==================== design 1
design_1/pdn.png
Bar = 50 µm. Pins as bars on the die edge.
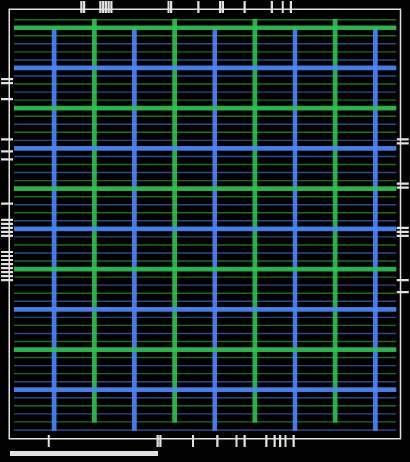

File: src/rtl/clct_patid_sched_pkg.sv
// Shared constants and FSM state type for the CLCT pattern-ID scheduler.
package clct_patid_sched_pkg;

    localparam logic [4:0] PID_NONE      = 5'd31;
    localparam logic [4:0] PID_L1ONLY    = 5'd30;
    localparam logic [4:0] PID_PAIR_OFS  = 5'd5;
    localparam logic [2:0] PID_MAX_LEGAL = 3'd4;

    typedef enum logic [1:0] {
        IDLE  = 2'd0,
        SEND  = 2'd1,
        FLUSH = 2'd2
    } state_t;

endpackage

File: src/rtl/clct_patid_sched_pair_enc.sv
// Combinational encoder: CLCT0/CLCT1 (vpf, pid) pair -> 5-bit combined code plus error flag.
module patid_pair_enc
    import clct_patid_sched_pkg::*;
(
    input  logic       lct0_vpf,
    input  logic [2:0] clct0_pid,
    input  logic       lct1_vpf,
    input  logic [2:0] clct1_pid,
    output logic       err,
    output logic [4:0] code
);

    logic [5:0] pair_sum;

    always_comb begin
        // Pair code is formed 6 bits wide and deliberately truncated, even for illegal PIDs.
        pair_sum = (6'(clct1_pid) * 6'd5) + 6'(clct0_pid) + 6'(PID_PAIR_OFS);
        unique case ({lct0_vpf, lct1_vpf})
            2'b10:   code = {2'b00, clct0_pid};
            2'b11:   code = pair_sum[4:0];
            2'b01:   code = PID_L1ONLY;
            default: code = PID_NONE;
        endcase
        err = (lct0_vpf && (clct0_pid > PID_MAX_LEGAL)) ||
              (lct1_vpf && (clct1_pid > PID_MAX_LEGAL));
    end

endmodule

File: src/rtl/clct_patid_sched.sv
// Per-BX CLCT pattern-ID scheduler: encode stage, inline FIFO with overflow count, valid/ready output.
module clct_patid_sched
    import clct_patid_sched_pkg::*;
#(
    parameter int unsigned DEPTH      = 8,
    parameter int unsigned BXW        = 12,
    parameter bit          DROP_EMPTY = 1'b1
) (
    input  logic                    clock,
    input  logic                    reset_n,
    input  logic                    in_valid,
    input  logic                    lct0_vpf,
    input  logic [2:0]              clct0_pid,
    input  logic                    lct1_vpf,
    input  logic [2:0]              clct1_pid,
    input  logic [BXW-1:0]          in_bxn,
    input  logic                    flush,
    output logic                    out_valid,
    input  logic                    out_ready,
    output logic [4:0]              out_pid,
    output logic [BXW-1:0]          out_bxn,
    output logic                    out_err,
    output logic [$clog2(DEPTH):0]  fifo_count,
    output logic [7:0]              ovf_count,
    output logic                    busy
);

    localparam int unsigned AW       = $clog2(DEPTH);
    localparam int unsigned WW       = BXW + 6;
    localparam logic [AW:0] FULL_CNT = DEPTH[AW:0];
    localparam logic [AW:0] PTR_ONE  = {{AW{1'b0}}, 1'b1};

    state_t         state;
    logic [AW:0]    wr_ptr;
    logic [AW:0]    rd_ptr;
    logic [AW:0]    count;
    logic [WW-1:0]  mem [DEPTH];
    logic           s1_valid;
    logic [WW-1:0]  s1_word;
    logic           enc_err;
    logic [4:0]     enc_code;
    logic           fifo_empty;
    logic           fifo_full;
    logic           take;
    logic           pop;
    logic           bypass;
    logic           push;
    logic           drop;
    logic [WW-1:0]  head;

    patid_pair_enc u_enc (
        .lct0_vpf  (lct0_vpf),
        .clct0_pid (clct0_pid),
        .lct1_vpf  (lct1_vpf),
        .clct1_pid (clct1_pid),
        .err       (enc_err),
        .code      (enc_code)
    );

    always_comb begin
        count      = wr_ptr - rd_ptr;
        fifo_empty = (count == '0);
        fifo_full  = (count == FULL_CNT);
        // The output register is free to load in IDLE, or in SEND when its word is being taken.
        take       = !flush && ((state == IDLE) || ((state == SEND) && out_ready));
        pop        = take && !fifo_empty;
        // An empty FIFO lets stage 1 load the output register directly, giving the 2-cycle latency.
        bypass     = take && fifo_empty && s1_valid;
        push       = !flush && s1_valid && !bypass && (!fifo_full || pop);
        drop       = !flush && s1_valid && !bypass && fifo_full && !pop;
        head       = pop ? mem[rd_ptr[AW-1:0]] : s1_word;
    end

    always_ff @(posedge clock) begin
        if (reset_n && push) begin
            mem[wr_ptr[AW-1:0]] <= s1_word;
        end
    end

    always_ff @(posedge clock) begin
        if (!reset_n) begin
            state     <= IDLE;
            wr_ptr    <= '0;
            rd_ptr    <= '0;
            s1_valid  <= 1'b0;
            s1_word   <= '0;
            out_valid <= 1'b0;
            out_pid   <= '0;
            out_bxn   <= '0;
            out_err   <= 1'b0;
            ovf_count <= '0;
        end else if (flush) begin
            state     <= FLUSH;
            wr_ptr    <= '0;
            rd_ptr    <= '0;
            s1_valid  <= 1'b0;
            out_valid <= 1'b0;
            out_pid   <= '0;
            out_bxn   <= '0;
            out_err   <= 1'b0;
        end else begin
            s1_valid <= (state != FLUSH) && in_valid &&
                        !(DROP_EMPTY && !lct0_vpf && !lct1_vpf);
            s1_word  <= {enc_err, enc_code, in_bxn};
            if (push) begin
                wr_ptr <= wr_ptr + PTR_ONE;
            end
            if (pop) begin
                rd_ptr <= rd_ptr + PTR_ONE;
            end
            if (drop && (ovf_count != 8'hFF)) begin
                ovf_count <= ovf_count + 8'd1;
            end
            unique case (state)
                IDLE, SEND: begin
                    if (pop || bypass) begin
                        state     <= SEND;
                        out_valid <= 1'b1;
                        out_err   <= head[WW-1];
                        out_pid   <= head[WW-2 -: 5];
                        out_bxn   <= head[BXW-1:0];
                    end else if (take) begin
                        state     <= IDLE;
                        out_valid <= 1'b0;
                    end
                end
                default: begin
                    state     <= IDLE;
                    wr_ptr    <= '0;
                    rd_ptr    <= '0;
                    out_valid <= 1'b0;
                end
            endcase
        end
    end

    assign fifo_count = count;
    assign busy       = (count != '0) || out_valid || s1_valid;

endmodule
File: config.mk
export PLATFORM = sky130hd
export DESIGN_NAME = clct_patid_sched
export DESIGN_NICKNAME = d
export VERILOG_FILES = /design/src/rtl/clct_patid_sched_pkg.sv /design/src/rtl/clct_patid_sched_pair_enc.sv /design/src/rtl/clct_patid_sched.sv
export SDC_FILE = /design/constraint.sdc
export NUM_CORES = 1
export LEC_CHECK = 0
export CAP_MARGIN = 0
export CORE_ASPECT_RATIO = 1.1
export CORE_UTILIZATION = 45
export DETAILED_ROUTE_END_ITERATION = 7
export REMOVE_ABC_BUFFERS = 1
export SYNTH_ARGS = -nofsm -noshare
export SYNTH_HDL_FRONTEND = slang
export SYNTH_SLANG_ARGS = --single-unit
File: constraint.sdc
create_clock -name clock -period 11.4 [get_ports clock]
set_input_delay 2.28 -clock clock [delete_from_list [all_inputs] [get_ports clock]]
set_output_delay 2.28 -clock clock [all_outputs]
set_load 0.005 [all_outputs]
==================== design 2
File: src/rtl/k423_if_prefetch_if.sv
`default_nettype none
// ------------------------------------------------------------------
// k423_if_prefetch_if : instruction-memory and IF->ID handshake bus
// Rev 1.0
// ------------------------------------------------------------------
interface k423_if_prefetch_if #(
  parameter int ADDR_W  = 32,
  parameter int INST_W  = 32,
  parameter int FETCH_N = 2
);
  logic                      if_mem_req_vld_o;
  logic                      if_mem_req_wen_o;
  logic [ADDR_W-1:0]         if_mem_req_addr_o;
  logic [INST_W-1:0]         if_mem_req_wdata_o;
  logic                      if_mem_req_rdy_i;
  logic                      if_mem_rsp_vld_i;
  logic [FETCH_N*INST_W-1:0] if_mem_rsp_rdata_i;
  logic                      if_stage_vld_o;
  logic                      id_stage_rdy_i;
  logic [ADDR_W-1:0]         if_pc_o;
  logic [INST_W-1:0]         if_inst_o;

  modport master (
    output if_mem_req_vld_o, if_mem_req_wen_o, if_mem_req_addr_o, if_mem_req_wdata_o,
    input  if_mem_req_rdy_i, if_mem_rsp_vld_i, if_mem_rsp_rdata_i,
    output if_stage_vld_o, if_pc_o, if_inst_o,
    input  id_stage_rdy_i
  );

  modport slave (
    input  if_mem_req_vld_o, if_mem_req_wen_o, if_mem_req_addr_o, if_mem_req_wdata_o,
    output if_mem_req_rdy_i, if_mem_rsp_vld_i, if_mem_rsp_rdata_i,
    input  if_stage_vld_o, if_pc_o, if_inst_o,
    output id_stage_rdy_i
  );
endinterface
`default_nettype wire

File: src/rtl/k423_if_prefetch.sv
`default_nettype none
// ------------------------------------------------------------------
// k423_if_prefetch : multi-outstanding block fetch with instruction buffer
// Rev 1.0
// ------------------------------------------------------------------
module k423_if_prefetch #(
  parameter int              ADDR_W    = 32,
  parameter int              INST_W    = 32,
  parameter int              FETCH_N   = 2,
  parameter int              OST_DEPTH = 2,
  parameter int              BUF_DEPTH = 8,
  parameter logic [ADDR_W-1:0] RST_PC  = 32'h8000_0000
) (
  input  wire logic              clk_i,
  input  wire logic              rst_i,
  input  wire logic              pcu_stall_pc_i,
  input  wire logic              wb_excp_br_tkn_i,
  input  wire logic [ADDR_W-1:0] wb_excp_br_pc_i,
  input  wire logic              wb_bju_br_tkn_i,
  input  wire logic [ADDR_W-1:0] wb_bju_br_pc_i,
  k423_if_prefetch_if.master     bus
);

  localparam int LOG_FN    = $clog2(FETCH_N);
  localparam int OFF_W     = (LOG_FN > 0) ? LOG_FN : 1;
  localparam int BLK_B     = LOG_FN + 2;
  localparam int OPW       = (OST_DEPTH > 1) ? $clog2(OST_DEPTH) : 1;
  localparam int BPW       = (BUF_DEPTH > 1) ? $clog2(BUF_DEPTH) : 1;
  localparam int OCW       = $clog2(OST_DEPTH + 1);
  localparam int BCW       = $clog2(BUF_DEPTH + 1);
  localparam int OFS_SLOTS = 2 ** OPW;
  localparam int BUF_SLOTS = 2 ** BPW;
  localparam logic [ADDR_W-1:0] BLK_MASK  = {ADDR_W{1'b1}} << BLK_B;
  localparam logic [ADDR_W-1:0] BLK_BYTES = ADDR_W'(FETCH_N * 4);

  logic [ADDR_W-1:0] pc_q, pc_d;
  logic [ADDR_W-1:0] rsp_blk_q, rsp_blk_d;
  logic [OCW-1:0]    ost_cnt_q, ost_cnt_d;
  logic [OCW-1:0]    kill_cnt_q, kill_cnt_d;
  logic [OPW-1:0]    ofs_wp_q, ofs_wp_d;
  logic [OPW-1:0]    ofs_rp_q, ofs_rp_d;
  logic [BPW-1:0]    buf_wp_q, buf_wp_d;
  logic [BPW-1:0]    buf_rp_q, buf_rp_d;
  logic [BCW-1:0]    buf_cnt_q, buf_cnt_d;

  logic [OFF_W-1:0]  ofs_mem_q  [OFS_SLOTS];
  logic [ADDR_W-1:0] buf_pc_q   [BUF_SLOTS];
  logic [INST_W-1:0] buf_inst_q [BUF_SLOTS];

  logic              w_redirect;
  logic [ADDR_W-1:0] w_tgt;
  logic [OFF_W-1:0]  w_req_off;
  logic [BCW-1:0]    w_free;
  logic [31:0]       w_need;
  logic              w_credit;
  logic              w_req_vld;
  logic              w_req_fire;
  logic              w_rsp;
  logic              w_rsp_kill;
  logic              w_rsp_live;
  logic [OFF_W-1:0]  w_rsp_off;
  logic [BCW-1:0]    w_push_n;
  logic              w_vld;
  logic              w_pop;

  assign w_redirect = wb_excp_br_tkn_i | wb_bju_br_tkn_i;
  assign w_tgt      = wb_excp_br_tkn_i ? wb_excp_br_pc_i : wb_bju_br_pc_i;

  generate
    if (LOG_FN > 0) begin : g_off_bits
      assign w_req_off = pc_q[BLK_B-1:2];
    end else begin : g_off_none
      assign w_req_off = '0;
    end
  endgenerate

  // Every in-flight block reserves FETCH_N slots, so a response always fits.
  assign w_free     = BCW'(BUF_DEPTH) - buf_cnt_q;
  assign w_need     = 32'(FETCH_N) * (32'(ost_cnt_q) + 32'd1);
  assign w_credit   = 32'(w_free) >= w_need;
  assign w_req_vld  = ~rst_i & ~pcu_stall_pc_i & ~w_redirect &
                      (ost_cnt_q < OCW'(OST_DEPTH)) & w_credit;
  assign w_req_fire = w_req_vld & bus.if_mem_req_rdy_i;

  assign w_rsp      = bus.if_mem_rsp_vld_i;
  assign w_rsp_kill = w_rsp & ((kill_cnt_q != '0) | w_redirect);
  assign w_rsp_live = w_rsp & ~w_rsp_kill;
  assign w_rsp_off  = ofs_mem_q[ofs_rp_q];
  assign w_push_n   = w_rsp_live ? (BCW'(FETCH_N) - BCW'(w_rsp_off)) : '0;

  assign w_vld      = (buf_cnt_q != '0);
  assign w_pop      = w_vld & bus.id_stage_rdy_i & ~w_redirect;

  always_comb begin
    pc_d       = pc_q;
    rsp_blk_d  = rsp_blk_q;
    ost_cnt_d  = ost_cnt_q;
    kill_cnt_d = kill_cnt_q;
    ofs_wp_d   = ofs_wp_q + OPW'(w_req_fire);
    ofs_rp_d   = ofs_rp_q + OPW'(w_rsp);
    buf_wp_d   = buf_wp_q;
    buf_rp_d   = buf_rp_q;
    buf_cnt_d  = buf_cnt_q;
    if (w_redirect) begin
      // All requests still outstanding after this cycle belong to the old path.
      pc_d       = w_tgt;
      rsp_blk_d  = w_tgt & BLK_MASK;
      ost_cnt_d  = ost_cnt_q - OCW'(w_rsp);
      kill_cnt_d = ost_cnt_q - OCW'(w_rsp);
      buf_wp_d   = '0;
      buf_rp_d   = '0;
      buf_cnt_d  = '0;
    end else begin
      if (w_req_fire) begin
        pc_d = (pc_q & BLK_MASK) + BLK_BYTES;
      end
      ost_cnt_d = ost_cnt_q + OCW'(w_req_fire) - OCW'(w_rsp);
      if (w_rsp_kill) begin
        kill_cnt_d = kill_cnt_q - OCW'(1);
      end
      if (w_rsp_live) begin
        rsp_blk_d = rsp_blk_q + BLK_BYTES;
      end
      buf_wp_d  = buf_wp_q + BPW'(w_push_n);
      buf_rp_d  = buf_rp_q + BPW'(w_pop);
      buf_cnt_d = buf_cnt_q + w_push_n - BCW'(w_pop);
    end
  end

  always_ff @(posedge clk_i or posedge rst_i) begin
    if (rst_i) begin
      pc_q       <= RST_PC;
      rsp_blk_q  <= RST_PC & BLK_MASK;
      ost_cnt_q  <= '0;
      kill_cnt_q <= '0;
      ofs_wp_q   <= '0;
      ofs_rp_q   <= '0;
      buf_wp_q   <= '0;
      buf_rp_q   <= '0;
      buf_cnt_q  <= '0;
    end else begin
      pc_q       <= pc_d;
      rsp_blk_q  <= rsp_blk_d;
      ost_cnt_q  <= ost_cnt_d;
      kill_cnt_q <= kill_cnt_d;
      ofs_wp_q   <= ofs_wp_d;
      ofs_rp_q   <= ofs_rp_d;
      buf_wp_q   <= buf_wp_d;
      buf_rp_q   <= buf_rp_d;
      buf_cnt_q  <= buf_cnt_d;
    end
  end

  // Lanes below the entry offset (misaligned redirect target) are never written.
  always_ff @(posedge clk_i) begin
    if (w_req_fire) begin
      ofs_mem_q[ofs_wp_q] <= w_req_off;
    end
    for (int l = 0; l < FETCH_N; l++) begin
      if (w_rsp_live && (l >= int'(w_rsp_off))) begin
        buf_pc_q[buf_wp_q + BPW'(l) - BPW'(w_rsp_off)]   <= rsp_blk_q + ADDR_W'(4 * l);
        buf_inst_q[buf_wp_q + BPW'(l) - BPW'(w_rsp_off)] <= bus.if_mem_rsp_rdata_i[l*INST_W +: INST_W];
      end
    end
  end

  assign bus.if_mem_req_vld_o   = w_req_vld;
  assign bus.if_mem_req_wen_o   = 1'b0;
  assign bus.if_mem_req_addr_o  = pc_q & BLK_MASK;
  assign bus.if_mem_req_wdata_o = '0;
  assign bus.if_stage_vld_o     = w_vld;
  assign bus.if_pc_o            = w_vld ? buf_pc_q[buf_rp_q]   : '0;
  assign bus.if_inst_o          = w_vld ? buf_inst_q[buf_rp_q] : '0;

endmodule
`default_nettype wire

File: src/flat_wrapper.sv
// flat-port wrapper written by rule: the top's interface ports become plain ports
module k423_if_prefetch_flat 
#(
  parameter int              ADDR_W    = 32,
  parameter int              INST_W    = 32,
  parameter int              FETCH_N   = 2,
  parameter int              OST_DEPTH = 2,
  parameter int              BUF_DEPTH = 8,
  parameter logic [ADDR_W-1:0] RST_PC  = 32'h8000_0000
)
  (clk_i, rst_i, pcu_stall_pc_i, wb_excp_br_tkn_i, wb_excp_br_pc_i, wb_bju_br_tkn_i, wb_bju_br_pc_i, bus_if_mem_req_vld_o, bus_if_mem_req_wen_o, bus_if_mem_req_addr_o, bus_if_mem_req_wdata_o, bus_if_mem_req_rdy_i, bus_if_mem_rsp_vld_i, bus_if_mem_rsp_rdata_i, bus_if_stage_vld_o, bus_if_pc_o, bus_if_inst_o, bus_id_stage_rdy_i);
  k423_if_prefetch_if #(.ADDR_W(ADDR_W), .INST_W(INST_W), .FETCH_N(FETCH_N)) bus_i ();
  input  wire logic clk_i;
  input  wire logic rst_i;
  input  wire logic pcu_stall_pc_i;
  input  wire logic wb_excp_br_tkn_i;
  input  wire logic [ADDR_W-1:0] wb_excp_br_pc_i;
  input  wire logic wb_bju_br_tkn_i;
  input  wire logic [ADDR_W-1:0] wb_bju_br_pc_i;
  output wire logic [$bits(bus_i.if_mem_req_vld_o)-1:0] bus_if_mem_req_vld_o;
  output wire logic [$bits(bus_i.if_mem_req_wen_o)-1:0] bus_if_mem_req_wen_o;
  output wire logic [$bits(bus_i.if_mem_req_addr_o)-1:0] bus_if_mem_req_addr_o;
  output wire logic [$bits(bus_i.if_mem_req_wdata_o)-1:0] bus_if_mem_req_wdata_o;
  input wire logic [$bits(bus_i.if_mem_req_rdy_i)-1:0] bus_if_mem_req_rdy_i;
  input wire logic [$bits(bus_i.if_mem_rsp_vld_i)-1:0] bus_if_mem_rsp_vld_i;
  input wire logic [$bits(bus_i.if_mem_rsp_rdata_i)-1:0] bus_if_mem_rsp_rdata_i;
  output wire logic [$bits(bus_i.if_stage_vld_o)-1:0] bus_if_stage_vld_o;
  output wire logic [$bits(bus_i.if_pc_o)-1:0] bus_if_pc_o;
  output wire logic [$bits(bus_i.if_inst_o)-1:0] bus_if_inst_o;
  input wire logic [$bits(bus_i.id_stage_rdy_i)-1:0] bus_id_stage_rdy_i;
  assign bus_if_mem_req_vld_o = bus_i.if_mem_req_vld_o;
  assign bus_if_mem_req_wen_o = bus_i.if_mem_req_wen_o;
  assign bus_if_mem_req_addr_o = bus_i.if_mem_req_addr_o;
  assign bus_if_mem_req_wdata_o = bus_i.if_mem_req_wdata_o;
  assign bus_i.if_mem_req_rdy_i = bus_if_mem_req_rdy_i;
  assign bus_i.if_mem_rsp_vld_i = bus_if_mem_rsp_vld_i;
  assign bus_i.if_mem_rsp_rdata_i = bus_if_mem_rsp_rdata_i;
  assign bus_if_stage_vld_o = bus_i.if_stage_vld_o;
  assign bus_if_pc_o = bus_i.if_pc_o;
  assign bus_if_inst_o = bus_i.if_inst_o;
  assign bus_i.id_stage_rdy_i = bus_id_stage_rdy_i;
  k423_if_prefetch #(.ADDR_W(ADDR_W), .INST_W(INST_W), .FETCH_N(FETCH_N), .OST_DEPTH(OST_DEPTH), .BUF_DEPTH(BUF_DEPTH), .RST_PC(RST_PC)) u_core (.clk_i(clk_i), .rst_i(rst_i), .pcu_stall_pc_i(pcu_stall_pc_i), .wb_excp_br_tkn_i(wb_excp_br_tkn_i), .wb_excp_br_pc_i(wb_excp_br_pc_i), .wb_bju_br_tkn_i(wb_bju_br_tkn_i), .wb_bju_br_pc_i(wb_bju_br_pc_i), .bus(bus_i));
endmodule
File: config.mk
export PLATFORM = sky130hd
export DESIGN_NAME = k423_if_prefetch_flat
export DESIGN_NICKNAME = d
export VERILOG_FILES = /design/src/rtl/k423_if_prefetch_if.sv /design/src/rtl/k423_if_prefetch.sv /design/src/flat_wrapper.sv
export SDC_FILE = /design/constraint.sdc
export NUM_CORES = 1
export LEC_CHECK = 0
export CAP_MARGIN = 30
export CORE_UTILIZATION = 45
export CTS_CLUSTER_SIZE = 10
export DETAILED_ROUTE_END_ITERATION = 8
export PLACE_DENSITY = 0.65
export REMOVE_ABC_BUFFERS = 1
export SLEW_MARGIN = 10
export SYNTH_ARGS = -nofsm -noshare
export SYNTH_HDL_FRONTEND = slang
export SYNTH_SLANG_ARGS = --single-unit
export TNS_END_PERCENT = 30
File: constraint.sdc
create_clock -name clk_i -period 13.5 [get_ports clk_i]
set_input_delay 2.7 -clock clk_i [delete_from_list [all_inputs] [get_ports clk_i]]
set_output_delay 2.7 -clock clk_i [all_outputs]
set_load 0.02 [all_outputs]
==================== design 3
`src/rtl/collatz_pkg.sv`:
```
// Shared types and constants for the Collatz orbit engine.
package collatz_pkg;

    typedef enum logic [1:0] {
        IDLE = 2'd0,
        RUN  = 2'd1,
        DONE = 2'd2
    } state_t;

    localparam logic REG_LEN = 1'b0;
    localparam logic REG_REC = 1'b1;

    function automatic int lane_count(input int width);
        return (width + 7) / 8;
    endfunction

endpackage

```
`src/rtl/collatz_step.sv`:
```
// Combinational Collatz step: next value, odd-step overflow and saturating length increment.
// With COLLATZ_SHORTCUT_EN the halving that always follows an odd step is folded into it.
module collatz_step #(
    parameter int BITS     = 32,
    parameter int LEN_BITS = 16
) (
    input  logic [BITS-1:0]     cur,
    input  logic [LEN_BITS-1:0] len,
    output logic [BITS-1:0]     next_cur,
    output logic [LEN_BITS-1:0] next_len,
    output logic [BITS-1:0]     peak,
    output logic                is_one,
    output logic                ovf
);
    logic [BITS+1:0]   t;
    logic [LEN_BITS:0] len_sum;
    logic [1:0]        inc;

    // 3*cur+1 at BITS+2 width so the overflow bits are visible
    assign t      = {2'b00, cur} + {1'b0, cur, 1'b0} + {{(BITS+1){1'b0}}, 1'b1};
    assign is_one = (cur == {{(BITS-1){1'b0}}, 1'b1});
    assign ovf    = cur[0] && (t[BITS+1:BITS] != 2'b00);
    assign peak   = t[BITS-1:0];

    always_comb begin
        next_cur = cur >> 1;
        inc      = 2'd1;
        if (cur[0]) begin
`ifdef COLLATZ_SHORTCUT_EN
            next_cur = t[BITS:1];
            inc      = 2'd2;
`else
            next_cur = t[BITS-1:0];
`endif
        end
    end

    assign len_sum  = {1'b0, len} + (LEN_BITS+1)'(inc);
    assign next_len = len_sum[LEN_BITS] ? {LEN_BITS{1'b1}} : len_sum[LEN_BITS-1:0];

endmodule

```
`src/rtl/collatz_engine.sv`:
```
// Collatz orbit engine: bytewise start-value load, start/busy/done handshake, length/record readback.
// Build option COLLATZ_SHORTCUT_EN selects the merged odd+halve step inside collatz_step.
module collatz_engine
    import collatz_pkg::*;
#(
    parameter int BITS      = 32,
    parameter int LEN_BITS  = 16,
    parameter int ADDR_BITS = 5
) (
    input  logic                 clk,
    input  logic                 reset,
    input  logic                 wr_en,
    input  logic                 rd_en,
    input  logic [ADDR_BITS-1:0] addr,
    input  logic [7:0]           wdata,
    output logic [7:0]           rdata,
    input  logic                 start,
    output logic                 busy,
    output logic                 done,
    output logic                 overflow
);
    // state | meaning
    // IDLE  | out of reset, waiting for start
    // RUN   | iterating the orbit, one step per cycle
    // DONE  | result held, waiting for the next start
    localparam int LANE_W    = ADDR_BITS - 1;
    localparam int RD_W      = 8 * (2 ** LANE_W);
    localparam int NUM_LANES = lane_count(BITS);

    state_t              state, state_next;
    logic [BITS-1:0]     num, cur, record, next_cur, peak;
    logic [LEN_BITS-1:0] len, next_len;
    logic                is_one, step_ovf, accept;
    logic [LANE_W-1:0]   lane;
    logic [RD_W-1:0]     rd_field;

    collatz_step #(.BITS(BITS), .LEN_BITS(LEN_BITS)) u_step (
        .cur      (cur),
        .len      (len),
        .next_cur (next_cur),
        .next_len (next_len),
        .peak     (peak),
        .is_one   (is_one),
        .ovf      (step_ovf)
    );

    assign accept = start && (state != RUN);
    assign lane   = addr[LANE_W-1:0];
    assign busy   = (state == RUN);
    assign done   = (state == DONE);

    always_ff @(posedge clk or posedge reset) begin
        if (reset) state <= IDLE;
        else       state <= state_next;
    end

    always_comb begin
        state_next = state;
        case (state)
            IDLE, DONE: if (start) state_next = (num == '0) ? DONE : RUN;
            RUN:        if (is_one || step_ovf) state_next = DONE;
            default:    state_next = IDLE;
        endcase
    end

    // Zero start is an immediate overflow result rather than an endless orbit
    always_ff @(posedge clk or posedge reset) begin
        if (reset) begin
            cur      <= '0;
            len      <= '0;
            record   <= '0;
            overflow <= 1'b0;
        end else if (accept) begin
            cur      <= num;
            len      <= '0;
            record   <= num;
            overflow <= (num == '0);
        end else if (state == RUN && !is_one) begin
            if (step_ovf) begin
                overflow <= 1'b1;
            end else begin
                cur <= next_cur;
                len <= next_len;
                if (cur[0] && peak > record) record <= peak;
            end
        end
    end

    always_ff @(posedge clk or posedge reset) begin
        if (reset) begin
            num <= '0;
        end else if (wr_en && state != RUN) begin
            for (int i = 0; i < NUM_LANES; i++) begin
                if (int'(lane) == i) num[8*i +: 8] <= wdata;
            end
        end
    end

    always_comb begin
        rd_field = '0;
        if (addr[ADDR_BITS-1] == REG_REC) rd_field[BITS-1:0]     = record;
        else                              rd_field[LEN_BITS-1:0] = len;
    end

    always_ff @(posedge clk or posedge reset) begin
        if (reset)      rdata <= 8'h00;
        else if (rd_en) rdata <= rd_field[{lane, 3'b000} +: 8];
    end

endmodule
```
`config.mk`:
```
export PLATFORM = sky130hd
export DESIGN_NAME = collatz_engine
export DESIGN_NICKNAME = d
export VERILOG_FILES = /design/src/rtl/collatz_pkg.sv /design/src/rtl/collatz_step.sv /design/src/rtl/collatz_engine.sv
export SDC_FILE = /design/constraint.sdc
export NUM_CORES = 1
export LEC_CHECK = 0
export ABC_AREA = 1
export CORE_MARGIN = 8
export CORE_UTILIZATION = 45
export DETAILED_ROUTE_END_ITERATION = 7
export SYNTH_ARGS = -nofsm -noshare
export SYNTH_HDL_FRONTEND = slang
export SYNTH_SLANG_ARGS = --single-unit
```
`constraint.sdc`:
```
create_clock -name clk -period 8.1 [get_ports clk]
set_input_delay 1.215 -clock clk [delete_from_list [all_inputs] [get_ports clk]]
set_output_delay 1.215 -clock clk [all_outputs]
set_load 0.02 [all_outputs]
```
==================== design 4
[config.mk]
export PLATFORM = sky130hd
export DESIGN_NAME = mic_control
export DESIGN_NICKNAME = d
export VERILOG_FILES = /design/src/rtl/mic_control.sv
export SDC_FILE = /design/constraint.sdc
export NUM_CORES = 1
export LEC_CHECK = 0
export CAP_MARGIN = 20
export CORE_ASPECT_RATIO = 1.4
export CORE_MARGIN = 2
export CORE_UTILIZATION = 45
export DETAILED_ROUTE_END_ITERATION = 8
export PLACE_DENSITY = 0.79
export SYNTH_ARGS = -nofsm -noshare
export SYNTH_HDL_FRONTEND = slang
export SYNTH_SLANG_ARGS = --single-unit
[constraint.sdc]
create_clock -name clk -period 2.35 [get_ports clk]
set_input_delay 0.3525 -clock clk [delete_from_list [all_inputs] [get_ports clk]]
set_output_delay 0.3525 -clock clk [all_outputs]
set_load 0.01 [all_outputs]
[src/rtl/mic_control.sv]
// I2S-style capture path: generates MCLK/SCK/LRCK for the codec and deserialises 16-bit stereo pairs.
// Optional peak-magnitude meters are built only when MIC_RX_PEAK_EN is defined.
module mic_control #(
    parameter int unsigned SYNC_STAGES = 2
) (
    input  logic        clk,
    input  logic        rst,
    input  logic        audio_sdout,
    output logic        audio_mclk,
    output logic        audio_sck,
    output logic        audio_lrck,
    output logic [15:0] audio_out_left,
    output logic [15:0] audio_out_right,
    output logic        sample_valid,
    input  logic        sample_ready,
    output logic        overrun,
    input  logic        overrun_clr
`ifdef MIC_RX_PEAK_EN
    ,
    output logic [15:0] peak_left,
    output logic [15:0] peak_right,
    input  logic        peak_clr
`endif
);

    // Sample point sits mid-bit, pushed back by the synchroniser latency.
    localparam logic [3:0] StrobePhase = 4'(7 + SYNC_STAGES);

    logic [8:0]             cnt;
    logic [SYNC_STAGES-1:0] sync;
    logic [15:0]            shift;
    logic [15:0]            shadow;
    logic [15:0]            shift_next;
    logic                   sync_out;
    logic                   strobe;
    logic                   left_done;
    logic                   frame_done;
    logic                   valid_d;
    logic                   overrun_d;

    assign audio_mclk = cnt[1];
    assign audio_sck  = cnt[3];
    assign audio_lrck = cnt[8];

    assign sync_out   = sync[SYNC_STAGES-1];
    assign shift_next = {shift[14:0], sync_out};
    assign strobe     = (cnt[3:0] == StrobePhase);
    assign left_done  = strobe && (cnt[8:4] == 5'd15);
    assign frame_done = strobe && (cnt[8:4] == 5'd31);

    always_ff @(posedge clk) begin
        if (rst) begin
            cnt  <= '0;
            sync <= '0;
        end else begin
            cnt     <= cnt + 9'd1;
            sync[0] <= audio_sdout;
            for (int i = 1; i < SYNC_STAGES; i++) begin
                sync[i] <= sync[i-1];
            end
        end
    end

    always_ff @(posedge clk) begin
        if (rst) begin
            shift           <= '0;
            shadow          <= '0;
            audio_out_left  <= '0;
            audio_out_right <= '0;
        end else begin
            if (strobe) begin
                shift <= shift_next;
            end
            if (left_done) begin
                shadow <= shift_next;
            end
            // Both words load together so a consumer never sees a torn pair.
            if (frame_done) begin
                audio_out_left  <= shadow;
                audio_out_right <= shift_next;
            end
        end
    end

    always_comb begin
        valid_d   = sample_valid;
        overrun_d = overrun;
        if (frame_done) begin
            valid_d = 1'b1;
            if (sample_valid && !sample_ready) begin
                overrun_d = 1'b1;
            end else if (overrun_clr) begin
                overrun_d = 1'b0;
            end
        end else begin
            if (sample_valid && sample_ready) begin
                valid_d = 1'b0;
            end
            if (overrun_clr) begin
                overrun_d = 1'b0;
            end
        end
    end

    always_ff @(posedge clk) begin
        if (rst) begin
            sample_valid <= 1'b0;
            overrun      <= 1'b0;
        end else begin
            sample_valid <= valid_d;
            overrun      <= overrun_d;
        end
    end

`ifdef MIC_RX_PEAK_EN
    logic [15:0] mag_left;
    logic [15:0] mag_right;
    logic [15:0] peak_left_d;
    logic [15:0] peak_right_d;

    // Magnitude of a two's-complement word; -32768 saturates to 32767.
    function automatic logic [15:0] magnitude(input logic [15:0] s);
        if (s == 16'h8000) begin
            return 16'h7FFF;
        end else if (s[15]) begin
            return 16'(-s);
        end else begin
            return s;
        end
    endfunction

    assign mag_left  = magnitude(shadow);
    assign mag_right = magnitude(shift_next);

    always_comb begin
        peak_left_d  = peak_left;
        peak_right_d = peak_right;
        if (frame_done) begin
            if (peak_clr || (mag_left > peak_left)) begin
                peak_left_d = mag_left;
            end
            if (peak_clr || (mag_right > peak_right)) begin
                peak_right_d = mag_right;
            end
        end else if (peak_clr) begin
            peak_left_d  = '0;
            peak_right_d = '0;
        end
    end

    always_ff @(posedge clk) begin
        if (rst) begin
            peak_left  <= '0;
            peak_right <= '0;
        end else begin
            peak_left  <= peak_left_d;
            peak_right <= peak_right_d;
        end
    end
`endif

endmodule


==> screenshots <==
Cells coloured by class.
shot_01.png
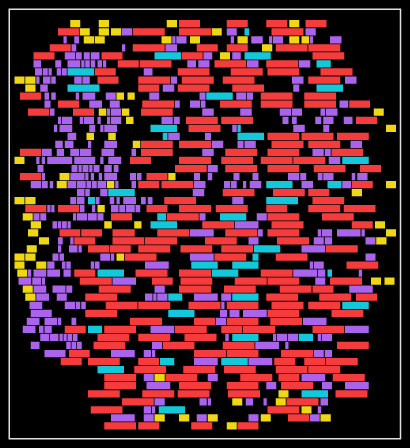
shot_02.png
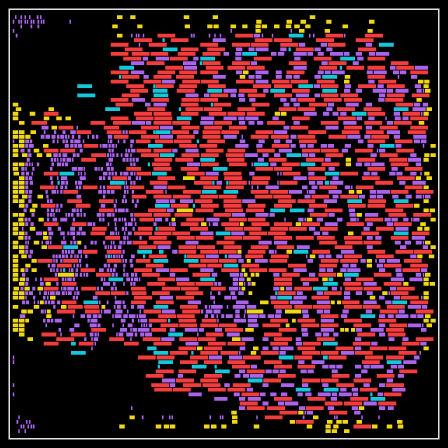
shot_03.png
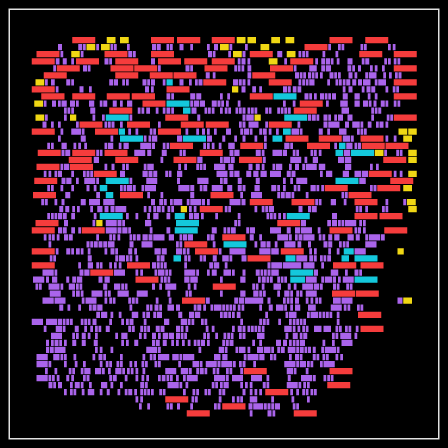
shot_04.png
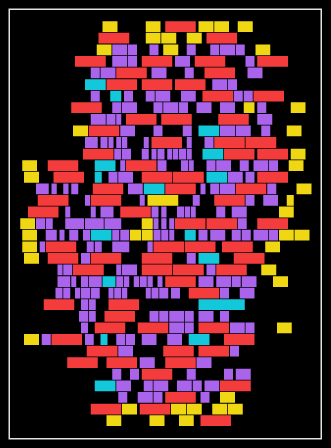
- design 1 = shot_01.png
- design 2 = shot_02.png
- design 4 = shot_04.png
- design 3 = shot_03.png

design_2/density.png
Bar = 100 µm. The die is cut into 25 by 25 equal tiles; black is low, pale yellow is high, 0 to 100% covered.
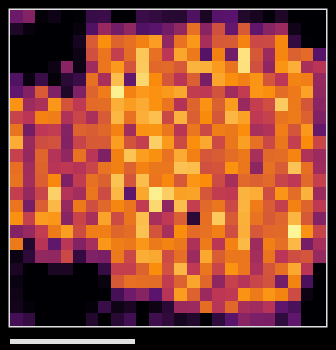
The densest ninth of the die: centre. 17% of the tiles are over 75% full. 11% of the tiles are nearly empty. The mean over all tiles is 49%. The fullest tile reaches 98%. The emptiest ninth of the die: lower left.

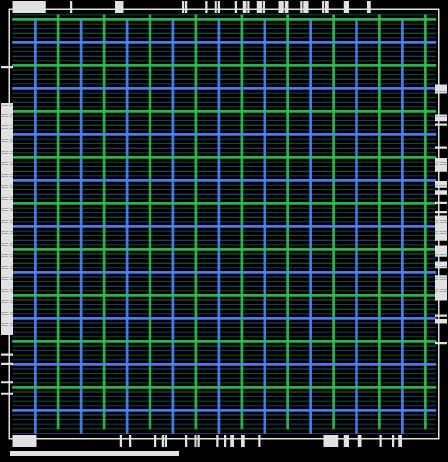
design_2/pdn.png
Bar = 100 µm. Pins as bars on the die edge.
VSS: drawn in blue. VDD: drawn in green.
267 signal pins sit on the boundary. 92 met1 rails follow the rows. 18 straps on met5. The core has 91 rows.

==> impl_metrics.toml, design 2 <==
# flow metrics
[status]
status = "finished clean"

[floorplan]
fp.coreArea_um2 = 62100
io_pins = 267

[worst_hold_path]
hold_depth = 0
hold_path_class = "reg2reg"

[critical_path]
end_kind = "output pin"
arrival_ps = 4370
reg2reg_from = "u_core.ofs_rp_q"
r2r_slack_ps = 9100
worst_path_most_repeated_cell = "clkdlybuf4s50_1"
path_class = "in2out"

[sta]
holdWs_ps = 488
final.setup.worst_slack_ps = 6430
setup_violations = 0

[logic_synthesis]
xor_share_pct = 0.617
logic_family = "multiplexers"

[finish]
final_cell_area_um2 = 32500
fin_util_pct = 52.4
buffers = 260

[detailed_routing]
dr.pass1.iters = 5

[placement]
gp_congestion = 0.871

[clock_tree]
cts_buffer_depth = 3

[grt]
overflow = 0
grt-busiest-layer = "met2"
grt_use_met2_pct = 36.1

[power_and_ir_drop]
top_power_group = "sequential cells"
[design 2: state kept, by name, indices dropped and copies added (netlist names)]
register / flops
u_core.buf_cnt_q: 4
u_core.buf_inst_q: 256
u_core.buf_pc_q: 240
u_core.buf_rp_q: 3
u_core.buf_wp_q: 3
u_core.kill_cnt_q: 2
u_core.ofs_mem_q: 2
u_core.ofs_rp_q: 1
u_core.ofs_wp_q: 1
u_core.ost_cnt_q: 2
u_core.pc_q: 30
u_core.rsp_blk_q: 29
[design 2: metal layers]
layer	wire length, µm	up-vias
met5	20	-
met3	4180	81
met1	28700	8376
met2	33600	566
met4	1270	2
li1	-	7318
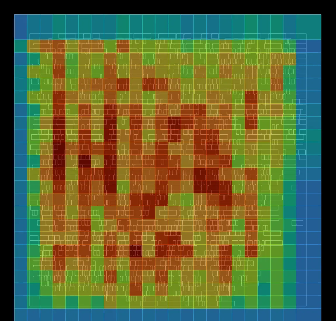
design_3/final_congestion.png
met3 GRT Util: 3.54%
overall global routing resource usage: 24.5%
fin util: 50.5%
met1 usage in global routing: 32.2%

==> impl_metrics.toml, design 3 <==
# flow metrics
[status]
status = "finished clean"

[floorplan]
nWellTaps = 280
die_w_um = 165

[sta]
fin_setup_tns_ps = 0
slew_viol_final = 0
holdWs_ps = 470

[logic_synthesis]
yosys-stat-area_um2 = 10000
synth-async-reset-ratio_pct = 100

[finish]
multiInputCombCellCount = 1132
buffer_area_share_pct = 2.94
buffers = 34
num_antenna_cells = 0
final_cell_area_um2 = 11000
drive_gt1_share_pct = 4.29

[grt]
grt_use_met2_pct = 39.9
grt-busiest-layer = "met2"

[clock_tree]
cts_root_buf = "clkbuf_16"
cts_tree = "done"

[power_and_ir_drop]
ir_worst_vdd_mv = 0.247

[detailed_routing]
wl_met2_um = 15000
top_layer = "met4"

[placement]
io_buffers = 28

[critical_path]
worst-r2r-cell-count = 27
==> design 3: synth_stat cells (7+ instances only) <==
library cell	instances	area [µm²]
and2_1	13	81.3
inv_1	212	796
a21oi_1	59	295
nor3_1	10	50.1
nand2_2	11	68.8
o211ai_1	26	195
nor2_1	76	285
o21ai_0	66	330
buf_2	7	35.0
o22ai_1	13	81.3
ha_1	83	1040
nand3b_1	11	82.6
nand3_1	65	325
nand4_1	47	294
dfrtp_1	123	3080
nand2_1	579	2170
xor2_1	13	114
clkbuf_1	24	90.1
nor4_1	15	93.8
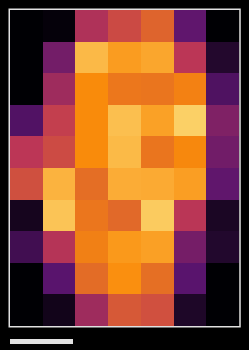
design_4/density.png
Bar = 20 µm. The die is cut into 7 by 10 equal tiles; black is low, pale yellow is high, 0 to 100% covered.
13% of the tiles are nearly empty. The fullest tile reaches 90%. The densest ninth of the die: centre.

==> impl_metrics.toml, design 4 <==
# flow metrics
[status]
status = "finished clean"

[critical_path]
r2r_slack_ps = 520
cp_data_required_time_ps = 2610

[logic_synthesis]
ys_sh_simple_pct = 22.6
synth-adder-area-share_pct = 0.837
ys_sh_mux_pct = 16.1
ys_seq_share_pct = 50.9

[power_and_ir_drop]
ir_worst_vdd_mv = 0.365
power.switching_uw = 501
power_switching_share_pct = 21.4
powerComb_uw = 61.9
p_seq_share_pct = 55.4

[detailed_routing]
drc_errors = 0
ant_nets = 0

[placement]
post-place-ws_ps = 547
gp_congestion = 0.757

[worst_hold_path]
hold_path_startpoint = "rst"

[floorplan]
die-area_um2 = 7320

[sta]
max_clock_freq_mhz = 548

[finish]
layout.nets = 341

[grt]
use_met3_pct = 3.10
-- design 4: per-layer routing --
metal,vias to the layer above,wire [µm]
met5,-,0
met1,956,2390
met4,0,163
li1,1057,-
met2,34,2410
met3,10,149
-- design 4: worst reg2reg max path, cell delays in order, from the launching register on --
cell     delay [ps]
dfxtp_1         400
ha_1            200
and3b_1         360
and3_4          530
mux2i_1         260
-- design 4: area by class of cell --
type	instances	area, µm²
multi-input combinational	199	1340
clock buffer	10	138
tap	74	92.6
fill	564	2910
inverter	2	7.51
timing repair buffer	46	455
sequential	76	1520
clock inverter	6	63.8
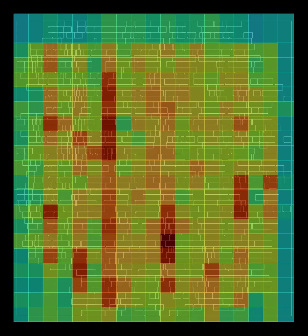
design_1/final_congestion.png
fin util: 56.1%
met3 GRT Util: 3.03%
overall global routing resource usage: 19.4%

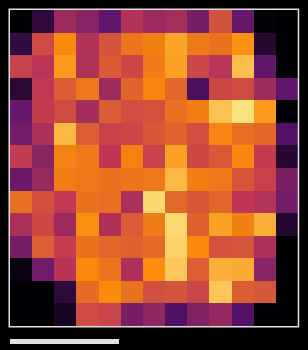
design_1/density.png
Bar = 50 µm. The die is cut into 13 by 14 equal tiles; black is low, pale yellow is high, 0 to 100% covered.
12% of the tiles are over 75% full. The fullest tile reaches 94%. 8.2% of the tiles are nearly empty. The mean over all tiles is 51%.

Notes on design_1/pdn.png above:
VSS: drawn in blue. VDD: drawn in green.
10 straps on met5. 9 straps on met4. The core has 51 rows. 52 met1 rails follow the rows.

==> impl_metrics.toml, design 1 <==
# flow metrics
[status]
status = "finished clean"

[floorplan]
die-area_um2 = 19100
fp-row-count = 51

[detailed_routing]
drc_errors = 0

[logic_synthesis]
topCellsByArea = "edfxtp_1 52%, dfxtp_1 14%, mux4_2 5.9%"
ys_sh_mux_pct = 14.2
ys_sh_simple_pct = 6.37
synth-adder-area-share_pct = 3.12

[finish]
clock_area_share_pct = 8.05
num_antenna_cells = 0
inverters = 13
seq_share_pct = 54.6

[critical_path]
worst-r2r-cell-count = 9
path_class = "reg2out"
path_cells = "inv_1 -> ha_1 -> inv_1 -> fa_1 -> xnor2_1 -> inv_1 -> nor3_1 -> o21ai_0 -> or2_2 -> clkdlybuf4s50_1"
cpPeakStageDelay_ps = 450

[worst_hold_path]
hold_path_class = "reg2reg"
hold_depth = 1

[power_and_ir_drop]
power_switching_share_pct = 19.6

[grt]
grt_pass1_wl_um = 27800

[clock_tree]
cts_htree_levels = 1
design 1: power by group through the flow:
stage                     combinational (µW)  clock [µW]  sequential, µW
final                                   52.5         757             803
after global routing                    58.8         802             804
after CTS                               53.3         772             803
after detailed placement                52.8           0             819
after global placement                  51.9           0             818
after floorplan                         29.1           0             815
design 1: sequential cells by signal, indices dropped and copies added (netlist names), 4 cells and up, named ones only:
signal / flops
mem: 144
s1_word: 18
out_bxn: 12
ovf_count: 8
out_pid: 5
rd_ptr: 4
wr_ptr: 4

==================== design 5
design_5/cell_classes.png
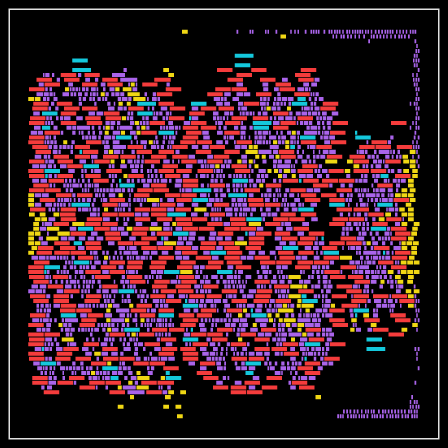

### config.mk
export PLATFORM = sky130hd
export DESIGN_NAME = multichannel_period_timer
export DESIGN_NICKNAME = d
export VERILOG_FILES = /design/src/rtl/multichannel_period_timer_pkg.sv /design/src/rtl/period_timer_ch.sv /design/src/rtl/multichannel_period_timer.sv
export SDC_FILE = /design/constraint.sdc
export NUM_CORES = 1
export LEC_CHECK = 0
export CAP_MARGIN = 20
export CORE_MARGIN = 10
export CORE_UTILIZATION = 50
export CTS_CLUSTER_SIZE = 25
export DETAILED_ROUTE_END_ITERATION = 10
export PLACE_DENSITY = 0.76
export SLEW_MARGIN = 20
export SYNTH_ARGS = -nofsm -noshare
export SYNTH_HDL_FRONTEND = slang
export SYNTH_HIERARCHICAL = 1
export SYNTH_SLANG_ARGS = --single-unit
### constraint.sdc
create_clock -name clk -period 2.8 [get_ports clk]
set_input_delay 0.28 -clock clk [delete_from_list [all_inputs] [get_ports clk]]
set_output_delay 0.28 -clock clk [all_outputs]
set_load 0.02 [all_outputs]
### src/rtl/multichannel_period_timer_pkg.sv
// Shared types and defaults for the multichannel period timer.
// Holds channel state encoding, mode encoding and default widths.
package multichannel_period_timer_pkg;

    typedef enum logic {
        ST_IDLE = 1'b0,
        ST_RUN  = 1'b1
    } ch_state_e;

    localparam logic MODE_ONESHOT  = 1'b0;
    localparam logic MODE_PERIODIC = 1'b1;

    localparam int DEF_CNT_W  = 48;
    localparam int DEF_WORD_W = 16;

endpackage

### src/rtl/period_timer_ch.sv
// One down-counting period timer channel: staging shift register,
// start edge detect, IDLE/RUN FSM and down counter.
// Ports: clk, rst (async high), i_wr_en/i_wr_data (stage shift-in),
//   i_start, i_stop, i_mode (1 periodic, 0 one-shot),
//   o_tick_nxt (expiry seen this cycle, registered by the top), o_busy.
module period_timer_ch
    import multichannel_period_timer_pkg::*;
#(
    parameter int CNT_W  = DEF_CNT_W,
    parameter int WORD_W = DEF_WORD_W
) (
    input  logic              clk,
    input  logic              rst,
    input  logic              i_wr_en,
    input  logic [WORD_W-1:0] i_wr_data,
    input  logic              i_start,
    input  logic              i_stop,
    input  logic              i_mode,
    output logic              o_tick_nxt,
    output logic              o_busy
);

    localparam logic [CNT_W-1:0] ONE = CNT_W'(1);

    ch_state_e        r_state;
    logic [CNT_W-1:0] r_stage;
    logic [CNT_W-1:0] r_count;
    logic             r_start_d;

    logic [CNT_W-1:0] w_stage_nxt;
    logic             w_start_edge;
    logic             w_run;
    logic             w_zero;

    generate
        if (CNT_W > WORD_W) begin : g_shift
            assign w_stage_nxt = {r_stage[CNT_W-WORD_W-1:0], i_wr_data};
        end else begin : g_word
            assign w_stage_nxt = i_wr_data;
        end
    endgenerate

    assign w_start_edge = i_start & ~r_start_d;
    assign w_run        = (r_state == ST_RUN);
    assign w_zero       = (r_count == '0);

    // Stop and restart both suppress the expiry of this cycle.
    assign o_tick_nxt = w_run & w_zero & ~i_stop & ~w_start_edge;
    assign o_busy     = w_run;

    always_ff @(posedge clk or posedge rst) begin
        if (rst) begin
            r_state   <= ST_IDLE;
            r_stage   <= '0;
            r_count   <= '0;
            // A start held high through reset must not arm.
            r_start_d <= 1'b1;
        end else begin
            r_start_d <= i_start;
            if (i_wr_en) begin
                r_stage <= w_stage_nxt;
            end
            if (i_stop) begin
                r_state <= ST_IDLE;
            end else if (w_start_edge) begin
                r_state <= ST_RUN;
                r_count <= r_stage;
            end else if (w_run) begin
                if (!w_zero) begin
                    r_count <= r_count - ONE;
                end else if (i_mode == MODE_PERIODIC) begin
                    r_count <= r_stage;
                end else begin
                    r_state <= ST_IDLE;
                end
            end
        end
    end

endmodule

### src/rtl/multichannel_period_timer.sv
// N_CH independent period timers plus a free-running timestamp.
// Ports: clk, rst (async high), wr_en/wr_ch/wr_data (period load),
//   start/stop/mode per channel, tick/busy per channel, ts_en,
//   timestamp, ts_wrap, tick_ts (N_CH x CNT_W capture).
// Macro TIMER_TICK_CAPTURE_EN enables tick_ts capture; otherwise 0.
module multichannel_period_timer
    import multichannel_period_timer_pkg::*;
#(
    parameter int CNT_W  = DEF_CNT_W,
    parameter int WORD_W = DEF_WORD_W,
    parameter int N_CH   = 4,
    localparam int CH_W  = (N_CH > 1) ? $clog2(N_CH) : 1
) (
    input  logic                  clk,
    input  logic                  rst,
    input  logic                  wr_en,
    input  logic [CH_W-1:0]       wr_ch,
    input  logic [WORD_W-1:0]     wr_data,
    input  logic [N_CH-1:0]       start,
    input  logic [N_CH-1:0]       stop,
    input  logic [N_CH-1:0]       mode,
    output logic [N_CH-1:0]       tick,
    output logic [N_CH-1:0]       busy,
    input  logic                  ts_en,
    output logic [CNT_W-1:0]      timestamp,
    output logic                  ts_wrap,
    output logic [N_CH*CNT_W-1:0] tick_ts
);

    localparam logic [CNT_W-1:0] ONE = CNT_W'(1);

    logic [N_CH-1:0]  w_tick_nxt;
    logic [N_CH-1:0]  r_tick;
    logic [CNT_W-1:0] r_ts;
    logic             r_wrap;

    generate
        for (genvar c = 0; c < N_CH; c++) begin : g_ch
            logic w_wr_sel;
            // Out-of-range channel indices match no channel.
            assign w_wr_sel = wr_en & (wr_ch == CH_W'(c));

            period_timer_ch #(
                .CNT_W  (CNT_W),
                .WORD_W (WORD_W)
            ) u_ch (
                .clk        (clk),
                .rst        (rst),
                .i_wr_en    (w_wr_sel),
                .i_wr_data  (wr_data),
                .i_start    (start[c]),
                .i_stop     (stop[c]),
                .i_mode     (mode[c]),
                .o_tick_nxt (w_tick_nxt[c]),
                .o_busy     (busy[c])
            );
        end
    endgenerate

    always_ff @(posedge clk or posedge rst) begin
        if (rst) begin
            r_tick <= '0;
        end else begin
            r_tick <= w_tick_nxt;
        end
    end

    assign tick = r_tick;

    always_ff @(posedge clk or posedge rst) begin
        if (rst) begin
            r_ts   <= '0;
            r_wrap <= 1'b0;
        end else if (ts_en) begin
            r_ts <= r_ts + ONE;
            if (&r_ts) begin
                r_wrap <= 1'b1;
            end
        end else begin
            r_ts   <= '0;
            r_wrap <= 1'b0;
        end
    end

    assign timestamp = r_ts;
    assign ts_wrap   = r_wrap;

`ifdef TIMER_TICK_CAPTURE_EN
    logic [N_CH*CNT_W-1:0] r_tick_ts;

    // Captured alongside the tick register, so the value is the
    // timestamp of the cycle in which the zero count was seen.
    always_ff @(posedge clk or posedge rst) begin
        if (rst) begin
            r_tick_ts <= '0;
        end else begin
            for (int c = 0; c < N_CH; c++) begin
                if (w_tick_nxt[c]) begin
                    r_tick_ts[c*CNT_W +: CNT_W] <= r_ts;
                end
            end
        end
    end

    assign tick_ts = r_tick_ts;
`else
    assign tick_ts = '0;
`endif

endmodule

==================== design 6
==> config.mk <==
export PLATFORM = sky130hd
export DESIGN_NAME = cache_miss_sequencer
export DESIGN_NICKNAME = d
export VERILOG_FILES = /design/src/rtl/cache_miss_sequencer.sv
export SDC_FILE = /design/constraint.sdc
export NUM_CORES = 1
export LEC_CHECK = 0
export ABC_CLOCK_PERIOD_IN_PS = 2300
export CORE_UTILIZATION = 43
export CTS_CLUSTER_DIAMETER = 80
export DETAILED_ROUTE_END_ITERATION = 6
export PLACE_DENSITY = 0.85
export SYNTH_ARGS = -nofsm -noshare
export SYNTH_HDL_FRONTEND = slang
export SYNTH_SLANG_ARGS = --single-unit
==> constraint.sdc <==
create_clock -name clk -period 2.3 [get_ports clk]
set_clock_uncertainty 0.2 [all_clocks]
set_input_delay 0.23 -clock clk [delete_from_list [all_inputs] [get_ports clk]]
set_output_delay 0.23 -clock clk [all_outputs]
set_load 0.02 [all_outputs]
==> src/rtl/cache_miss_sequencer.sv <==
// Miss-handling controller: writes back a dirty victim line, refills the
// missing line from backing memory into the cache array, then pulses done.
module cache_miss_sequencer #(
   parameter int ADDR_W = 8,
   parameter int DATA_W = 8,
   parameter int OFF_W  = 2
) (
   input  logic                      clk,
   input  logic                      rst,
   input  logic                      miss_valid,
   output logic                      miss_ready,
   input  logic [ADDR_W-OFF_W-1:0]   miss_line,
   input  logic                      miss_dirty,
   input  logic [ADDR_W-OFF_W-1:0]   victim_line,
   output logic [OFF_W-1:0]          victim_word,
   input  logic [DATA_W-1:0]         victim_rdata,
   output logic                      fill_we,
   output logic [OFF_W-1:0]          fill_word,
   output logic [DATA_W-1:0]         fill_data,
   output logic                      done,
   output logic                      busy,
   output logic                      mem_req,
   output logic                      mem_we,
   output logic [ADDR_W-1:0]         mem_addr,
   output logic [DATA_W-1:0]         mem_wdata,
   input  logic                      mem_ack,
   input  logic [DATA_W-1:0]         mem_rdata
);

   localparam int LA_W = ADDR_W - OFF_W;

   typedef enum logic [1:0] {
      IDLE,
      WB,
      FILL,
      DONE
   } state_t;

   state_t            state, state_nxt;
   logic [OFF_W-1:0]  cnt, cnt_nxt;
   logic [LA_W-1:0]   miss_line_q;
   logic [LA_W-1:0]   victim_line_q;
   logic              accept;
   logic              last_word;
   logic              fill_ack;

   assign accept      = (state == IDLE) && miss_valid;
   assign last_word   = (cnt == '1);
   assign fill_ack    = (state == FILL) && mem_ack;
   assign victim_word = cnt;
   assign mem_wdata   = victim_rdata;

   always_ff @(posedge clk) begin
      if (rst) begin
         state         <= IDLE;
         cnt           <= '0;
         miss_line_q   <= '0;
         victim_line_q <= '0;
         fill_we       <= 1'b0;
         fill_word     <= '0;
         fill_data     <= '0;
      end else begin
         state   <= state_nxt;
         cnt     <= cnt_nxt;
         fill_we <= fill_ack;
         if (accept) begin
            miss_line_q   <= miss_line;
            victim_line_q <= victim_line;
         end
         // Fill strobe trails the memory ack by one cycle; word/data hold otherwise.
         if (fill_ack) begin
            fill_word <= cnt;
            fill_data <= mem_rdata;
         end
      end
   end

   always_comb begin
      state_nxt  = state;
      cnt_nxt    = cnt;
      miss_ready = 1'b0;
      busy       = 1'b1;
      done       = 1'b0;
      mem_req    = 1'b0;
      mem_we     = 1'b0;
      mem_addr   = '0;
      case (state)
         IDLE: begin
            miss_ready = 1'b1;
            busy       = 1'b0;
            if (miss_valid) begin
               cnt_nxt   = '0;
               state_nxt = miss_dirty ? WB : FILL;
            end
         end
         WB: begin
            mem_req  = 1'b1;
            mem_we   = 1'b1;
            mem_addr = {victim_line_q, cnt};
            if (mem_ack) begin
               cnt_nxt = cnt + 1'b1;
               if (last_word) state_nxt = FILL;
            end
         end
         FILL: begin
            mem_req  = 1'b1;
            mem_addr = {miss_line_q, cnt};
            if (mem_ack) begin
               cnt_nxt = cnt + 1'b1;
               if (last_word) state_nxt = DONE;
            end
         end
         DONE: begin
            done      = 1'b1;
            state_nxt = IDLE;
         end
         default: state_nxt = IDLE;
      endcase
   end

endmodule
==================== design 7
==> config.mk <==
export PLATFORM = sky130hd
export DESIGN_NAME = mdio_slave_param
export DESIGN_NICKNAME = d
export VERILOG_FILES = /design/src/rtl/mdio_pkg.sv /design/src/rtl/mdio_slave_param_rd_shifter.sv /design/src/rtl/mdio_slave_param.sv
export SDC_FILE = /design/constraint.sdc
export NUM_CORES = 1
export LEC_CHECK = 0
export CAP_MARGIN = 20
export CORE_ASPECT_RATIO = 0.5
export CORE_UTILIZATION = 55
export DETAILED_ROUTE_END_ITERATION = 10
export PLACE_DENSITY = 0.78
export SYNTH_ARGS = -nofsm -noshare
export SYNTH_HDL_FRONTEND = slang
export SYNTH_HIERARCHICAL = 1
export SYNTH_SLANG_ARGS = --single-unit
==> constraint.sdc <==
create_clock -name MDC -period 2.9 [get_ports MDC]
set_input_delay 0.29 -clock MDC [delete_from_list [all_inputs] [get_ports MDC]]
set_output_delay 0.29 -clock MDC [all_outputs]
set_load 0.03 [all_outputs]
==> src/rtl/mdio_pkg.sv <==
// Shared MDIO frame constants, field geometry and receiver state encoding.
package mdio_pkg;

  localparam logic [1:0] ST_C22    = 2'b01;
  localparam logic [1:0] ST_C45    = 2'b00;

  localparam logic [1:0] C22_WR    = 2'b01;
  localparam logic [1:0] C22_RD    = 2'b10;
  localparam logic [1:0] C45_ADDR  = 2'b00;
  localparam logic [1:0] C45_WR    = 2'b01;
  localparam logic [1:0] C45_RD    = 2'b11;
  localparam logic [1:0] C45_RDINC = 2'b10;

  localparam int unsigned PHYAD_LEN = 5;
  localparam int unsigned REGAD_LEN = 5;
  localparam int unsigned TA_LEN    = 2;
  localparam int unsigned DATA_LEN  = 16;
  localparam int unsigned FRAME_LEN = 4 + PHYAD_LEN + REGAD_LEN + TA_LEN + DATA_LEN;

  // Frame bit index (bit 0 = first ST bit) of the last bit of each field
  localparam int unsigned POS_OP_END  = 3;
  localparam int unsigned POS_PHY_END = POS_OP_END + PHYAD_LEN;
  localparam int unsigned POS_REG_END = POS_PHY_END + REGAD_LEN;
  localparam int unsigned POS_TA_END  = POS_REG_END + TA_LEN;
  localparam int unsigned POS_LAST    = FRAME_LEN - 1;

  typedef enum logic [3:0] {
    S_IDLE, S_ST2, S_OP, S_PHYAD, S_REGAD, S_TA, S_WDATA, S_RDATA, S_SKIP
  } state_t;

endpackage

==> src/rtl/mdio_slave_param_rd_shifter.sv <==
// Read-data serialiser: parks the line at 1, drives the TA zero, then shifts 16 bits MSB first.
module mdio_rd_shifter
  import mdio_pkg::*;
(
  input  logic                clk,
  input  logic                rst,
  input  logic                load,
  input  logic                shift,
  input  logic                drive_zero,
  input  logic [DATA_LEN-1:0] load_data,
  output logic                mdio_in,
  output logic                empty
);

  logic [DATA_LEN-1:0] sr;
  logic [4:0]          cnt;

  // load presents the MSB immediately; cnt tracks bits still to present
  always_ff @(posedge clk) begin
    if (rst) begin
      sr      <= '0;
      cnt     <= '0;
      mdio_in <= 1'b1;
      empty   <= 1'b1;
    end else if (load) begin
      mdio_in <= load_data[DATA_LEN-1];
      sr      <= {load_data[DATA_LEN-2:0], 1'b0};
      cnt     <= 5'(DATA_LEN - 1);
      empty   <= 1'b0;
    end else if (drive_zero) begin
      mdio_in <= 1'b0;
    end else if (shift) begin
      if (cnt != 5'd0) begin
        mdio_in <= sr[DATA_LEN-1];
        sr      <= {sr[DATA_LEN-2:0], 1'b0};
        cnt     <= cnt - 5'd1;
        empty   <= (cnt == 5'd1);
      end else begin
        mdio_in <= 1'b1;
        empty   <= 1'b1;
      end
    end
  end

endmodule

==> src/rtl/mdio_slave_param.sv <==
// PHY-side MDIO receiver: Clause 22/45 decode, address filter, register strobes, read serialiser.
module mdio_slave_param
  import mdio_pkg::*;
#(
  parameter logic [4:0]  PHY_ADDR     = 5'd1,
  parameter int unsigned PREAMBLE_LEN = 32,
  parameter bit          C45_EN       = 1'b1,
  parameter int unsigned ADDR_W       = 16
) (
  input  logic              MDC,
  input  logic              RESET,
  input  logic              MDIO_OUT,
  input  logic              MDIO_OE,
  input  logic [15:0]       RD_DATA,
  output logic              MDIO_IN,
  output logic              MDIO_IN_EN,
  output logic [ADDR_W-1:0] ADDR,
  output logic [4:0]        DEVAD,
  output logic [15:0]       WR_DATA,
  output logic              WR_STB,
  output logic              RD_STB,
  output logic              MDIO_DONE,
  output logic              ERR
);

  localparam int unsigned PRE_W = (PREAMBLE_LEN > 0) ? $clog2(PREAMBLE_LEN + 1) : 1;

  state_t            state;
  logic [PRE_W-1:0]  pre_cnt;
  logic [4:0]        pos;
  logic [15:0]       sh;
  logic              is_c45, is_rd, is_addr, is_inc, phy_ok;
  logic              commit_wr, commit_addr;
  logic [ADDR_W-1:0] c45_addr;

  logic [15:0] sh_next;
  logic [1:0]  op_c;
  logic [4:0]  field_c;
  logic        abort_c, sh_load, sh_zero, sh_shift, sh_empty;

  assign sh_next  = {sh[14:0], MDIO_OUT};
  assign op_c     = sh_next[1:0];
  assign field_c  = sh_next[4:0];
  assign abort_c  = !MDIO_OE && ((state inside {S_ST2, S_OP, S_PHYAD, S_REGAD, S_WDATA}) ||
                                 (state == S_TA && !is_rd));
  assign sh_zero  = (state == S_TA) && is_rd && (pos == 5'(POS_REG_END + 1));
  assign sh_load  = (state == S_TA) && is_rd && (pos == 5'(POS_TA_END));
  assign sh_shift = (state == S_RDATA);

  mdio_rd_shifter u_rd_shifter (
    .clk        (MDC),
    .rst        (RESET),
    .load       (sh_load),
    .shift      (sh_shift),
    .drive_zero (sh_zero),
    .load_data  (RD_DATA),
    .mdio_in    (MDIO_IN),
    .empty      (sh_empty)
  );

  always_ff @(posedge MDC) begin
    if (RESET) begin
      state       <= S_IDLE;
      pre_cnt     <= '0;
      pos         <= '0;
      sh          <= '0;
      is_c45      <= 1'b0;
      is_rd       <= 1'b0;
      is_addr     <= 1'b0;
      is_inc      <= 1'b0;
      phy_ok      <= 1'b0;
      commit_wr   <= 1'b0;
      commit_addr <= 1'b0;
      c45_addr    <= '0;
      MDIO_IN_EN  <= 1'b0;
      ADDR        <= '0;
      DEVAD       <= '0;
      WR_DATA     <= '0;
      WR_STB      <= 1'b0;
      RD_STB      <= 1'b0;
      MDIO_DONE   <= 1'b0;
      ERR         <= 1'b0;
    end else begin
      WR_STB      <= 1'b0;
      RD_STB      <= 1'b0;
      MDIO_DONE   <= 1'b0;
      ERR         <= 1'b0;
      commit_wr   <= 1'b0;
      commit_addr <= 1'b0;

      // Write-type frames complete one edge after their last data bit
      if (commit_wr) begin
        WR_DATA   <= sh;
        WR_STB    <= 1'b1;
        MDIO_DONE <= 1'b1;
      end
      if (commit_addr) begin
        c45_addr  <= ADDR_W'(sh);
        MDIO_DONE <= 1'b1;
      end

      if (abort_c) begin
        state      <= S_IDLE;
        pre_cnt    <= '0;
        ERR        <= 1'b1;
        MDIO_IN_EN <= 1'b0;
      end else begin
        if (state != S_IDLE) begin
          pos <= pos + 5'd1;
          sh  <= sh_next;
        end
        case (state)
          S_IDLE: if (MDIO_OE) begin
            if (MDIO_OUT) begin
              if (pre_cnt != PRE_W'(PREAMBLE_LEN)) pre_cnt <= pre_cnt + PRE_W'(1);
            end else if (pre_cnt == PRE_W'(PREAMBLE_LEN)) begin
              state   <= S_ST2;
              pos     <= 5'd1;
              pre_cnt <= '0;
            end else begin
              pre_cnt <= '0;
            end
          end
          S_ST2: begin
            if ({1'b0, MDIO_OUT} == ST_C22) begin
              is_c45 <= 1'b0;
              state  <= S_OP;
            end else if (C45_EN && ({1'b0, MDIO_OUT} == ST_C45)) begin
              is_c45 <= 1'b1;
              state  <= S_OP;
            end else begin
              ERR   <= 1'b1;
              state <= S_IDLE;
            end
          end
          S_OP: if (pos == 5'(POS_OP_END)) begin
            state <= S_PHYAD;
            if (is_c45) begin
              unique case (op_c)
                C45_ADDR:  {is_rd, is_addr, is_inc} <= 3'b010;
                C45_WR:    {is_rd, is_addr, is_inc} <= 3'b000;
                C45_RD:    {is_rd, is_addr, is_inc} <= 3'b100;
                C45_RDINC: {is_rd, is_addr, is_inc} <= 3'b101;
              endcase
            end else begin
              {is_addr, is_inc} <= 2'b00;
              case (op_c)
                C22_WR:  is_rd <= 1'b0;
                C22_RD:  is_rd <= 1'b1;
                default: begin
                  is_rd <= 1'b0;
                  ERR   <= 1'b1;
                  state <= S_SKIP;
                end
              endcase
            end
          end
          S_PHYAD: if (pos == 5'(POS_PHY_END)) begin
            phy_ok <= (field_c == PHY_ADDR);
            state  <= S_REGAD;
          end
          // Addresses are presented with RD_STB during the first TA bit
          S_REGAD: if (pos == 5'(POS_REG_END)) begin
            if (!phy_ok) begin
              state <= S_SKIP;
            end else begin
              state <= S_TA;
              if (is_c45) begin
                DEVAD <= field_c;
                if (!is_addr) ADDR <= c45_addr;
              end else begin
                DEVAD <= '0;
                ADDR  <= ADDR_W'(field_c);
              end
              RD_STB <= is_rd;
            end
          end
          S_TA: begin
            if (is_rd) begin
              if (pos == 5'(POS_REG_END + 1)) MDIO_IN_EN <= 1'b1;
              else                            state      <= S_RDATA;
            end else if (pos == 5'(POS_REG_END + 1)) begin
              if (!MDIO_OUT) begin
                ERR   <= 1'b1;
                state <= S_SKIP;
              end
            end else if (MDIO_OUT) begin
              ERR   <= 1'b1;
              state <= S_SKIP;
            end else begin
              state <= S_WDATA;
            end
          end
          S_WDATA: if (pos == 5'(POS_LAST)) begin
            state       <= S_IDLE;
            commit_wr   <= !is_addr;
            commit_addr <= is_addr;
          end
          S_RDATA: if (sh_empty) begin
            state      <= S_IDLE;
            MDIO_IN_EN <= 1'b0;
            MDIO_DONE  <= 1'b1;
            if (is_inc) c45_addr <= c45_addr + ADDR_W'(1);
          end
          S_SKIP: if (pos == 5'(POS_LAST)) state <= S_IDLE;
          default: state <= S_IDLE;
        endcase
      end
    end
  end

endmodule

==================== design 8
**config.mk**
```make
export PLATFORM = sky130hd
export DESIGN_NAME = float_dec_formatter
export DESIGN_NICKNAME = d
export VERILOG_FILES = /design/src/rtl/float_dec_formatter.sv
export SDC_FILE = /design/constraint.sdc
export NUM_CORES = 2
export LEC_CHECK = 0
export ABC_CLOCK_PERIOD_IN_PS = 4600
export CORE_MARGIN = 1.5
export CORE_UTILIZATION = 55
export DETAILED_ROUTE_END_ITERATION = 10
export PLACE_DENSITY = 0.79
export RECOVER_POWER = 50
export SYNTH_ARGS = -nofsm -noshare
export SYNTH_HDL_FRONTEND = slang
export SYNTH_SLANG_ARGS = --single-unit
```
**constraint.sdc**
```tcl
create_clock -name clk -period 4.6 [get_ports clk]
set_clock_uncertainty 0.2 [all_clocks]
set_input_delay 1.38 -clock clk [delete_from_list [all_inputs] [get_ports clk]]
set_output_delay 1.38 -clock clk [all_outputs]
set_load 0.02 [all_outputs]
```
**src/rtl/float_dec_formatter.sv**
```systemverilog
// float_dec_formatter
//   Turns the integer part, binary fraction and sign produced by the
//   IEEE-754 binary-to-decimal converter into packed BCD digits for the
//   display/UART stages.
//   The integer part is converted by double-dabble (shift-add-3), one bit
//   per cycle. The fraction is converted by repeated multiply-by-10, one
//   digit per cycle. Fraction digits are truncated, not rounded.
//
// Ports
//   clk, rst_n   rising-edge clock, asynchronous active-low reset
//   start        request a conversion; only looked at while idle
//   in_floor     unsigned integer magnitude (INT_W bits)
//   in_frac      unsigned binary fraction, MSB weight 2^-1 (FRAC_W bits)
//   in_sign      sign, 1 = negative
//   busy         high from the cycle after acceptance until done rises
//   done         one-cycle pulse when int_bcd/frac_bcd/sign_out are new
//   int_bcd      integer BCD, units digit in bits [3:0]
//   frac_bcd     fraction BCD, 10^-1 digit in the MSB nibble
//   sign_out     registered copy of the accepted in_sign
module float_dec_formatter #(
  parameter int INT_W       = 128,
  parameter int INT_DIGITS  = 39,  // must cover 2^INT_W-1 in decimal
  parameter int FRAC_W      = 128,
  parameter int FRAC_DIGITS = 8    // must not exceed INT_W (shared counter)
) (
  input  logic                       clk,
  input  logic                       rst_n,
  input  logic                       start,
  input  logic [INT_W-1:0]           in_floor,
  input  logic [FRAC_W-1:0]          in_frac,
  input  logic                       in_sign,
  output logic                       busy,
  output logic                       done,
  output logic [4*INT_DIGITS-1:0]    int_bcd,
  output logic [4*FRAC_DIGITS-1:0]   frac_bcd,
  output logic                       sign_out
);

  localparam int CNT_W = $clog2(INT_W + 1);

  typedef enum logic [1:0] {
    S_IDLE,
    S_INT,
    S_FRAC,
    S_FIN
  } state_e;

  state_e                     state_q, state_d;
  logic [CNT_W-1:0]           cnt_q, cnt_d;
  logic [INT_W-1:0]           shift_q, shift_d;
  logic [4*INT_DIGITS-1:0]    bcd_q, bcd_d;
  logic [FRAC_W-1:0]          frac_q, frac_d;
  logic [4*FRAC_DIGITS-1:0]   fbcd_q, fbcd_d;
  logic                       sign_q, sign_d;
  logic                       busy_q, busy_d;
  logic                       done_q, done_d;
  logic [4*INT_DIGITS-1:0]    int_bcd_q, int_bcd_d;
  logic [4*FRAC_DIGITS-1:0]   frac_bcd_q, frac_bcd_d;
  logic                       sign_out_q, sign_out_d;

  // Datapath helpers, evaluated every cycle and used only in their state.
  logic [4*INT_DIGITS-1:0]    bcd_adj;
  logic [FRAC_W+3:0]          prod10;

  always_comb begin
    bcd_adj = bcd_q;
    for (int i = 0; i < INT_DIGITS; i++) begin
      if (bcd_q[4*i +: 4] >= 4'd5) begin
        bcd_adj[4*i +: 4] = bcd_q[4*i +: 4] + 4'd3;
      end
    end
    // frac*10 without a multiplier; the top nibble is the next decimal digit.
    prod10 = ({4'b0000, frac_q} << 3) + ({4'b0000, frac_q} << 1);
  end

  always_comb begin
    // NOTE: every _d starts from its _q (hold) so no path leaves a
    // variable unassigned; otherwise the tool would infer a latch.
    state_d    = state_q;
    cnt_d      = cnt_q;
    shift_d    = shift_q;
    bcd_d      = bcd_q;
    frac_d     = frac_q;
    fbcd_d     = fbcd_q;
    sign_d     = sign_q;
    busy_d     = busy_q;
    done_d     = 1'b0;
    int_bcd_d  = int_bcd_q;
    frac_bcd_d = frac_bcd_q;
    sign_out_d = sign_out_q;

    unique case (state_q)
      S_IDLE: begin
        if (start) begin
          shift_d = in_floor;
          frac_d  = in_frac;
          sign_d  = in_sign;
          bcd_d   = '0;
          fbcd_d  = '0;
          cnt_d   = CNT_W'(INT_W);
          busy_d  = 1'b1;
          state_d = S_INT;
        end
      end

      S_INT: begin
        {bcd_d, shift_d} = {bcd_adj, shift_q} << 1;
        cnt_d            = cnt_q - CNT_W'(1);
        if (cnt_q == CNT_W'(1)) begin
          cnt_d   = CNT_W'(FRAC_DIGITS);
          state_d = S_FRAC;
        end
      end

      S_FRAC: begin
        frac_d = prod10[FRAC_W-1:0];
        // New digit enters at the LSB so the first one ends up on top.
        fbcd_d = (fbcd_q << 4) | {{(4*FRAC_DIGITS-4){1'b0}}, prod10[FRAC_W+3:FRAC_W]};
        cnt_d  = cnt_q - CNT_W'(1);
        if (cnt_q == CNT_W'(1)) begin
          state_d = S_FIN;
        end
      end

      S_FIN: begin
        int_bcd_d  = bcd_q;
        frac_bcd_d = fbcd_q;
        sign_out_d = sign_q;
        done_d     = 1'b1;
        busy_d     = 1'b0;
        state_d    = S_IDLE;
      end

      default: state_d = S_IDLE;
    endcase
  end

  // NOTE: the wide shift/BCD/fraction registers are reset along with the
  // control state, so an aborted conversion never leaves stale digits behind.
  always_ff @(posedge clk or negedge rst_n) begin
    if (!rst_n) begin
      state_q    <= S_IDLE;
      cnt_q      <= '0;
      shift_q    <= '0;
      bcd_q      <= '0;
      frac_q     <= '0;
      fbcd_q     <= '0;
      sign_q     <= 1'b0;
      busy_q     <= 1'b0;
      done_q     <= 1'b0;
      int_bcd_q  <= '0;
      frac_bcd_q <= '0;
      sign_out_q <= 1'b0;
    end else begin
      // NOTE: non-blocking assignments so every flop sees the pre-edge
      // values of the others, independent of statement order.
      state_q    <= state_d;
      cnt_q      <= cnt_d;
      shift_q    <= shift_d;
      bcd_q      <= bcd_d;
      frac_q     <= frac_d;
      fbcd_q     <= fbcd_d;
      sign_q     <= sign_d;
      busy_q     <= busy_d;
      done_q     <= done_d;
      int_bcd_q  <= int_bcd_d;
      frac_bcd_q <= frac_bcd_d;
      sign_out_q <= sign_out_d;
    end
  end

  assign busy     = busy_q;
  assign done     = done_q;
  assign int_bcd  = int_bcd_q;
  assign frac_bcd = frac_bcd_q;
  assign sign_out = sign_out_q;

endmodule
```
design_7/final_congestion.png
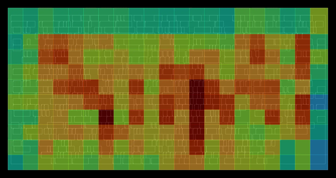
overall global routing resource usage: 26.9%
Top Usage Layer GRT: met2
fin util: 70.8%
met2 GRT Util: 45.0%
met1 usage in global routing: 34.0%

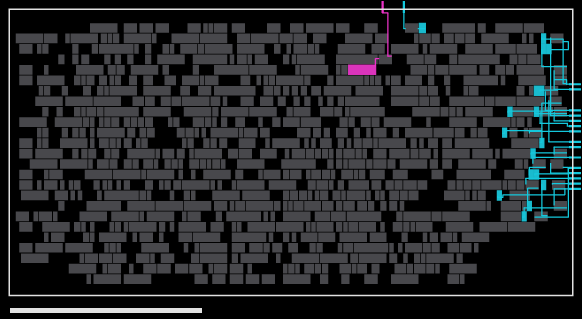
design_7/port_nets.png
Bar = 50 µm.
MDIO_DONE: drawn in magenta, bits 1, direction output, edge top, end cells 1, buffers 1, wire 17.0 µm. RD_DATA: drawn in cyan, bits 16, direction input, edge 15 right, 1 top, end cells 16, buffers 16, wire 347 µm.

==> impl_metrics.toml, design 7 <==
# flow metrics
[detailed_routing]
dr.pass1.iters = 5
wl_met3_um = 852
drtIter0Drc = 456

[floorplan]
fp.coreArea_um2 = 9760
die_h_um = 74.0

[sta]
worstMarginPinSlew_ps = 977

[critical_path]
crit_family = "simple AND/OR/NAND/NOR gates"
cp_data_required_time_ps = 3230
reg2reg_from = "state[2]"

[logic_synthesis]
xor_share_pct = 1.07
syn_avg_cell_area_um2 = 8.53
ys_cells = 669
ys_sh_simple_pct = 25.9
synth.cellmix.compoundShare_pct = 17.4

[placement]
io_buffers = 62

[status]
status = "finished clean"

[power_and_ir_drop]
p_clk_share_pct = 54.8

[finish]
drive_gt1_share_pct = 9.89
buffers = 75
comb_area_share_pct = 43.7

[clock_tree]
path_clk_slew_ps = 50
cts_root_buf = "clkbuf_16"
cts_hold_buf = 0

[flow_run]
maxCapViolCount = 0

[grt]
overflow = 0
use_met3_pct = 6.38
==> design 7: per-stage QoR <==
stage	area, µm²	power (µW)	setup WS, ps	cells	hold WS, ps
after floorplan	5710	1700	579	669	359
after global placement	6340	1740	581	833	442
after detailed placement	6340	1740	525	833	446
after CTS	6910	3800	490	863	320
after global routing	6910	3880	279	863	359
final	6910	3780	485	863	339
==> design 7: power groups by stage <==
stage	combinational (µW)	sequential, µW	clock, µW
after global routing	89.5	1620	2170
final	82.9	1630	2070
after CTS	82.6	1630	2090
after detailed placement	82.0	1660	0
after global placement	80.9	1660	0
after floorplan	38.3	1660	0
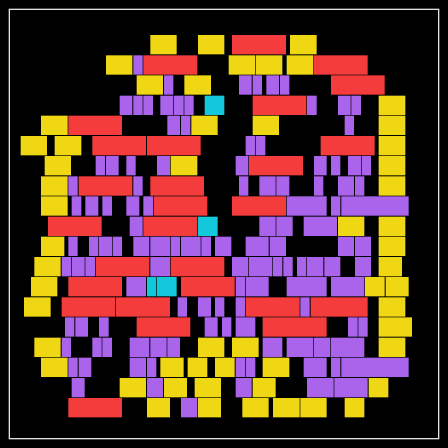
design_6/cell_classes.png
flip-flops: drawn in red, cells 27. all other logic: drawn in purple, cells 118. clock drivers and dummy loads: drawn in cyan, cells 4. other buffers and delay cells: drawn in yellow, cells 55.

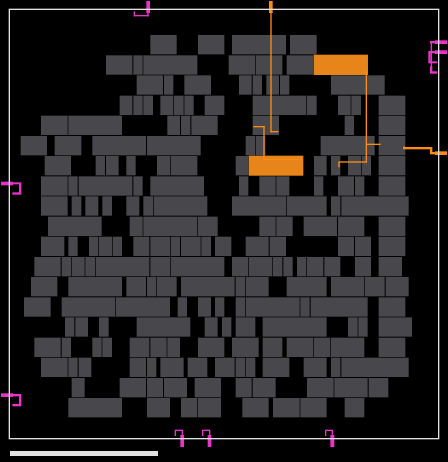
design_6/port_nets.png
Bar = 20 µm.
mem_wdata: drawn in magenta, bits 8, direction output, edge 3 bottom, 2 right, 2 left, 1 top, end cells 0, buffers 0, wire 24.8 µm. fill_word: drawn in orange, bits 2, direction output, edge 1 right, 1 top, end cells 2, buffers 2, wire 51.6 µm.

==> impl_metrics.toml, design 6 <==
# flow metrics
[critical_path]
startpoint = "state[1]"

[logic_synthesis]
yosys.area.top_type = "dfxtp_1"

[finish]
seq_share_pct = 30.0

[placement]
place_area_um2 = 1760

[floorplan]
initCoreUtil_pct = 46.8

[power_and_ir_drop]
p_int_uw = 1090
finalPower_uw = 1810

[clock_tree]
cts-resized-gates = 13
cts_tree = "done"

[status]
violations = "design-rule violations"
status = "finished with violations"

[grt]
grt_use_met2_pct = 32.9

[detailed_routing]
drc_errors = 5
top_layer = "met4"

[sta]
post-route-period-util_pct = 96.4
design 6: kinds of logic (layout without fill, tap and decap cells):
kind of cell	count (synthesis)	in the layout
and+or+nand+nor	69	69
DFF	27	27
muxes	3	3
adders and majority gates	6	6
buffers and inverters	24	64
AOI/OAI and AO/OA	35	35
design 6: critical path, stage by stage, from the launching register on:
cell and delay (ps):
dfxtp_4 380, buf_4 140, ha_4 190, or2_2 280, and3_1 180, dlygate4sd2_1 310
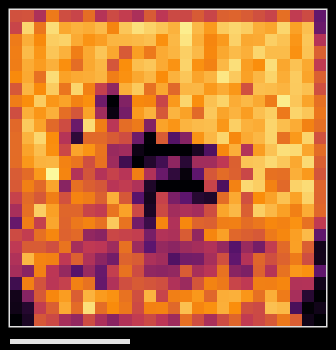
design_8/density.png
Bar = 100 µm. The die is cut into 26 by 26 equal tiles; black is low, pale yellow is high, 0 to 100% covered.
The emptiest ninth of the die: centre. The fullest tile reaches 99%. 38% of the tiles are over 75% full. 2.4% of the tiles are nearly empty. The mean over all tiles is 63%.

==> impl_metrics.toml, design 8 <==
# flow metrics
[status]
status = "finished with violations"
violations = "max-capacitance violations, max-slew violations"

[logic_synthesis]
ys_cells = 3939

[worst_hold_path]
hold_path_class = "reg2reg"

[sta]
rsz0062_at_grt = "no"
slew_viol_final = 129
fin_setup_tns_ps = 0

[flow_run]
maxCapViolCount = 2

[critical_path]
path_class = "reg2reg"
reg2reg_from = "frac_q[6]"
startpoint = "frac_q[6]"

[finish]
drive_gt1_share_pct = 8.71

[power_and_ir_drop]
p_seq_share_pct = 25.5
power.density_nw_per_um2 = 683

[floorplan]
initCoreUtil_pct = 55.7

[detailed_routing]
vias = 31400
-- design 8: per-layer routing --
layer / vias up / wire [µm]
met4: 2 / 4470
li1: 14900 / -
met5: - / 11
met2: 996 / 49700
met1: 15300 / 46600
met3: 232 / 6820
-- design 8: final cells by class --
| cell class | count | area, µm² |
|---|---|---|
| diodes | 9 | 22.5 |
| clock buffers | 101 | 2090 |
| clock inverters | 24 | 278 |
| fillers | 5234 | 22000 |
| inverters | 136 | 510 |
| multi-input cells | 2937 | 20000 |
| flip-flops and latches | 646 | 16200 |
| well taps | 873 | 1090 |
| repair buffers | 497 | 5040 |
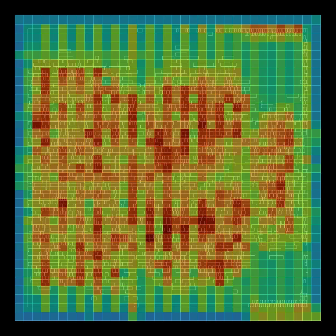
design_5/final_congestion.png
WL/cell: 19.3 µm
met2 GRT Util: 33.5%

Notes on design_5/cell_classes.png above:
clock drivers and dummy loads: drawn in cyan, cells 80. other buffers and delay cells: drawn in yellow, cells 200. flip-flops: drawn in red, cells 445. all other logic: drawn in purple, cells 1859.

==> impl_metrics.toml, design 5 <==
# flow metrics
[logic_synthesis]
edf_count = 0
synthFlopType = "dfrtp_1"
syn_area_um2 = 24700
synth.cellmix.compoundShare_pct = 14.6
ys_sh_mux_pct = 11.7
xor_share_pct = 0.817
common_cells = "441 x dfrtp_1, 203 x buf_4, 188 x mux2_2"

[critical_path]
path_cells = "or3_1 -> or2_4 -> or3_4 -> or4_4 -> o31ai_2 -> a2bb2oi_2"
path_class = "reg2reg"
reg2reg_from = "g_ch[1].u_ch/r_count[31]"

[clock_tree]
cts-resized-gates = 2
cts_hold_buf = 0
cts_setup_buffers = 0
cts_root_buf = "clkbuf_16"
cts_buffer_depth = 3

[detailed_routing]
vias = 19300
wl_met2_um = 29800
top_layer = "met5"

[status]
status = "finished clean"

[floorplan]
initCoreUtil_pct = 50.5

[finish]
seq_share_pct = 40.1
comb_area_share_pct = 42.7

[placement]
dp_hpwl_um = 43200

[sta]
fin_setup_tns_ps = 0

[grt]
grt-busiest-layer = "met2"
design 5: state kept, by name, summed over array words and instances, names as in the netlist:
name,count
g_ch.u_ch/r_count,192
g_ch.u_ch/r_stage,192
timestamp,48
g_ch.u_ch/o_busy,4
g_ch.u_ch/r_start_d,4
tick,4
ts_wrap,1
design 5: power breakdown:
group          leakage (µW)  internal [µW]  switching [µW]
Sequential          0.00547           8330            2000
Combinational       0.00528           2270            2500
Clock              0.000765           3950            2570
Total                0.0115          14500            7070


==> notes/layouts.md <==
Pictures saved along the way, in no particular order.

Cell density map.
Plate I
Bar = 20 µm. The die is cut into 12 by 12 equal tiles; black is low, pale yellow is high, 0 to 100% covered.
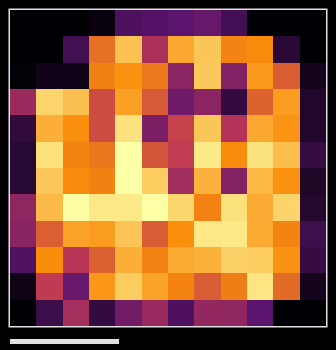
Plate II
Bar = 50 µm. The die is cut into 15 by 7 equal tiles; black is low, pale yellow is high, 0 to 100% covered.
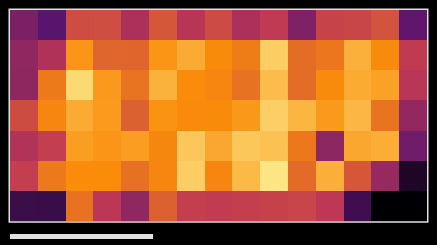
Plate III
Bar = 50 µm. The die is cut into 24 by 24 equal tiles; black is low, pale yellow is high, 0 to 100% covered.
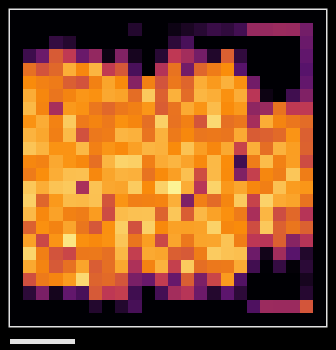
Plate IV
Bar = 50 µm. The die is cut into 17 by 17 equal tiles; black is low, pale yellow is high, 0 to 100% covered.
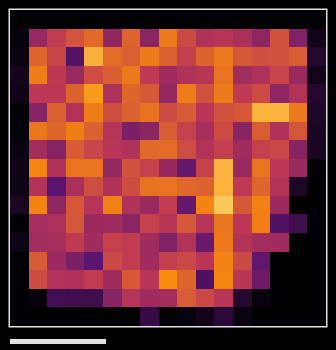
Of these, smallest die: Plate I
For design 5, see Plate III.
For design 6, see Plate I.
For design 3, see Plate IV.
For design 7, see Plate II.

Key to Plate III:
The fullest tile reaches 98%. The emptiest ninth of the die: upper right. The densest ninth of the die: centre. 27% of the tiles are over 75% full. The mean over all tiles is 46%.


==> notes/layouts.md <==
Pictures saved along the way, in no particular order.

Routing congestion map.
picture 1
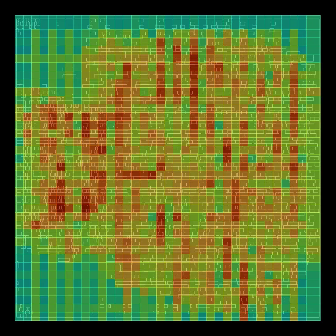
picture 2
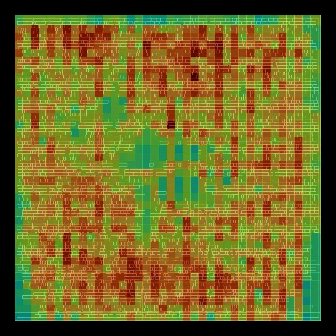
picture 3
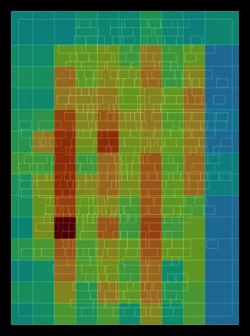
picture 4
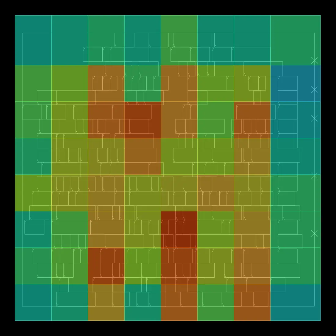
design 8: picture 2
design 6: picture 4
design 4: picture 3
design 2: picture 1

No activity file was given, so power comes from the tool's default toggle rates.
